==================== design 1
==> design_1/sizes.png <==
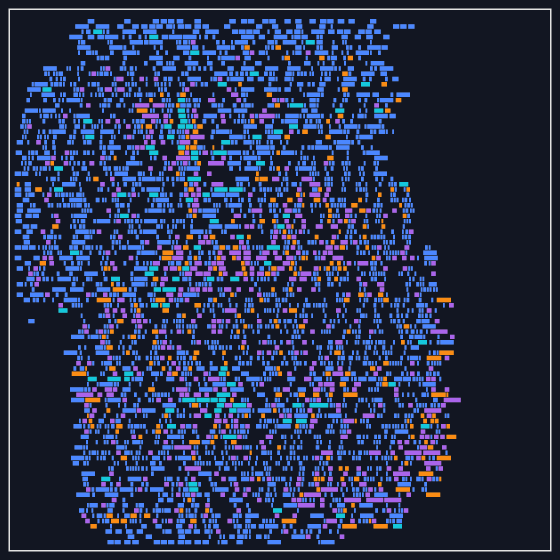

--- config.mk ---
export PLATFORM = sky130hd
export DESIGN_NAME = mips_cpu_muldiv_flat
export DESIGN_NICKNAME = d
export VERILOG_FILES = /design/src/rtl/mips_cpu_muldiv_if.sv /design/src/rtl/mips_cpu_muldiv.sv /design/src/flat_wrapper.sv
export SDC_FILE = /design/constraint.sdc
export NUM_CORES = 1
export LEC_CHECK = 0
export ABC_AREA = 1
export CORE_MARGIN = 2
export CORE_UTILIZATION = 25
export CTS_BUF_LIST = sky130_fd_sc_hd__clkbuf_2 sky130_fd_sc_hd__clkbuf_4 sky130_fd_sc_hd__clkbuf_8
export DETAILED_ROUTE_END_ITERATION = 8
export HOLD_SLACK_MARGIN = 0.05
export PLACE_DENSITY = 0.48
export SETUP_SLACK_MARGIN = 0.5
export SLEW_MARGIN = 10
export SYNTH_ARGS = -nofsm -noshare
export SYNTH_HDL_FRONTEND = slang
export SYNTH_SLANG_ARGS = --single-unit
--- constraint.sdc ---
create_clock -name clk -period 3.9 [get_ports clk]
set_clock_uncertainty 0.1 [all_clocks]
set_input_delay 0.78 -clock clk [delete_from_list [all_inputs] [get_ports clk]]
set_output_delay 0.78 -clock clk [all_outputs]
set_load 0.02 [all_outputs]
--- src/rtl/mips_cpu_muldiv_if.sv ---
// HI/LO multiply-divide unit port bundle: operation request, MTHI/MTLO writes, results and stall.
interface mips_cpu_muldiv_if;
  logic        start;
  logic [1:0]  op;
  logic [31:0] opA;
  logic [31:0] opB;
  logic        wrHi;
  logic        wrLo;
  logic [31:0] wrData;
  logic [31:0] hi;
  logic [31:0] lo;
  logic        busy;
  logic        done;

  modport master (
    output start, op, opA, opB, wrHi, wrLo, wrData,
    input  hi, lo, busy, done
  );

  modport slave (
    input  start, op, opA, opB, wrHi, wrLo, wrData,
    output hi, lo, busy, done
  );
endinterface

--- src/rtl/mips_cpu_muldiv.sv ---
// Iterative MIPS HI/LO unit: MULT/MULTU shift-add and DIV/DIVU restoring divide on magnitudes.
// Result lands 32 edges after start; busy stalls the pipeline, start/writes are ignored while busy.
module mips_cpu_muldiv (
  input  logic                    clk,
  input  logic                    reset,
  mips_cpu_muldiv_if.slave        bus
);
  typedef enum logic {IDLE, RUN} state_t;

  state_t      state, state_nxt;
  logic [4:0]  cnt;
  logic [63:0] acc;
  logic [31:0] b_mag;
  logic [31:0] a_raw;
  logic        is_div;
  logic        neg_p;
  logic        neg_r;
  logic        dz;
  logic [31:0] hi_q, lo_q;
  logic        done_q;

  logic        sa, sb;
  logic [31:0] a_mag_in, b_mag_in;
  logic [32:0] msum;
  logic [32:0] rem_sh;
  logic [32:0] diff;
  logic [63:0] acc_nxt;
  logic [63:0] prod;
  logic [31:0] res_hi, res_lo;

  always_ff @(posedge clk) begin
    if (reset) state <= IDLE;
    else       state <= state_nxt;
  end

  always_comb begin
    state_nxt = state;
    case (state)
      IDLE: if (bus.start) state_nxt = RUN;
      RUN:  if (cnt == 5'd31) state_nxt = IDLE;
      default: state_nxt = IDLE;
    endcase
  end

  // Signed ops work on magnitudes; signs are reapplied when the result is written.
  always_comb begin
    sa       = bus.op[0] & bus.opA[31];
    sb       = bus.op[0] & bus.opB[31];
    a_mag_in = sa ? (32'd0 - bus.opA) : bus.opA;
    b_mag_in = sb ? (32'd0 - bus.opB) : bus.opB;
  end

  always_comb begin
    msum   = {1'b0, acc[63:32]} + (acc[0] ? {1'b0, b_mag} : 33'd0);
    rem_sh = {acc[63:32], acc[31]};
    diff   = rem_sh - {1'b0, b_mag};
    if (!is_div)
      acc_nxt = {msum, acc[31:1]};
    else if (!diff[32])
      acc_nxt = {diff[31:0], acc[30:0], 1'b1};
    else
      acc_nxt = {rem_sh[31:0], acc[30:0], 1'b0};
  end

  always_comb begin
    prod   = neg_p ? (64'd0 - acc_nxt) : acc_nxt;
    res_hi = prod[63:32];
    res_lo = prod[31:0];
    if (is_div) begin
      res_lo = neg_p ? (32'd0 - acc_nxt[31:0])  : acc_nxt[31:0];
      res_hi = neg_r ? (32'd0 - acc_nxt[63:32]) : acc_nxt[63:32];
      if (dz) begin
        res_lo = 32'hFFFF_FFFF;
        res_hi = a_raw;
      end
    end
  end

  always_ff @(posedge clk) begin
    if (reset) begin
      hi_q   <= 32'd0;
      lo_q   <= 32'd0;
      done_q <= 1'b0;
      cnt    <= 5'd0;
      acc    <= 64'd0;
      b_mag  <= 32'd0;
      a_raw  <= 32'd0;
      is_div <= 1'b0;
      neg_p  <= 1'b0;
      neg_r  <= 1'b0;
      dz     <= 1'b0;
    end else begin
      done_q <= 1'b0;
      if (state == IDLE) begin
        if (bus.start) begin
          acc    <= {32'd0, a_mag_in};
          b_mag  <= b_mag_in;
          a_raw  <= bus.opA;
          is_div <= bus.op[1];
          neg_p  <= sa ^ sb;
          neg_r  <= sa;
          dz     <= (bus.opB == 32'd0);
          cnt    <= 5'd0;
        end else begin
          if (bus.wrHi) hi_q <= bus.wrData;
          if (bus.wrLo) lo_q <= bus.wrData;
        end
      end else begin
        acc <= acc_nxt;
        cnt <= cnt + 5'd1;
        if (cnt == 5'd31) begin
          hi_q   <= res_hi;
          lo_q   <= res_lo;
          done_q <= 1'b1;
        end
      end
    end
  end

  assign bus.hi   = hi_q;
  assign bus.lo   = lo_q;
  assign bus.busy = (state == RUN);
  assign bus.done = done_q;
endmodule

--- src/flat_wrapper.sv ---
// flat-port wrapper written by rule: the top's interface ports become plain ports
module mips_cpu_muldiv_flat 
  (clk, reset, bus_start, bus_op, bus_opA, bus_opB, bus_wrHi, bus_wrLo, bus_wrData, bus_hi, bus_lo, bus_busy, bus_done);
  mips_cpu_muldiv_if bus_i ();
  input  logic clk;
  input  logic reset;
  input wire logic [$bits(bus_i.start)-1:0] bus_start;
  input wire logic [$bits(bus_i.op)-1:0] bus_op;
  input wire logic [$bits(bus_i.opA)-1:0] bus_opA;
  input wire logic [$bits(bus_i.opB)-1:0] bus_opB;
  input wire logic [$bits(bus_i.wrHi)-1:0] bus_wrHi;
  input wire logic [$bits(bus_i.wrLo)-1:0] bus_wrLo;
  input wire logic [$bits(bus_i.wrData)-1:0] bus_wrData;
  output wire logic [$bits(bus_i.hi)-1:0] bus_hi;
  output wire logic [$bits(bus_i.lo)-1:0] bus_lo;
  output wire logic [$bits(bus_i.busy)-1:0] bus_busy;
  output wire logic [$bits(bus_i.done)-1:0] bus_done;
  assign bus_i.start = bus_start;
  assign bus_i.op = bus_op;
  assign bus_i.opA = bus_opA;
  assign bus_i.opB = bus_opB;
  assign bus_i.wrHi = bus_wrHi;
  assign bus_i.wrLo = bus_wrLo;
  assign bus_i.wrData = bus_wrData;
  assign bus_hi = bus_i.hi;
  assign bus_lo = bus_i.lo;
  assign bus_busy = bus_i.busy;
  assign bus_done = bus_i.done;
  mips_cpu_muldiv u_core (.clk(clk), .reset(reset), .bus(bus_i));
endmodule
==================== design 2
### src/rtl/phy_lane_aligner_if.sv
// Lane aligner receive bus: raw deserializer words and alignment
// controls in, aligned link words and per-lane slip status out.
interface phy_lane_aligner_if #(
    parameter int NUM_LANES    = 16,
    parameter int LANE_WIDTH   = 8,
    parameter int LOG_MAX_SKEW = 2
);
    logic [NUM_LANES*LANE_WIDTH-1:0]   data_in;
    logic [NUM_LANES-1:0]              bit_slip;
    logic [NUM_LANES-1:0]              lane_polarity;
    logic [NUM_LANES*LOG_MAX_SKEW-1:0] lane_skew;
    logic                              reverse_lanes;
    logic [NUM_LANES*LANE_WIDTH-1:0]   data_out;
    logic [NUM_LANES-1:0]              slip_busy;

    modport master (
        output data_in, bit_slip, lane_polarity,
        output lane_skew, reverse_lanes,
        input  data_out, slip_busy
    );

    modport slave (
        input  data_in, bit_slip, lane_polarity,
        input  lane_skew, reverse_lanes,
        output data_out, slip_busy
    );
endinterface

### src/rtl/phy_lane_aligner.sv
// Per-lane bit-slip, polarity and deskew, plus whole-link lane reversal.
// PHY_ALIGNER_SLIP_CNT_EN adds saturating per-lane slip counters.
module phy_lane_aligner #(
    parameter int NUM_LANES    = 16,
    parameter int LANE_WIDTH   = 8,
    parameter int LOG_MAX_SKEW = 2,
    parameter int SLIP_HOLDOFF = 4
) (
    input logic              clk,
    input logic              res_n,
    phy_lane_aligner_if.slave bus
`ifdef PHY_ALIGNER_SLIP_CNT_EN
    ,
    input  logic                   dbg_clear,
    output logic [NUM_LANES*8-1:0] dbg_slip_cnt
`endif
);
    localparam int OW    = $clog2(LANE_WIDTH);
    localparam int HW    = $clog2(SLIP_HOLDOFF + 1);
    localparam int DEPTH = (2 ** LOG_MAX_SKEW) - 1;

    typedef logic [LANE_WIDTH-1:0] word_t;

    logic [NUM_LANES*LANE_WIDTH-1:0] stage_w;
    logic [NUM_LANES-1:0]            busy_w;
`ifdef PHY_ALIGNER_SLIP_CNT_EN
    logic [NUM_LANES*8-1:0]          cnt_w;
`endif

    for (genvar i = 0; i < NUM_LANES; i++) begin : g_lane
        word_t                   din;
        word_t                   prev_q;
        word_t                   sel;
        word_t                   pol;
        word_t                   stg_q;
        word_t                   stg_d;
        word_t                   dl_q [DEPTH];
        logic [2*LANE_WIDTH-1:0] win;
        logic [OW-1:0]           off_q;
        logic [OW-1:0]           off_d;
        logic [HW-1:0]           hc_q;
        logic [HW-1:0]           hc_d;
        logic [LOG_MAX_SKEW-1:0] skew;
        logic                    acc;
        logic                    slip_q;

        assign din  = bus.data_in[i*LANE_WIDTH +: LANE_WIDTH];
        assign skew = bus.lane_skew[i*LOG_MAX_SKEW +: LOG_MAX_SKEW];
        assign win  = {din, prev_q};
        assign sel  = win[off_q +: LANE_WIDTH];
        assign pol  = sel ^ {LANE_WIDTH{bus.lane_polarity[i]}};
        assign acc  = bus.bit_slip[i] && (hc_q == '0);

        // The accepted slip is registered once before it moves the window.
        always_comb begin
            hc_d  = hc_q;
            off_d = off_q;
            stg_d = pol;
            if (acc) begin
                hc_d = HW'(SLIP_HOLDOFF);
            end else if (hc_q != '0) begin
                hc_d = hc_q - 1'b1;
            end
            if (slip_q) begin
                off_d = (off_q == OW'(LANE_WIDTH - 1)) ? '0 : off_q + 1'b1;
            end
            if (skew != '0) begin
                stg_d = dl_q[skew - 1'b1];
            end
        end

        always_ff @(posedge clk or negedge res_n) begin
            if (!res_n) begin
                prev_q <= '0;
                off_q  <= '0;
                hc_q   <= '0;
                slip_q <= 1'b0;
                stg_q  <= '0;
                for (int k = 0; k < DEPTH; k++) begin
                    dl_q[k] <= '0;
                end
            end else begin
                prev_q  <= din;
                off_q   <= off_d;
                hc_q    <= hc_d;
                slip_q  <= acc;
                stg_q   <= stg_d;
                dl_q[0] <= pol;
                for (int k = 1; k < DEPTH; k++) begin
                    dl_q[k] <= dl_q[k-1];
                end
            end
        end

        assign stage_w[i*LANE_WIDTH +: LANE_WIDTH] = stg_q;
        assign busy_w[i] = (hc_q != '0);

`ifdef PHY_ALIGNER_SLIP_CNT_EN
        logic [7:0] cnt_q;

        always_ff @(posedge clk or negedge res_n) begin
            if (!res_n) begin
                cnt_q <= '0;
            end else if (dbg_clear) begin
                cnt_q <= '0;
            end else if (acc && (cnt_q != 8'hFF)) begin
                cnt_q <= cnt_q + 8'd1;
            end
        end

        assign cnt_w[i*8 +: 8] = cnt_q;
`endif
    end

    for (genvar i = 0; i < NUM_LANES; i++) begin : g_rev
        assign bus.data_out[i*LANE_WIDTH +: LANE_WIDTH] =
            bus.reverse_lanes
                ? stage_w[(NUM_LANES-1-i)*LANE_WIDTH +: LANE_WIDTH]
                : stage_w[i*LANE_WIDTH +: LANE_WIDTH];
    end

    assign bus.slip_busy = busy_w;
`ifdef PHY_ALIGNER_SLIP_CNT_EN
    assign dbg_slip_cnt = cnt_w;
`endif
endmodule

### src/flat_wrapper.sv
// flat-port wrapper written by rule: the top's interface ports become plain ports
module phy_lane_aligner_flat 
#(
    parameter int NUM_LANES    = 16,
    parameter int LANE_WIDTH   = 8,
    parameter int LOG_MAX_SKEW = 2,
    parameter int SLIP_HOLDOFF = 4
)
  (clk, res_n, bus_data_in, bus_bit_slip, bus_lane_polarity, bus_lane_skew, bus_reverse_lanes, bus_data_out, bus_slip_busy);
  phy_lane_aligner_if #(.NUM_LANES(NUM_LANES), .LANE_WIDTH(LANE_WIDTH), .LOG_MAX_SKEW(LOG_MAX_SKEW)) bus_i ();
  input logic clk;
  input logic res_n;
  input wire logic [$bits(bus_i.data_in)-1:0] bus_data_in;
  input wire logic [$bits(bus_i.bit_slip)-1:0] bus_bit_slip;
  input wire logic [$bits(bus_i.lane_polarity)-1:0] bus_lane_polarity;
  input wire logic [$bits(bus_i.lane_skew)-1:0] bus_lane_skew;
  input wire logic [$bits(bus_i.reverse_lanes)-1:0] bus_reverse_lanes;
  output wire logic [$bits(bus_i.data_out)-1:0] bus_data_out;
  output wire logic [$bits(bus_i.slip_busy)-1:0] bus_slip_busy;
  assign bus_i.data_in = bus_data_in;
  assign bus_i.bit_slip = bus_bit_slip;
  assign bus_i.lane_polarity = bus_lane_polarity;
  assign bus_i.lane_skew = bus_lane_skew;
  assign bus_i.reverse_lanes = bus_reverse_lanes;
  assign bus_data_out = bus_i.data_out;
  assign bus_slip_busy = bus_i.slip_busy;
  phy_lane_aligner #(.NUM_LANES(NUM_LANES), .LANE_WIDTH(LANE_WIDTH), .LOG_MAX_SKEW(LOG_MAX_SKEW), .SLIP_HOLDOFF(SLIP_HOLDOFF)) u_core (.clk(clk), .res_n(res_n), .bus(bus_i));
endmodule
### config.mk
export PLATFORM = sky130hd
export DESIGN_NAME = phy_lane_aligner_flat
export DESIGN_NICKNAME = d
export VERILOG_FILES = /design/src/rtl/phy_lane_aligner_if.sv /design/src/rtl/phy_lane_aligner.sv /design/src/flat_wrapper.sv
export SDC_FILE = /design/constraint.sdc
export NUM_CORES = 1
export LEC_CHECK = 0
export ABC_CLOCK_PERIOD_IN_PS = 3500
export CORE_AREA = 2 2 272 341
export DETAILED_ROUTE_END_ITERATION = 10
export DIE_AREA = 0 0 274 343
export PLACE_DENSITY_LB_ADDON = 0.08
export SLEW_MARGIN = 20
export SYNTH_ARGS = -nofsm -noshare
export SYNTH_HDL_FRONTEND = slang
export SYNTH_SLANG_ARGS = --single-unit
### constraint.sdc
create_clock -name clk -period 3.5 [get_ports clk]
set_input_delay 0.875 -clock clk [delete_from_list [all_inputs] [get_ports clk]]
set_output_delay 0.875 -clock clk [all_outputs]
set_load 0.1 [all_outputs]

==> gallery <==
Clock network drawn from the DEF.
shot_01.png
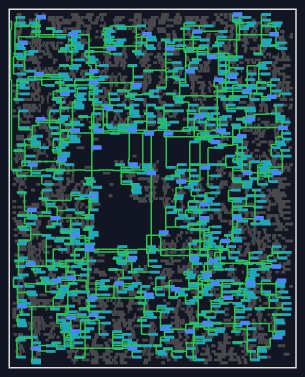
shot_02.png
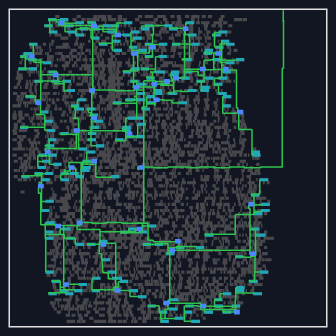
- most sequential cells: shot_01.png
design 1: shot_02.png
design 2: shot_01.png

Key to shot_02.png:
Key: flip-flops = cyan [count 203]; clock drivers = blue [count 40]; clock wires = green [length 4130 um]
There are 41 routed clock nets.

==> design_1/logic_types.png <==
The bar under the picture is 100 um long.
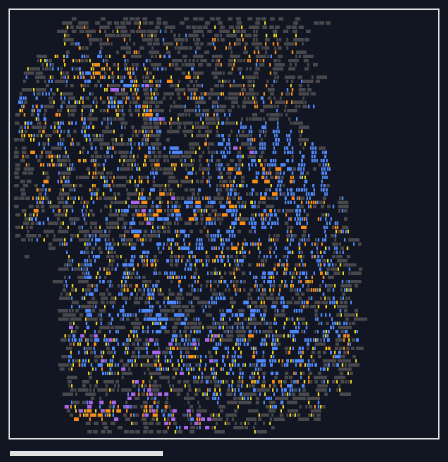
Key: nand cells = blue [cells 1311]; nor cells = orange [cells 420]; inv cells = yellow [cells 489]; xor and xnor cells = purple [cells 51]
Finished Layout Cells: 4874
Comb area share: 51.36%
most numerous logic cell after layout: nand2_1

## Picture notes: design_1/sizes.png
Key: _2 cells = orange [cells 282, share 7.2%]; _3 and _4 cells = purple [cells 526, share 13%]; _6 and larger = cyan [cells 96, share 2.5%]; _0 and _1 cells = blue [cells 2999, share 77%]
Non-CTS buffers: 611
area grow syn2layout: 43.32%
fin area: 27120 um^2
Setup WS post-layout: -0.03048 ns

==> reports/metrics.cfg, design 1 <==
[worst_setup_path]
worst_path_max_delay_cell = fa_2
rr_startpoint = u_core.acc[31]$_SDFFE_PP0P_
r2r_end = u_core.bus.hi[6]$_SDFFE_PP0P_
critical_path.most_common_cell = nand2_2

[routing]
drc = 0
highest_layer = met4
wl_met1_um = 42690

[global_routing]
met2_usage_pct = 38.40

[sta]
setup_tns_ns = -0.1056
worst_slack_ns = -0.03048
setup_viol = 5
rsz0062_at_grt = true
min_period_over_period_pct = 100.8

[power_and_ir_drop]
clkPwrFrac_pct = 28.8
pwr-share-seq_pct = 28.9
power_clock_w = 0.00228
swShare_pct = 40.54

[layout]
layout_top_cells = nand2_1 (869), inv_1 (459), buf_4 (401)

[run_status]
violations = negative setup slack
outcome = complete, but fails checks

[clock_network]
cts-resized-gates = 185
clkTransAtPathRegs_ns = 0.06
hold_buffers = 0
cts_buffer_depth = 3
cts_buffers = 40

[yosys]
syn_nets = 3536
muxShareOfSynthArea_pct = 0

[placed_design]
place_ws_ns = -0.2978

[design 1: how the worst max path moves through the flow]
stage	from	end	slack (ns)
final	u_core.acc[31]$_SDFFE_PP0P_	u_core.bus.hi[6]$_SDFFE_PP0P_	-0.03
after global routing	u_core.acc[31]$_SDFFE_PP0P_	u_core.bus.hi[10]$_SDFFE_PP0P_	-0.33
after CTS	u_core.acc[31]$_SDFFE_PP0P_	u_core.bus.hi[4]$_SDFFE_PP0P_	-0.09
after detailed placement	u_core.b_mag[30]$_SDFFE_PP0P_	u_core.bus.hi[6]$_SDFFE_PP0P_	-0.30
after global placement	u_core.b_mag[30]$_SDFFE_PP0P_	u_core.bus.hi[4]$_SDFFE_PP0P_	-0.28
after floorplan	u_core.acc[31]$_SDFFE_PP0P_	u_core.bus.hi[26]$_SDFFE_PP0P_	0.23
[design 1: area by class of cell]
class | instances | area (um^2) | share of cell area, %
clock inverter | 6 | 45.04 | 0.1661
clock buffer | 60 | 744.5 | 2.745
inverter | 489 | 1847 | 6.808
antenna | 2 | 5.005 | 0.01845
tap | 969 | 1212 | 4.470
multi-input combinational | 2534 | 13930 | 51.36
sequential | 203 | 4094 | 15.09
timing repair buffer | 611 | 5246 | 19.34
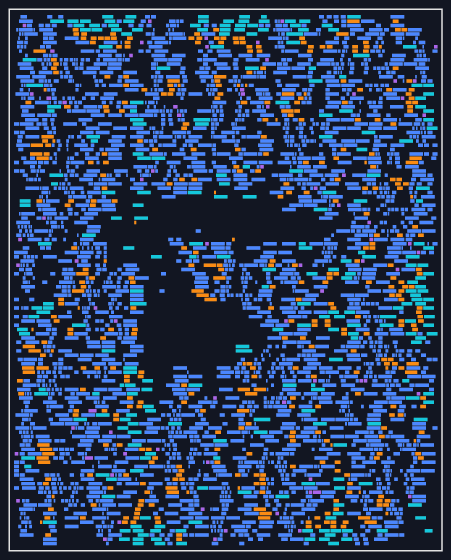
(design_2/sizes.png)
Key: _3 and _4 cells = purple [cells 73, share 2.2%]; _0 and _1 cells = blue [cells 2509, share 77%]; _6 and larger = cyan [cells 257, share 7.9%]; _2 cells = orange [cells 418, share 13%]
fin area: 44850 um^2
area grow syn2layout: 24.44%
Setup WS post-layout: 0.5227 ns
Non-CTS buffers: 394

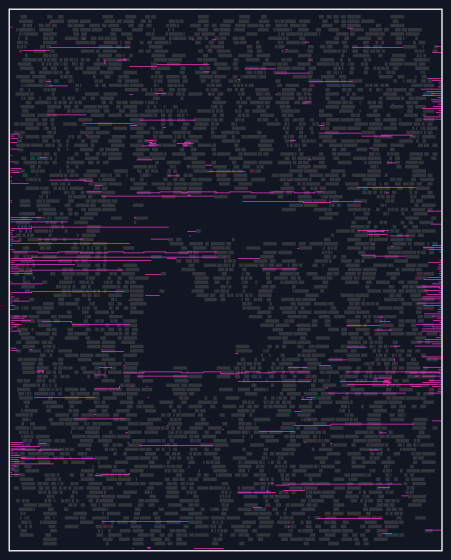
(design_2/layer_met3.png)
Cells faint in the background.
The layer holds 4.6% of the routed length. 241 nets have wire on it.
vias: 23750
final wirelength: 87400 um
grt met3 use: 3.912%

==> reports/metrics.cfg, design 2 <==
[run_status]
outcome = completed

[run]
openroad.warnings = 42

[clock_network]
post_cts.repair.setup_buffers = 0
cts-resized-gates = 0
cts-root-buf = clkbuf_16

[power_and_ir_drop]
clkPwrFrac_pct = 20.0
pwr-share-seq_pct = 34.2
total_power_w = 0.04455
peakVddDrop_uv = 691.9

[floorplan]
row_count = 124
chip_area_um2 = 93980
fp_util_pct = 39.64
die_w_um = 274
die_y_um = 343

[yosys]
synth.distinct_cells = 44
top_cells_by_area = dfrtp_1 (52%), mux2_2 (11%), mux2i_1 (5.6%)
xor_share_pct = 3.111
ys_cells = 2878
syn-cell-area_um2 = 36040
most_common_cell = dfrtp_1

[routing]
wl_per_cell_um = 19.61
postRouteAntennaNets = 0
drc = 0

[sta]
worst_pin_slew_ns = 0.9382
finalCriticalPeriod_ns = 2.977
finalClockSkew_ns = 0.02332
hold_viol_final = 0

[global_routing]
busiest_layer = met2
grt_pass1_wl_um = 140300
grt_max_degree = 88
grtUsageTotal_pct = 18.61
grt_pass1_vias = 25720

[placed_design]
place_congestion = 0.8167
port_buffers = 338

[layout]
clock_cell_area_share_pct = 6.219
nClkBuffers = 116
largest_class = sequential cells
fin_util_pct = 49.33
sh_comb_area_pct = 36.01

[worst_hold_path]
holdCritPathClass = in2async

[worst_setup_path]
startpoint_type = primary input
worst_ep_required_time_ns = 2.62
path_buffers = 3
rr_startpoint = u_core.g_lane[10].off_q[0]$_DFFE_PN0P_
critical_path.most_common_cell = buf_12

[design 2: layout by cell type (no fill, tap or decap), types with 14 or more instances in the layout]
master             n
dfrtp_1          752
mux2_2           345
mux2i_1          203
clkdlybuf4s50_1  192
buf_12           142
nor2_1           113
a211oi_1         109
a221oi_1          97
inv_1             96
xnor2_1           93
o22ai_1           90
nor2b_1           85
clkbuf_16         85
ha_1              80
nand2b_1          79
o21a_1            64
and2_1            62
buf_4             58
a22o_1            51
o21ai_0           49
mux4_2            43
a22oi_1           40
xor2_1            35
nand2_1           32
nor3b_1           32
or3_1             32
o22a_1            20
a21oi_1           20
nor3_1            19
clkbuf_8          18
or2_2             15
a21o_1            14
[design 2: power by group through the flow]
stage	clock, W	combinational (W)	sequential [W]
final	0.00890	0.0204	0.0152
after global routing	0.00959	0.0218	0.0158
after CTS	0.00923	0.0206	0.0153
after detailed placement	0	0.0205	0.0154
after global placement	0	0.0201	0.0152
after floorplan	0	0.0157	0.0136
[design 2: flip-flops by register name (all words and copies together), names as in the netlist]
signal,count
u_core.g_lane.dl_q,384
u_core.g_lane.hc_q,48
u_core.g_lane.off_q,48
u_core.g_lane.prev_q,128
u_core.g_lane.slip_q,16
u_core.g_lane.stg_q,128

==================== design 3
==> design_3/layer_met3.png <==
Cells faint in the background.
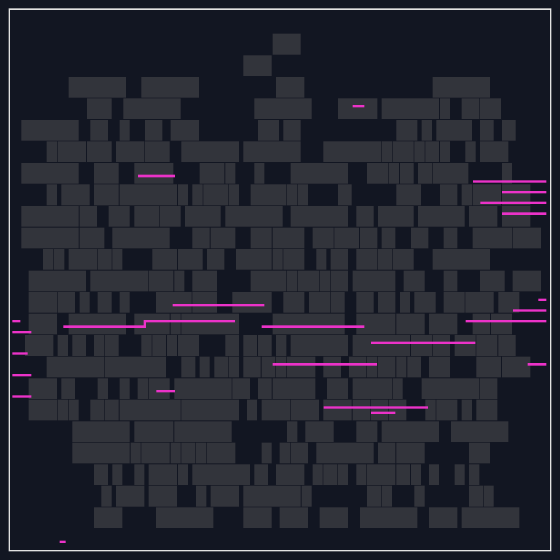

### config.mk
export PLATFORM = sky130hd
export DESIGN_NAME = dna_seq_gen_flat
export DESIGN_NICKNAME = d
export VERILOG_FILES = /design/src/rtl/dna_seq_gen_if.sv /design/src/rtl/dna_seq_gen.sv /design/src/flat_wrapper.sv
export SDC_FILE = /design/constraint.sdc
export NUM_CORES = 1
export LEC_CHECK = 0
export CAP_MARGIN = 20
export CORE_UTILIZATION = 49
export CTS_CLUSTER_DIAMETER = 150
export DETAILED_ROUTE_END_ITERATION = 10
export PLACE_DENSITY = 0.8
export SLEW_MARGIN = 20
export SYNTH_ARGS = -nofsm -noshare
export SYNTH_HDL_FRONTEND = slang
export SYNTH_SLANG_ARGS = --single-unit
### constraint.sdc
create_clock -name clk -period 2.8 [get_ports clk]
set_input_delay 0.56 -clock clk [delete_from_list [all_inputs] [get_ports clk]]
set_output_delay 0.56 -clock clk [all_outputs]
set_load 0.01 [all_outputs]
### src/rtl/dna_seq_gen_if.sv
// Symbol generator bus: request side (start, pattern, repeat_cnt, gap_len),
// downstream handshake (ready, x, valid) and status (busy, done).
//   master : the generator (drives x/valid/busy/done, samples the rest)
//   slave  : the requester/consumer side
interface dna_seq_gen_if #(
   parameter int unsigned PAT_LEN = 6
) ();
   logic                 start;
   logic [2*PAT_LEN-1:0] pattern;
   logic [3:0]           repeat_cnt;
   logic [3:0]           gap_len;
   logic                 ready;
   logic [1:0]           x;
   logic                 valid;
   logic                 busy;
   logic                 done;

   modport master (
      input  start, pattern, repeat_cnt, gap_len, ready,
      output x, valid, busy, done
   );

   modport slave (
      output start, pattern, repeat_cnt, gap_len, ready,
      input  x, valid, busy, done
   );
endinterface

### src/rtl/dna_seq_gen.sv
// DNA symbol sequence generator.
// Emits a latched pattern of 2-bit nucleotides (A=00 T=01 C=10 G=11)
// repeat_cnt times over a valid/ready handshake, separated by gap_len
// LFSR-driven filler symbols (C or G only), then pulses done for one cycle.
// Ports:
//   clk  : clock, all logic on posedge
//   rst  : synchronous active-high reset
//   bus  : dna_seq_gen_if master modport (request, handshake, status)
module dna_seq_gen #(
   parameter int unsigned PAT_LEN   = 6,
   parameter logic [7:0]  LFSR_SEED = 8'hA5
) (
   input  logic          clk,
   input  logic          rst,
   dna_seq_gen_if.master bus
);
   localparam int unsigned PAT_W = 2 * PAT_LEN;
   localparam int unsigned IDX_W = (PAT_LEN > 1) ? $clog2(PAT_LEN) : 1;
   localparam int unsigned CNT_W = 4;
   localparam int unsigned LFSR_W = 8;

   typedef enum logic [1:0] {
      IDLE = 2'd0,
      SEND = 2'd1,
      GAP  = 2'd2,
      FIN  = 2'd3
   } state_e;

   state_e              state_q, state_d;
   logic [PAT_W-1:0]    pat_q, pat_d;
   logic [CNT_W-1:0]    rep_q, rep_d;
   logic [CNT_W-1:0]    gap_len_q, gap_len_d;
   logic [CNT_W-1:0]    gap_cnt_q, gap_cnt_d;
   logic [IDX_W-1:0]    idx_q, idx_d;
   logic [LFSR_W-1:0]   lfsr_q, lfsr_d;
   logic [1:0]          x_q, x_d;
   logic                valid_q, valid_d;
   logic                busy_q, busy_d;
   logic                done_q, done_d;
   logic                xfer_c;
   logic [1:0]          sym_c;

   assign xfer_c = valid_q & bus.ready;

   // State and datapath registers
   always_ff @(posedge clk) begin
      if (rst) begin
         state_q   <= IDLE;
         pat_q     <= '0;
         rep_q     <= '0;
         gap_len_q <= '0;
         gap_cnt_q <= '0;
         idx_q     <= '0;
         lfsr_q    <= LFSR_SEED;
         x_q       <= 2'b00;
         valid_q   <= 1'b0;
         busy_q    <= 1'b0;
         done_q    <= 1'b0;
      end else begin
         state_q   <= state_d;
         pat_q     <= pat_d;
         rep_q     <= rep_d;
         gap_len_q <= gap_len_d;
         gap_cnt_q <= gap_cnt_d;
         idx_q     <= idx_d;
         lfsr_q    <= lfsr_d;
         x_q       <= x_d;
         valid_q   <= valid_d;
         busy_q    <= busy_d;
         done_q    <= done_d;
      end
   end

   // Next-state and counter logic; everything holds unless a transfer occurs
   always_comb begin
      state_d   = state_q;
      pat_d     = pat_q;
      rep_d     = rep_q;
      gap_len_d = gap_len_q;
      gap_cnt_d = gap_cnt_q;
      idx_d     = idx_q;
      lfsr_d    = lfsr_q;
      case (state_q)
         IDLE: begin
            if (bus.start) begin
               pat_d     = bus.pattern;
               rep_d     = bus.repeat_cnt;
               gap_len_d = bus.gap_len;
               idx_d     = '0;
               gap_cnt_d = '0;
               state_d   = (bus.repeat_cnt != '0) ? SEND : FIN;
            end
         end
         SEND: begin
            if (xfer_c) begin
               if (idx_q == IDX_W'(PAT_LEN - 1)) begin
                  idx_d = '0;
                  rep_d = rep_q - CNT_W'(1);
                  // rep_q==1 means this was the last repetition: no trailing gap
                  if (rep_q == CNT_W'(1)) begin
                     state_d = FIN;
                  end else if (gap_len_q == '0) begin
                     state_d = SEND;
                  end else begin
                     state_d   = GAP;
                     gap_cnt_d = '0;
                  end
               end else begin
                  idx_d = idx_q + IDX_W'(1);
               end
            end
         end
         GAP: begin
            if (xfer_c) begin
               // Fibonacci taps 8,6,5,4 shifted left into bit 0
               lfsr_d = {lfsr_q[6:0], lfsr_q[7] ^ lfsr_q[5] ^ lfsr_q[4] ^ lfsr_q[3]};
               if (gap_cnt_q == gap_len_q - CNT_W'(1)) begin
                  state_d   = SEND;
                  gap_cnt_d = '0;
               end else begin
                  gap_cnt_d = gap_cnt_q + CNT_W'(1);
               end
            end
         end
         FIN: begin
            state_d = IDLE;
         end
         default: begin
            state_d = IDLE;
         end
      endcase
   end

   // Output logic: registered outputs are computed from the next state so
   // the first symbol appears the cycle after start and holds under stall
   always_comb begin
      x_d     = 2'b00;
      valid_d = 1'b0;
      busy_d  = 1'b0;
      done_d  = 1'b0;
      sym_c   = 2'b00;
      for (int unsigned i = 0; i < PAT_LEN; i++) begin
         if (idx_d == IDX_W'(i)) begin
            sym_c = pat_d[2*i +: 2];
         end
      end
      case (state_d)
         SEND: begin
            valid_d = 1'b1;
            busy_d  = 1'b1;
            x_d     = sym_c;
         end
         GAP: begin
            valid_d = 1'b1;
            busy_d  = 1'b1;
            // Filler is C or G only, never A
            x_d     = {1'b1, lfsr_d[0]};
         end
         FIN: begin
            busy_d = 1'b1;
            done_d = 1'b1;
         end
         default: begin
            busy_d = 1'b0;
         end
      endcase
   end

   assign bus.x     = x_q;
   assign bus.valid = valid_q;
   assign bus.busy  = busy_q;
   assign bus.done  = done_q;

endmodule

### src/flat_wrapper.sv
// flat-port wrapper written by rule: the top's interface ports become plain ports
module dna_seq_gen_flat 
#(
   parameter int unsigned PAT_LEN   = 6,
   parameter logic [7:0]  LFSR_SEED = 8'hA5
)
  (clk, rst, bus_start, bus_pattern, bus_repeat_cnt, bus_gap_len, bus_ready, bus_x, bus_valid, bus_busy, bus_done);
  dna_seq_gen_if #(.PAT_LEN(PAT_LEN)) bus_i ();
  input  logic clk;
  input  logic rst;
  input wire logic [$bits(bus_i.start)-1:0] bus_start;
  input wire logic [$bits(bus_i.pattern)-1:0] bus_pattern;
  input wire logic [$bits(bus_i.repeat_cnt)-1:0] bus_repeat_cnt;
  input wire logic [$bits(bus_i.gap_len)-1:0] bus_gap_len;
  input wire logic [$bits(bus_i.ready)-1:0] bus_ready;
  output wire logic [$bits(bus_i.x)-1:0] bus_x;
  output wire logic [$bits(bus_i.valid)-1:0] bus_valid;
  output wire logic [$bits(bus_i.busy)-1:0] bus_busy;
  output wire logic [$bits(bus_i.done)-1:0] bus_done;
  assign bus_i.start = bus_start;
  assign bus_i.pattern = bus_pattern;
  assign bus_i.repeat_cnt = bus_repeat_cnt;
  assign bus_i.gap_len = bus_gap_len;
  assign bus_i.ready = bus_ready;
  assign bus_x = bus_i.x;
  assign bus_valid = bus_i.valid;
  assign bus_busy = bus_i.busy;
  assign bus_done = bus_i.done;
  dna_seq_gen #(.PAT_LEN(PAT_LEN), .LFSR_SEED(LFSR_SEED)) u_core (.clk(clk), .rst(rst), .bus(bus_i));
endmodule
==================== design 4
--- src/rtl/seg_disp_pkg.sv ---
// Shared definitions for the vending-machine price display.
// Contents: active-low 7-segment codes (bit7 = dp, bits 6:0 = g..a),
// converter state encoding, value index constants and a digit-to-segment
// lookup. Optional build macro SEG_LZ_BLANK_EN is consumed by the top.
package seg_disp_pkg;

    localparam int DIGITS = 6;

    localparam logic [7:0] SEG_0     = 8'hC0;
    localparam logic [7:0] SEG_1     = 8'hF9;
    localparam logic [7:0] SEG_2     = 8'hA4;
    localparam logic [7:0] SEG_3     = 8'hB0;
    localparam logic [7:0] SEG_4     = 8'h99;
    localparam logic [7:0] SEG_5     = 8'h92;
    localparam logic [7:0] SEG_6     = 8'h82;
    localparam logic [7:0] SEG_7     = 8'hF8;
    localparam logic [7:0] SEG_8     = 8'h80;
    localparam logic [7:0] SEG_9     = 8'h90;
    localparam logic [7:0] SEG_DASH  = 8'hBF;
    localparam logic [7:0] SEG_BLANK = 8'hFF;
    // Decimal-point bit; clearing it lights the dp (active-low).
    localparam logic [7:0] DP_MASK   = 8'h80;

    typedef enum logic [1:0] {
        S_LOAD  = 2'd0,
        S_SHIFT = 2'd1,
        S_STORE = 2'd2
    } conv_state_e;

    localparam logic [1:0] IDX_NEED = 2'd0;
    localparam logic [1:0] IDX_PUT  = 2'd1;
    localparam logic [1:0] IDX_OUT  = 2'd2;

    function automatic logic [7:0] seg_code(input logic [3:0] d);
        case (d)
            4'd0:    seg_code = SEG_0;
            4'd1:    seg_code = SEG_1;
            4'd2:    seg_code = SEG_2;
            4'd3:    seg_code = SEG_3;
            4'd4:    seg_code = SEG_4;
            4'd5:    seg_code = SEG_5;
            4'd6:    seg_code = SEG_6;
            4'd7:    seg_code = SEG_7;
            4'd8:    seg_code = SEG_8;
            4'd9:    seg_code = SEG_9;
            default: seg_code = SEG_BLANK;
        endcase
    endfunction

endpackage

--- src/rtl/bin2bcd_seq.sv ---
// Iterative double-dabble converter, 7-bit binary to 3 BCD nibbles.
// Ports: clk, rst_n (sync, active-low), start (latch bin, clear accumulator),
// bin[6:0], done (result valid, 8 cycles after start), hund/tens/ones.
module bin2bcd_seq
    import seg_disp_pkg::*;
(
    input  logic       clk,
    input  logic       rst_n,
    input  logic       start,
    input  logic [6:0] bin,
    output logic       done,
    output logic [3:0] hund,
    output logic [3:0] tens,
    output logic [3:0] ones
);

    logic [6:0]  sr_q, sr_d;
    logic [11:0] acc_q, acc_d;
    logic [2:0]  cnt_q, cnt_d;
    logic        busy_q, busy_d;
    logic [11:0] adj;

    function automatic logic [3:0] dabble(input logic [3:0] n);
        dabble = (n >= 4'd5) ? n + 4'd3 : n;
    endfunction

    always_comb begin
        sr_d   = sr_q;
        acc_d  = acc_q;
        cnt_d  = cnt_q;
        busy_d = busy_q;
        adj    = {dabble(acc_q[11:8]), dabble(acc_q[7:4]), dabble(acc_q[3:0])};
        if (start) begin
            sr_d   = bin;
            acc_d  = '0;
            cnt_d  = 3'd7;
            busy_d = 1'b1;
        end else if (busy_q && cnt_q != 3'd0) begin
            acc_d = {adj[10:0], sr_q[6]};
            sr_d  = {sr_q[5:0], 1'b0};
            cnt_d = cnt_q - 3'd1;
        end else if (busy_q) begin
            // result consumed during the done cycle
            busy_d = 1'b0;
        end
    end

    always_ff @(posedge clk) begin
        if (!rst_n) begin
            sr_q   <= '0;
            acc_q  <= '0;
            cnt_q  <= '0;
            busy_q <= 1'b0;
        end else begin
            sr_q   <= sr_d;
            acc_q  <= acc_d;
            cnt_q  <= cnt_d;
            busy_q <= busy_d;
        end
    end

    assign done = busy_q && (cnt_q == 3'd0);
    assign hund = acc_q[11:8];
    assign tens = acc_q[7:4];
    assign ones = acc_q[3:0];

endmodule

--- src/rtl/seg_price_display.sv ---
// Six-digit multiplexed price display (common anode, active-low).
// Ports: clk, rst_n (sync, active-low), price_need/price_put/price_out[6:0]
// in 0.1-yuan units; sel[5:0] digit select, seg[7:0] segments (bit7 = dp).
// Digit pairs [5:4]=need, [3:2]=put, [1:0]=out, each shown as X.Y.
// Values >= 100 show "--". Build macro SEG_LZ_BLANK_EN blanks a zero tens digit.
//
// state   | meaning
// S_LOAD  | start converter on the selected input (1 cycle)
// S_SHIFT | converter shifting, 7 cycles
// S_STORE | write tens/ones or overflow for the index, advance index
module seg_price_display
    import seg_disp_pkg::*;
#(
    parameter int SCAN_CNT_MAX = 50_000
) (
    input  logic       clk,
    input  logic       rst_n,
    input  logic [6:0] price_need,
    input  logic [6:0] price_put,
    input  logic [6:0] price_out,
    output logic [5:0] sel,
    output logic [7:0] seg
);

    localparam int CW = (SCAN_CNT_MAX > 1) ? $clog2(SCAN_CNT_MAX) : 1;
`ifdef SEG_LZ_BLANK_EN
    localparam bit LZ_BLANK = 1'b1;
`else
    localparam bit LZ_BLANK = 1'b0;
`endif

    conv_state_e state_q, state_d;
    logic [1:0]  vidx_q, vidx_d;
    logic [2:0]  shift_cnt_q, shift_cnt_d;
    logic [3:0]  tens_q [3];
    logic [3:0]  tens_d [3];
    logic [3:0]  ones_q [3];
    logic [3:0]  ones_d [3];
    logic [2:0]  ovf_q, ovf_d;
    logic [CW-1:0] scan_cnt_q, scan_cnt_d;
    logic [2:0]  didx_q, didx_d;
    logic [5:0]  sel_q, sel_d;
    logic [7:0]  seg_q, seg_d;

    logic       start;
    logic [6:0] bin;
    logic       done;
    logic [3:0] c_hund, c_tens, c_ones;

    bin2bcd_seq u_bcd (
        .clk   (clk),
        .rst_n (rst_n),
        .start (start),
        .bin   (bin),
        .done  (done),
        .hund  (c_hund),
        .tens  (c_tens),
        .ones  (c_ones)
    );

    always_comb begin
        case (vidx_q)
            IDX_NEED: bin = price_need;
            IDX_PUT:  bin = price_put;
            default:  bin = price_out;
        endcase
    end

    always_comb begin
        state_d     = state_q;
        vidx_d      = vidx_q;
        shift_cnt_d = shift_cnt_q;
        tens_d      = tens_q;
        ones_d      = ones_q;
        ovf_d       = ovf_q;
        start       = 1'b0;
        case (state_q)
            S_LOAD: begin
                start       = 1'b1;
                shift_cnt_d = 3'd6;
                state_d     = S_SHIFT;
            end
            S_SHIFT: begin
                if (shift_cnt_q == 3'd0) state_d = S_STORE;
                else                     shift_cnt_d = shift_cnt_q - 3'd1;
            end
            S_STORE: begin
                if (done) begin
                    // tens and ones are written together so a pair never mixes
                    if (c_hund != 4'd0) begin
                        ovf_d[vidx_q] = 1'b1;
                    end else begin
                        ovf_d[vidx_q]  = 1'b0;
                        tens_d[vidx_q] = c_tens;
                        ones_d[vidx_q] = c_ones;
                    end
                end
                vidx_d  = (vidx_q == IDX_OUT) ? IDX_NEED : vidx_q + 2'd1;
                state_d = S_LOAD;
            end
            default: state_d = S_LOAD;
        endcase
    end

    logic [1:0] pair;
    logic [3:0] p_tens, p_ones;
    logic       p_ovf;

    always_comb begin
        scan_cnt_d = scan_cnt_q + CW'(1);
        didx_d     = didx_q;
        if (scan_cnt_q == CW'(SCAN_CNT_MAX - 1)) begin
            scan_cnt_d = '0;
            didx_d     = (didx_q == 3'(DIGITS - 1)) ? 3'd0 : didx_q + 3'd1;
        end

        // digits 5/4 -> need, 3/2 -> put, 1/0 -> out
        pair = 2'd2 - didx_q[2:1];
        case (pair)
            IDX_NEED: begin p_tens = tens_q[0]; p_ones = ones_q[0]; p_ovf = ovf_q[0]; end
            IDX_PUT:  begin p_tens = tens_q[1]; p_ones = ones_q[1]; p_ovf = ovf_q[1]; end
            default:  begin p_tens = tens_q[2]; p_ones = ones_q[2]; p_ovf = ovf_q[2]; end
        endcase

        sel_d = ~(6'b1 << didx_q);
        if (p_ovf) begin
            seg_d = SEG_DASH;
        end else if (didx_q[0]) begin
            seg_d = (LZ_BLANK && p_tens == 4'd0) ? SEG_BLANK : seg_code(p_tens);
            seg_d = seg_d & ~DP_MASK;
        end else begin
            seg_d = seg_code(p_ones);
        end
    end

    always_ff @(posedge clk) begin
        if (!rst_n) begin
            state_q     <= S_LOAD;
            vidx_q      <= IDX_NEED;
            shift_cnt_q <= '0;
            tens_q      <= '{default: '0};
            ones_q      <= '{default: '0};
            ovf_q       <= '0;
            scan_cnt_q  <= '0;
            didx_q      <= '0;
            sel_q       <= 6'h3F;
            seg_q       <= SEG_BLANK;
        end else begin
            state_q     <= state_d;
            vidx_q      <= vidx_d;
            shift_cnt_q <= shift_cnt_d;
            tens_q      <= tens_d;
            ones_q      <= ones_d;
            ovf_q       <= ovf_d;
            scan_cnt_q  <= scan_cnt_d;
            didx_q      <= didx_d;
            sel_q       <= sel_d;
            seg_q       <= seg_d;
        end
    end

    assign sel = sel_q;
    assign seg = seg_q;

endmodule

--- config.mk ---
export PLATFORM = sky130hd
export DESIGN_NAME = seg_price_display
export DESIGN_NICKNAME = d
export VERILOG_FILES = /design/src/rtl/seg_disp_pkg.sv /design/src/rtl/bin2bcd_seq.sv /design/src/rtl/seg_price_display.sv
export SDC_FILE = /design/constraint.sdc
export NUM_CORES = 1
export LEC_CHECK = 0
export CORE_AREA = 2 2 97 99
export CTS_CLUSTER_SIZE = 28
export DETAILED_ROUTE_END_ITERATION = 12
export DIE_AREA = 0 0 99 101
export GPL_TIMING_DRIVEN = 0
export HOLD_SLACK_MARGIN = 0.12
export PLACE_DENSITY = 0.76
export SYNTH_ARGS = -nofsm -noshare
export SYNTH_HDL_FRONTEND = slang
export SYNTH_HIERARCHICAL = 1
export SYNTH_SLANG_ARGS = --single-unit
--- constraint.sdc ---
create_clock -name clk -period 2.2 [get_ports clk]
set_input_delay 0.44 -clock clk [delete_from_list [all_inputs] [get_ports clk]]
set_output_delay 0.44 -clock clk [all_outputs]
set_load 0.02 [all_outputs]
==================== design 5
===== config.mk =====
export PLATFORM = sky130hd
export DESIGN_NAME = dshift_feeder_flat
export DESIGN_NICKNAME = d
export VERILOG_FILES = /design/src/rtl/dshift_feeder_pkg.sv /design/src/rtl/dshift_feeder_if.sv /design/src/rtl/dshift_feeder_feed_pipe.sv /design/src/rtl/dshift_feeder.sv /design/src/flat_wrapper.sv
export SDC_FILE = /design/constraint.sdc
export NUM_CORES = 1
export LEC_CHECK = 0
export CAP_MARGIN = 20
export CORE_MARGIN = 2
export CORE_UTILIZATION = 45
export CTS_BUF_LIST = sky130_fd_sc_hd__clkbuf_4 sky130_fd_sc_hd__clkbuf_8 sky130_fd_sc_hd__clkbuf_16
export CTS_CLUSTER_SIZE = 20
export DETAILED_ROUTE_END_ITERATION = 10
export PLACE_DENSITY = 0.76
export SETUP_SLACK_MARGIN = 0.5
export SLEW_MARGIN = 20
export SYNTH_ARGS = -nofsm -noshare
export SYNTH_HDL_FRONTEND = slang
export SYNTH_HIERARCHICAL = 1
export SYNTH_SLANG_ARGS = --single-unit

===== constraint.sdc =====
create_clock -name clk -period 2.15 [get_ports clk]
set_input_delay 0.43 -clock clk [delete_from_list [all_inputs] [get_ports clk]]
set_output_delay 0.43 -clock clk [all_outputs]
set_load 0.01 [all_outputs]

===== src/rtl/dshift_feeder_pkg.sv =====
// rtl/dshift_feeder_pkg.sv - shared direction codes and FSM encoding for dshift_feeder
// Contents: dir_e (dshift direction codes, shared with dshift), state_e (burst FSM states).
package dshift_feeder_pkg;

    typedef enum logic [1:0] {
        DIR_IDLE  = 2'b00,
        DIR_POS   = 2'b01,
        DIR_NEW_0 = 2'b10,
        DIR_NEW_1 = 2'b11
    } dir_e;

    typedef enum logic [1:0] {
        IDLE  = 2'b00,
        ISSUE = 2'b01,
        DRAIN = 2'b10,
        FIN   = 2'b11
    } state_e;

endpackage


===== src/rtl/dshift_feeder_if.sv =====
// rtl/dshift_feeder_if.sv - synchronous block RAM read port between feeder and RAM
// Signals: ram_en (read enable), ram_addr (read address), ram_dout (data, fixed latency).
// Modports: master (feeder side), slave (RAM side).
interface dshift_feeder_if #(
    parameter int DW = 16,
    parameter int AW = 10
) ();
    logic          ram_en;
    logic [AW-1:0] ram_addr;
    logic [DW-1:0] ram_dout;

    modport master (output ram_en, output ram_addr, input ram_dout);
    modport slave  (input ram_en, input ram_addr, output ram_dout);
endinterface


===== src/rtl/dshift_feeder_feed_pipe.sv =====
// rtl/dshift_feeder_feed_pipe.sv - RD_LAT-deep {valid, mode} delay line beside RAM reads
// Ports: clk, rst_n (async active-low clear), in_valid/in_mode (read issued this cycle),
//        out_valid/out_mode (tag aligned with the RAM data returning this cycle).
module feed_pipe
    import dshift_feeder_pkg::*;
#(
    parameter int RD_LAT = 2
) (
    input  logic       clk,
    input  logic       rst_n,
    input  logic       in_valid,
    input  logic [1:0] in_mode,
    output logic       out_valid,
    output logic [1:0] out_mode
);

    logic [RD_LAT-1:0]       vld_q, vld_d;
    logic [RD_LAT-1:0][1:0]  mode_q, mode_d;

    always_comb begin
        vld_d  = vld_q;
        mode_d = mode_q;
        vld_d[0]  = in_valid;
        // Empty slots carry IDLE so a stale mode can never leak downstream.
        mode_d[0] = in_valid ? in_mode : DIR_IDLE;
        for (int i = 1; i < RD_LAT; i++) begin
            vld_d[i]  = vld_q[i-1];
            mode_d[i] = mode_q[i-1];
        end
    end

    always_ff @(posedge clk or negedge rst_n) begin
        if (!rst_n) begin
            vld_q <= '0;
            for (int i = 0; i < RD_LAT; i++) begin
                mode_q[i] <= DIR_IDLE;
            end
        end else begin
            vld_q  <= vld_d;
            mode_q <= mode_d;
        end
    end

    assign out_valid = vld_q[RD_LAT-1];
    assign out_mode  = mode_q[RD_LAT-1];

endmodule


===== src/rtl/dshift_feeder.sv =====
// rtl/dshift_feeder.sv - burst reader from block RAM feeding the dshift din/dir pair
// Ports: clk, sys_rst_n (async active-low), start/mode/base_addr/len (burst request),
//        busy/done (status), ram (RAM read port, master), dir/din (registered to dshift).
module dshift_feeder
    import dshift_feeder_pkg::*;
#(
    parameter int DW     = 16,
    parameter int AW     = 10,
    parameter int RD_LAT = 2
) (
    input  logic                clk,
    input  logic                sys_rst_n,
    input  logic                start,
    input  logic [1:0]          mode,
    input  logic [AW-1:0]       base_addr,
    input  logic [AW-1:0]       len,
    output logic                busy,
    output logic                done,
    dshift_feeder_if.master     ram,
    output logic [1:0]          dir,
    output logic [DW-1:0]       din
);

    state_e        state_q, state_d;
    logic [AW-1:0] cnt_q, cnt_d;
    logic [AW-1:0] addr_q, addr_d;
    logic [AW-1:0] len_q, len_d;
    logic [1:0]    mode_q, mode_d;
    logic [1:0]    dir_q, dir_d;
    logic [DW-1:0] din_q, din_d;

    logic          pipe_vld;
    logic [1:0]    pipe_mode;

    // cnt_q counts reads in ISSUE and then the fixed drain wait in DRAIN.
    always_comb begin
        state_d = state_q;
        cnt_d   = cnt_q;
        addr_d  = addr_q;
        len_d   = len_q;
        mode_d  = mode_q;
        case (state_q)
            IDLE, FIN: begin
                state_d = IDLE;
                if (start) begin
                    mode_d  = mode;
                    len_d   = len;
                    addr_d  = base_addr;
                    cnt_d   = '0;
                    state_d = (len != '0) ? ISSUE : DRAIN;
                end
            end
            ISSUE: begin
                addr_d = addr_q + AW'(1);
                if (cnt_q == len_q - AW'(1)) begin
                    state_d = DRAIN;
                    cnt_d   = '0;
                end else begin
                    cnt_d = cnt_q + AW'(1);
                end
            end
            DRAIN: begin
                // RD_LAT+1 cycles: RAM latency plus the output register.
                if (cnt_q == AW'(RD_LAT)) begin
                    state_d = FIN;
                end else begin
                    cnt_d = cnt_q + AW'(1);
                end
            end
            default: state_d = IDLE;
        endcase
    end

    always_comb begin
        dir_d = DIR_IDLE;
        din_d = '0;
        if (pipe_vld) begin
            dir_d = pipe_mode;
            din_d = ram.ram_dout;
        end
    end

    always_ff @(posedge clk or negedge sys_rst_n) begin
        if (!sys_rst_n) begin
            state_q <= IDLE;
            cnt_q   <= '0;
            addr_q  <= '0;
            len_q   <= '0;
            mode_q  <= DIR_IDLE;
            dir_q   <= DIR_IDLE;
            din_q   <= '0;
        end else begin
            state_q <= state_d;
            cnt_q   <= cnt_d;
            addr_q  <= addr_d;
            len_q   <= len_d;
            mode_q  <= mode_d;
            dir_q   <= dir_d;
            din_q   <= din_d;
        end
    end

    feed_pipe #(
        .RD_LAT (RD_LAT)
    ) u_feed_pipe (
        .clk       (clk),
        .rst_n     (sys_rst_n),
        .in_valid  (ram.ram_en),
        .in_mode   (mode_q),
        .out_valid (pipe_vld),
        .out_mode  (pipe_mode)
    );

    assign ram.ram_en   = (state_q == ISSUE);
    assign ram.ram_addr = addr_q;
    assign busy         = (state_q == ISSUE) || (state_q == DRAIN);
    assign done         = (state_q == FIN);
    assign dir          = dir_q;
    assign din          = din_q;

endmodule

===== src/flat_wrapper.sv =====
// flat-port wrapper written by rule: the top's interface ports become plain ports
module dshift_feeder_flat import dshift_feeder_pkg::*;
#(
    parameter int DW     = 16,
    parameter int AW     = 10,
    parameter int RD_LAT = 2
)
  (clk, sys_rst_n, start, mode, base_addr, len, busy, done, dir, din, ram_ram_en, ram_ram_addr, ram_ram_dout);
  dshift_feeder_if #(.DW(DW), .AW(AW)) ram_i ();
  input  logic clk;
  input  logic sys_rst_n;
  input  logic start;
  input  logic [1:0] mode;
  input  logic [AW-1:0] base_addr;
  input  logic [AW-1:0] len;
  output logic busy;
  output logic done;
  output logic [1:0] dir;
  output logic [DW-1:0] din;
  output wire logic [$bits(ram_i.ram_en)-1:0] ram_ram_en;
  output wire logic [$bits(ram_i.ram_addr)-1:0] ram_ram_addr;
  input wire logic [$bits(ram_i.ram_dout)-1:0] ram_ram_dout;
  assign ram_ram_en = ram_i.ram_en;
  assign ram_ram_addr = ram_i.ram_addr;
  assign ram_i.ram_dout = ram_ram_dout;
  dshift_feeder #(.DW(DW), .AW(AW), .RD_LAT(RD_LAT)) u_core (.clk(clk), .sys_rst_n(sys_rst_n), .start(start), .mode(mode), .base_addr(base_addr), .len(len), .busy(busy), .done(done), .ram(ram_i), .dir(dir), .din(din));
endmodule

==================== design 6
[config.mk]
export PLATFORM = sky130hd
export DESIGN_NAME = alu_share_arbiter
export DESIGN_NICKNAME = d
export VERILOG_FILES = /design/src/rtl/alu_ctrl_pkg.sv /design/src/rtl/ALU_riscv.sv /design/src/rtl/alu_share_arbiter.sv
export SDC_FILE = /design/constraint.sdc
export NUM_CORES = 1
export LEC_CHECK = 0
export CAP_MARGIN = 15
export CORE_ASPECT_RATIO = 1.4
export CORE_MARGIN = 10
export CORE_UTILIZATION = 54
export CTS_BUF_LIST = sky130_fd_sc_hd__clkbuf_2
export DETAILED_ROUTE_END_ITERATION = 6
export PLACE_DENSITY = 0.84
export SETUP_SLACK_MARGIN = 0.02
export SYNTH_ARGS = -nofsm -noshare
export SYNTH_HDL_FRONTEND = slang
export SYNTH_SLANG_ARGS = --single-unit
[constraint.sdc]
create_clock -name clk -period 3.9 [get_ports clk]
set_input_delay 0.78 -clock clk [delete_from_list [all_inputs] [get_ports clk]]
set_output_delay 0.78 -clock clk [all_outputs]
set_load 0.01 [all_outputs]
[src/rtl/alu_ctrl_pkg.sv]
// Shared definitions for the ALU sharing arbiter: opcodes, FSM encoding
// and the opcode legality check.
package alu_ctrl_pkg;

   localparam logic [3:0] ALU_ADD = 4'b0000;
   localparam logic [3:0] ALU_SUB = 4'b1000;
   localparam logic [3:0] ALU_OR  = 4'b0110;
   localparam logic [3:0] ALU_AND = 4'b0111;

   typedef enum logic [1:0] {
      ST_IDLE = 2'd0,
      ST_EXEC = 2'd1,
      ST_RESP = 2'd2
   } state_e;

   function automatic logic alu_op_legal(input logic [3:0] sel);
      return (sel == ALU_ADD) || (sel == ALU_SUB) || (sel == ALU_OR) || (sel == ALU_AND);
   endfunction

endpackage

[src/rtl/ALU_riscv.sv]
// Combinational RISC-V style ALU: add, subtract, or, and.
// Unknown opcodes produce zero so no X leaks out.
module ALU_riscv
   import alu_ctrl_pkg::*;
(
   input  logic [31:0] rs1,
   input  logic [31:0] rs2,
   input  logic [3:0]  alu_sel,
   output logic [31:0] alu_out
);

   always_comb begin
      alu_out = '0;
      case (alu_sel)
         ALU_ADD: alu_out = rs1 + rs2;
         ALU_SUB: alu_out = rs1 + ~rs2 + 32'd1;
         ALU_OR:  alu_out = rs1 | rs2;
         ALU_AND: alu_out = rs1 & rs2;
         default: alu_out = '0;
      endcase
   end

endmodule

[src/rtl/alu_share_arbiter.sv]
// Round-robin sharing of one ALU between requesters A and B, with
// registered operands, a fixed execute window and a held response per port.
module alu_share_arbiter
   import alu_ctrl_pkg::*;
#(
   parameter int unsigned EXEC_CYCLES = 1,
   parameter int unsigned XLEN        = 32
) (
   input  logic            clk,
   input  logic            rst_n,
   input  logic            a_req_valid,
   output logic            a_req_ready,
   input  logic [XLEN-1:0] a_rs1,
   input  logic [XLEN-1:0] a_rs2,
   input  logic [3:0]      a_sel,
   output logic            a_rsp_valid,
   input  logic            a_rsp_ready,
   output logic [XLEN-1:0] a_rsp_data,
   output logic            a_rsp_err,
   input  logic            b_req_valid,
   output logic            b_req_ready,
   input  logic [XLEN-1:0] b_rs1,
   input  logic [XLEN-1:0] b_rs2,
   input  logic [3:0]      b_sel,
   output logic            b_rsp_valid,
   input  logic            b_rsp_ready,
   output logic [XLEN-1:0] b_rsp_data,
   output logic            b_rsp_err,
   output logic            busy,
   output logic [1:0]      dbg_state_o
);

   localparam logic [3:0] EXEC_LD = 4'(EXEC_CYCLES);

   // Handshake: a request transfers on the rising edge where req_valid and
   // req_ready are both high; a response transfers where rsp_valid and
   // rsp_ready are both high. rsp_valid/data/err stay stable until then.

   state_e          state_q, state_d;
   logic            prio_q, prio_d;     // 0: A wins a tie, 1: B wins
   logic            owner_q, owner_d;   // 0: A, 1: B
   logic [3:0]      cnt_q, cnt_d;
   logic [XLEN-1:0] rs1_q, rs2_q;
   logic [3:0]      sel_q;
   logic            a_vld_q, b_vld_q, a_err_q, b_err_q;
   logic [XLEN-1:0] a_data_q, b_data_q;
   logic [XLEN-1:0] alu_out;
   logic            a_hs, b_hs, load, capture, clear;

   // rst_n gates ready so nothing is accepted while reset is held.
   assign a_req_ready = rst_n && (state_q == ST_IDLE) && a_req_valid && (!b_req_valid || !prio_q);
   assign b_req_ready = rst_n && (state_q == ST_IDLE) && b_req_valid && (!a_req_valid || prio_q);
   assign a_hs        = a_req_valid && a_req_ready;
   assign b_hs        = b_req_valid && b_req_ready;

   always_comb begin
      state_d = state_q;
      prio_d  = prio_q;
      owner_d = owner_q;
      cnt_d   = cnt_q;
      load    = 1'b0;
      capture = 1'b0;
      clear   = 1'b0;
      case (state_q)
         ST_IDLE: begin
            if (a_hs || b_hs) begin
               load    = 1'b1;
               owner_d = b_hs;
               prio_d  = !b_hs;
               cnt_d   = EXEC_LD;
               state_d = ST_EXEC;
            end
         end
         ST_EXEC: begin
            if (cnt_q == 4'd0) begin
               capture = 1'b1;
               state_d = ST_RESP;
            end else begin
               cnt_d = cnt_q - 4'd1;
            end
         end
         ST_RESP: begin
            if ((!owner_q && a_vld_q && a_rsp_ready) || (owner_q && b_vld_q && b_rsp_ready)) begin
               clear   = 1'b1;
               state_d = ST_IDLE;
            end
         end
         default: state_d = ST_IDLE;
      endcase
   end

   always_ff @(posedge clk or negedge rst_n) begin
      if (!rst_n) begin
         state_q <= ST_IDLE;
         prio_q  <= 1'b0;
         owner_q <= 1'b0;
         cnt_q   <= '0;
         rs1_q   <= '0;
         rs2_q   <= '0;
         sel_q   <= '0;
      end else begin
         state_q <= state_d;
         prio_q  <= prio_d;
         owner_q <= owner_d;
         cnt_q   <= cnt_d;
         if (load) begin
            rs1_q <= b_hs ? b_rs1 : a_rs1;
            rs2_q <= b_hs ? b_rs2 : a_rs2;
            sel_q <= b_hs ? b_sel : a_sel;
         end
      end
   end

   ALU_riscv u_alu (
      .rs1     (rs1_q),
      .rs2     (rs2_q),
      .alu_sel (sel_q),
      .alu_out (alu_out)
   );

   // Illegal opcodes report zero data with err set, ignoring the ALU output.
   always_ff @(posedge clk or negedge rst_n) begin
      if (!rst_n) begin
         a_vld_q  <= 1'b0;
         b_vld_q  <= 1'b0;
         a_err_q  <= 1'b0;
         b_err_q  <= 1'b0;
         a_data_q <= '0;
         b_data_q <= '0;
      end else if (capture) begin
         if (!owner_q) begin
            a_vld_q  <= 1'b1;
            a_err_q  <= !alu_op_legal(sel_q);
            a_data_q <= alu_op_legal(sel_q) ? alu_out : '0;
         end else begin
            b_vld_q  <= 1'b1;
            b_err_q  <= !alu_op_legal(sel_q);
            b_data_q <= alu_op_legal(sel_q) ? alu_out : '0;
         end
      end else if (clear) begin
         if (!owner_q) a_vld_q <= 1'b0;
         else          b_vld_q <= 1'b0;
      end
   end

   assign a_rsp_valid = a_vld_q;
   assign a_rsp_data  = a_data_q;
   assign a_rsp_err   = a_err_q;
   assign b_rsp_valid = b_vld_q;
   assign b_rsp_data  = b_data_q;
   assign b_rsp_err   = b_err_q;
   assign busy        = (state_q != ST_IDLE);
   assign dbg_state_o = state_q;

endmodule

==> design_4/layer_met3.png <==
Cells faint in the background.
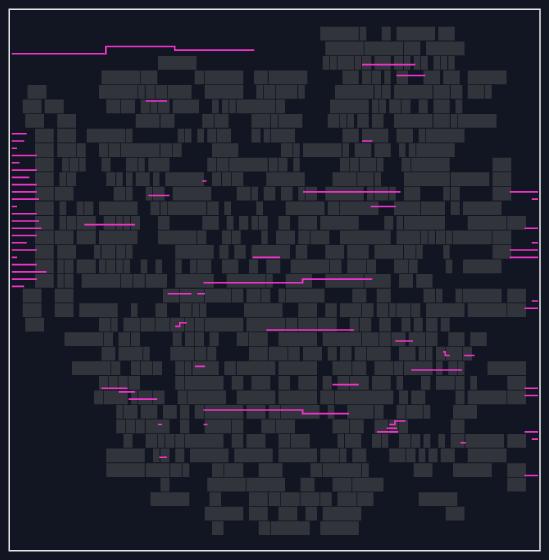
The layer holds 3.7% of the routed length. 56 nets have wire on it.
grt met3 use: 3.537%
final wirelength: 9408 um
vias: 3811

==> reports/metrics.cfg, design 4 <==
[power_and_ir_drop]
seq_power_w = 0.00173
total_power_w = 0.003257
pwr-share-seq_pct = 53.1
peakVddDrop_uv = 345.3
leakagePower_nw = 1.889
powerDensity_nw_per_um2 = 622.9

[layout]
layout.nets = 602
clock_cell_area_share_pct = 3.661
nClkBuffers = 9
largest_class = multi-input combinational cells
inverters = 18
diodes = 0

[worst_setup_path]
path_max_fanout = 10
r2r_end = seg[6]$_SDFF_PN1_
cp.arrival_ns = 2.28
worstSetupStartpoint = didx_q[1]$_SDFFE_PN0P_
crit_path_end = seg[6]$_SDFF_PN1_
crit_path_end_kind = register
r2r_setup_slack_ns = 0.14

[global_routing]
grt_max_degree = 16
met2_usage_pct = 32.38

[yosys]
synth-main-ff-cell = dfxtp_1
edf_count = 0
yosys.area.top_type_share_pct = 40.02
syn_nets = 555

[sta]
hold_viol_final = 0
worst_slack_ns = 0.1376

[worst_hold_path]
holdCritPathClass = reg2reg

[placed_design]
place_area_um2 = 5001

[run]
openroad.warnings = 32

[clock_network]
clkLatencyLatePin_ns = 0.35
cts_buffers = 9
cts_num_sinks = 90

[run_status]
outcome = completed

-- design 4: kinds of logic after synthesis --
family	Yosys count	share of synthesized area (%)
xor+xnor	17	3.308
mux	32	7.143
fa+ha+maj	14	3.891
buf+inv	47	4.836
simple gates	202	23.65
compound gates	116	17.15
flops	90	40.02
-- design 4: Yosys cell counts (all sizes together), types with 13 or more instances --
| master | count |
|---|---|
| mux2i | 31 |
| nor2 | 35 |
| clkbuf | 13 |
| dfxtp | 90 |
| o21ai | 35 |
| nand2 | 49 |
| nor2b | 31 |
| a21oi | 27 |
| ha | 14 |
| inv | 18 |
| nand3 | 24 |
| buf | 16 |
-- design 4: registers in the layout, indices dropped and copies added (netlist names), named ones only --
register and flops:
seg 8, didx_q 3, tens_q 12, scan_cnt_q 16, state_q 2, u_bcd/sr_q 7
u_bcd/busy_q 1, sel 6, u_bcd/acc_q 12, shift_cnt_q 3, ones_q 12, vidx_q 2
u_bcd/cnt_q 3
-- design 4: worst reg2reg max path, delay by kind of cell, from the launching register on --
family | cells | cell delay [ns]
AND-OR/OR-AND | 5 | 0.99
flip-flops | 1 | 0.39
buffers and inverters | 2 | 0.24
adder cells (fa/ha/maj) | 1 | 0.33
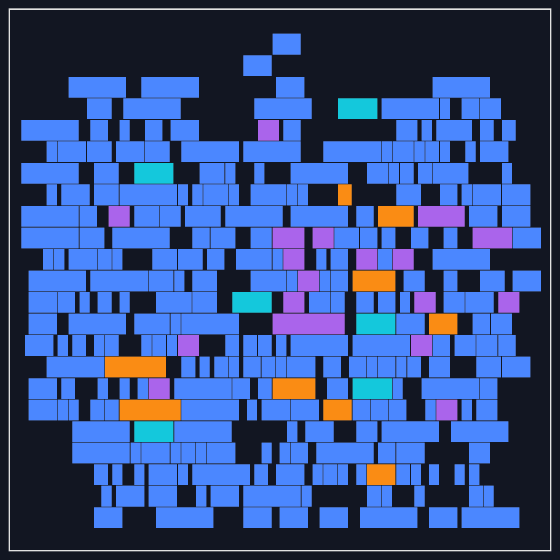
(design_3/sizes.png)
Key: _6 and larger = cyan [cells 6, share 2.1%]; _2 cells = orange [cells 9, share 3.1%]; _0 and _1 cells = blue [cells 259, share 89%]; _3 and _4 cells = purple [cells 18, share 6.2%]
fin area: 2655 um^2
Non-CTS buffers: 42
Setup WS post-layout: 0.1740 ns
area grow syn2layout: 23.52%

## Picture notes: design_3/layer_met3.png
The layer holds 3.4% of the routed length. The longest straight run is 12.9 um.
vias: 1835
grt met3 use: 4.000%
final wirelength: 4360 um

==> reports/metrics.cfg, design 3 <==
[run_status]
outcome = completed

[sta]
slew_headroom_pct = 60.47
min_period_over_period_pct = 93.79
setup_viol = 0

[power_and_ir_drop]
swShare_pct = 26.07
seq_power_w = 0.000645
power_clock_w = 0.000402
powerDensity_nw_per_um2 = 471.1

[clock_network]
hold_buffers = 0
cts-root-buf = clkbuf_8

[yosys]
syn-cell-area_um2 = 2150
ys_area_um2 = 2150
synth-main-ff-cell = dfxtp_1
synth.distinct_cells = 49

[routing]
highest_layer = met4
wl_met2_um = 2018

[floorplan]
core-area_um2 = 4115
die_w_um = 68.24
fp_util_pct = 52.23

[worst_setup_path]
startpoint_type = register

[worst_hold_path]
holdCritPathClass = reg2reg
hold_path_depth = 2

[layout]
seq_area_um2 = 843.3
largest_register_ffs = 12
mostFrequentLayoutCell = nand2_1

[global_routing]
grt_pass1_vias = 1711

-- design 3: logic make-up (layout without fill, tap and decap cells) --
| logic type | count (synthesis) | in the layout | share of synthesized area (%) |
|---|---|---|---|
| and+or+nand+nor | 113 | 113 | 26.19 |
| DFF | 42 | 42 | 39.12 |
| adders and majority gates | 9 | 9 | 5.239 |
| AOI/OAI and AO/OA | 51 | 51 | 16.18 |
| buffers and inverters | 19 | 56 | 4.191 |
| muxes | 9 | 9 | 4.191 |
| xor gates and xnor gates | 12 | 12 | 4.889 |
-- design 3: how the worst max path moves through the flow --
stage | cells after the start | endpoint | slack (ns)
2_1_floorplan | 13 | u_core.bus.x[0]$_SDFF_PP0_ | 0.09
3_3_place_gp | 11 | u_core.bus.x[0]$_SDFF_PP0_ | -0.006
3_5_place_dp | 11 | u_core.bus.x[0]$_SDFF_PP0_ | -0.05
4_1_cts | 14 | u_core.bus.x[0]$_SDFF_PP0_ | 0.002
5_1_grt | 13 | u_core.bus.x[0]$_SDFF_PP0_ | -0.07
6_report | 13 | u_core.bus.x[0]$_SDFF_PP0_ | 0.17
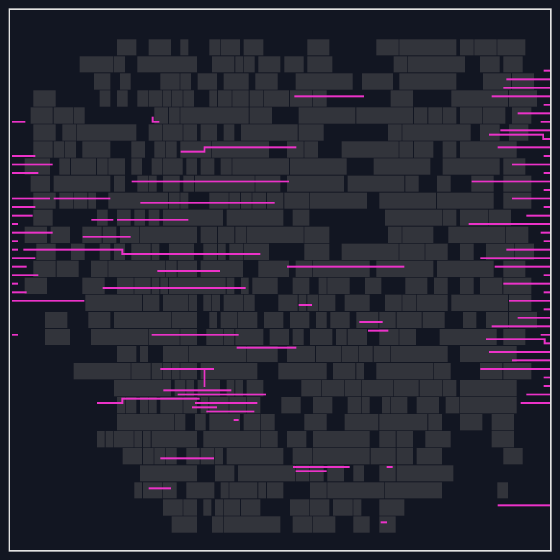
(design_5/layer_met3.png)
Cells faint in the background.
The layer carries 597 um of wire. 82 nets have wire on it. The longest straight run is 24.8 um. The wires run mostly horizontal.
grt met3 use: 4.667%
final wirelength: 8337 um

==> reports/metrics.cfg, design 5 <==
[run_status]
outcome = complete, but fails checks
violations = negative setup slack

[clock_network]
clkLatencyLatePin_ns = 0.34
cts_buffer_depth = 2

[routing]
drc = 0
drt_iter0_drc = 177

[worst_setup_path]
r2r_end = u_core/cnt_q[9]$_DFFE_PN0P_
cp.arrival_ns = 2.49
startpoint_type = register
crit_path_end = u_core/cnt_q[9]$_DFFE_PN0P_
slowest_delay_ns = 0.53

[floorplan]
ioPinCount = 72
die_y_um = 86.20

[global_routing]
grt_max_degree = 29
antenna_found_initial = 0

[sta]
setup_viol = 9
drv_slew = 0
worst_hold_slack_ns = 0.04683
worst_slack_ns = -0.1178
rsz0062_at_grt = true
hold_viol_final = 0

[layout]
drive_gt1_share_pct = 26.20
area.combinational_um2 = 1637
seq_area_um2 = 1458

[power_and_ir_drop]
comb-power_w = 0.00363

[run]
cap_violations = 0

[yosys]
ys_ff = 58
syn-cell-area_um2 = 3040
synthAdderAreaFrac_pct = 2.881
syn_avg_cell_area_um2 = 10.10
muxShareOfSynthArea_pct = 7.243

[placed_design]
place_area_um2 = 3971
place_congestion = 0.8424

design 5: cell usage after synthesis (2+ instances only):
cell type / n
xnor2_1: 9
buf_1: 2
inv_1: 10
mux2_2: 16
nand2_1: 25
clkbuf_1: 10
o22ai_1: 10
mux2i_1: 4
nor4_1: 4
buf_2: 3
nand2b_1: 4
nor4b_1: 2
dfrtp_1: 58
o211ai_1: 2
and3_1: 6
a21oi_1: 11
xor2_1: 5
o21ai_0: 16
or4b_1: 2
nor2_1: 10
a22o_1: 3
nand4_1: 3
nand3b_1: 2
nand3_1: 25
o221ai_1: 5
ha_1: 7
nor3_1: 4
o21ai_1: 2
and2_1: 20
design 5: area by class of cell:
type,instances,share of cell area [%]
Tap cell,77,2.144
Inverter,10,0.8352
Clock buffer,9,2.756
Clock inverter,7,2.255
Timing Repair Buffer,112,23.16
Multi-Input combinational cell,220,36.41
Sequential cell,58,32.43
design 5: metal layers:
metal / share of wire, % / wire [um] / up-vias / GRT usage, %
met1: 44 / 3630 / 1331 / 31.70
met2: 48 / 3982 / 119 / 38.76
met5: 0 / 0 / - / 0
met4: 1.5 / 127 / 0 / 8.381
met3: 7.2 / 597 / 13 / 4.667
li1: - / - / 1316 / -
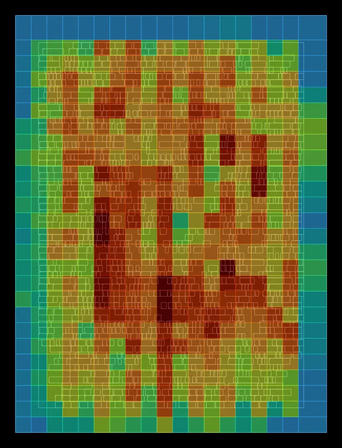
(design_6/congestion.png)
Total GRT Usage: 27.05%
GRT busiest layer: met2
WL/cell: 20.46 um
met2 global-route usage: 47.47%
M1 GR Usage: 30.62%

==> reports/metrics.cfg, design 6 <==
[run_status]
outcome = completed

[clock_network]
cts_buffer_depth = 2
htree_levels = 4
clkTransAtPathRegs_ns = 0.25

[global_routing]
use_met3_pct = 4.759
grt_max_degree = 86

[sta]
hold_viol_final = 0
slew_headroom_pct = 30.05
fmax_mhz = 271.7
worst_pin_slew_ns = 1.049
drv_slew = 0
rsz0062_at_grt = false

[floorplan]
fp_util_pct = 55.03

[worst_setup_path]
worst_path_max_delay_cell = dfrtp_1
crit_path_end_kind = register
worstPathCellList = inv_1, ha_1, buf_4, nor3b_1, nor4_2, o2111ai_1, and2_1, a21oi_2, o21ai_1, a311oi_1, a21oi_1, o32ai_1, mux2_2
worst-setup-path-type = reg2reg

[yosys]
syn_avg_cell_area_um2 = 8.363
ys_area_um2 = 10280
synthAoiAreaFrac_pct = 27.84
synth-main-ff-cell = dfrtp_1

[layout]
mostFrequentLayoutCell = clkdlybuf4s50_1
comb_cells = 912
seq_area_um2 = 3606
largest_class = multi-input combinational cells
area_share_nonclk_buffers_pct = 17.82
fin_util_pct = 68.75

[routing]
vias = 10080
drt-total-wl_um = 34080
postRouteAntennaNets = 0

[worst_hold_path]
holdCritPathClass = in2async

[design 6: registers in the layout, indices dropped and copies added (netlist names)]
| signal | count |
|---|---|
| dbg_state_o | 2 |
| prio_q | 1 |
| a_rsp_err | 1 |
| b_rsp_data | 32 |
| a_rsp_valid | 1 |
| rs2_q | 32 |
| b_rsp_valid | 1 |
| rs1_q | 32 |
| b_rsp_err | 1 |
| cnt_q | 4 |
| owner_q | 1 |
| a_rsp_data | 32 |
| sel_q | 4 |
[design 6: path summary, 6_finish.rpt]
path,start,endpoint,slack [ns],cells after the start
max,rs1_q[7]$_DFFE_PN0P_,a_rsp_data[30]$_DFFE_PN0P_,0.22,13
min,rst_n,rs2_q[19]$_DFFE_PN0P_,0.31,2
max reg2reg,rs1_q[7]$_DFFE_PN0P_,a_rsp_data[30]$_DFFE_PN0P_,0.22,13
min reg2reg,a_rsp_data[15]$_DFFE_PN0P_,a_rsp_data[15]$_DFFE_PN0P_,0.51,2
max in group asynchronous,rst_n,sel_q[3]$_DFFE_PN0P_,2.31,3
min in group clk,a_rsp_data[15]$_DFFE_PN0P_,a_rsp_data[15]$_DFFE_PN0P_,0.51,2


==> layout pictures side by side <==
Clock network drawn from the DEF.
(a)
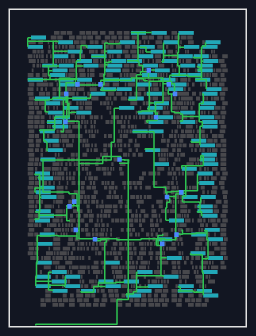
(b)
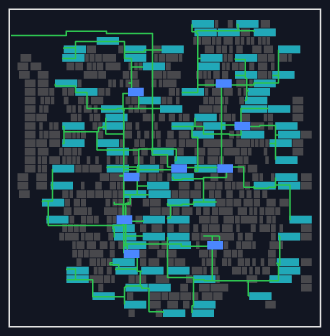
(c)
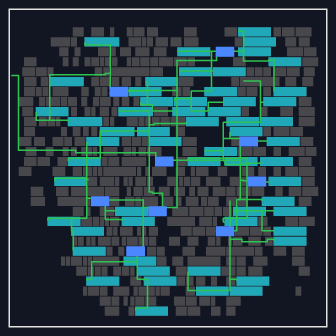
(d)
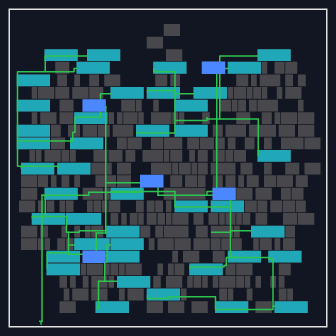
- (b) = design 4
- (d) = design 3
- (c) = design 5
- (a) = design 6
The one with the most sequential cells is (a).
The one with the fewest sequential cells is (d).

Key to (a):
Key: flip-flops = cyan [count 144]; clock drivers = blue [count 17]; clock wires = green [length 1970 um]
Position of the flops: spread over the die. There are 18 routed clock nets.


==> screenshots <==
Selected gate families.
Plate I
The bar under the picture is 20 um long.
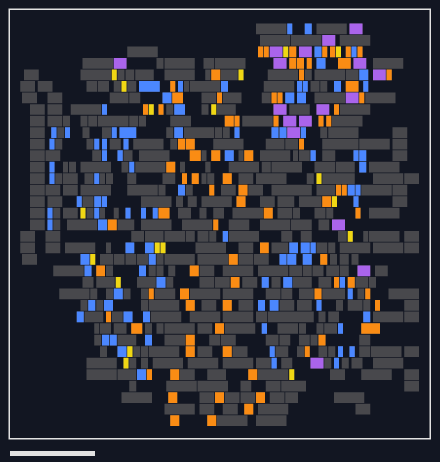
Plate II
The bar under the picture is 20 um long.
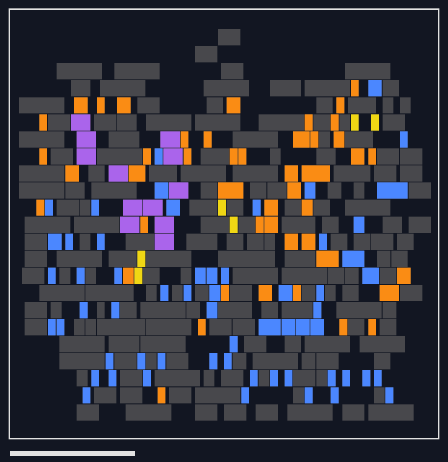
Plate III
The bar under the picture is 20 um long.
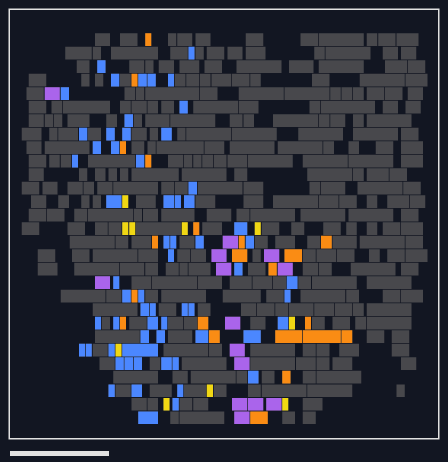
Plate IV
The bar under the picture is 50 um long.
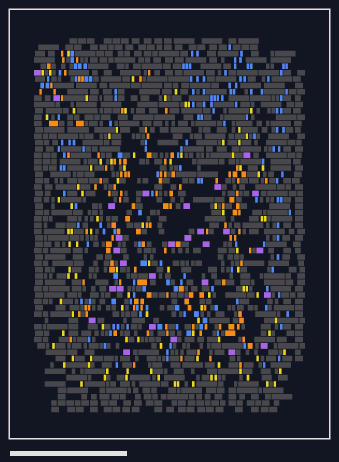
The one with the fewest cells is Plate II.
design 6 -> Plate IV
design 3 -> Plate II
design 5 -> Plate III
design 4 -> Plate I

Key to Plate II:
Key: inv cells = yellow [cells 6]; nand cells = blue [cells 59]; xor and xnor cells = purple [cells 12]; nor cells = orange [cells 46]

Power is estimated from default activity; no workload was simulated.
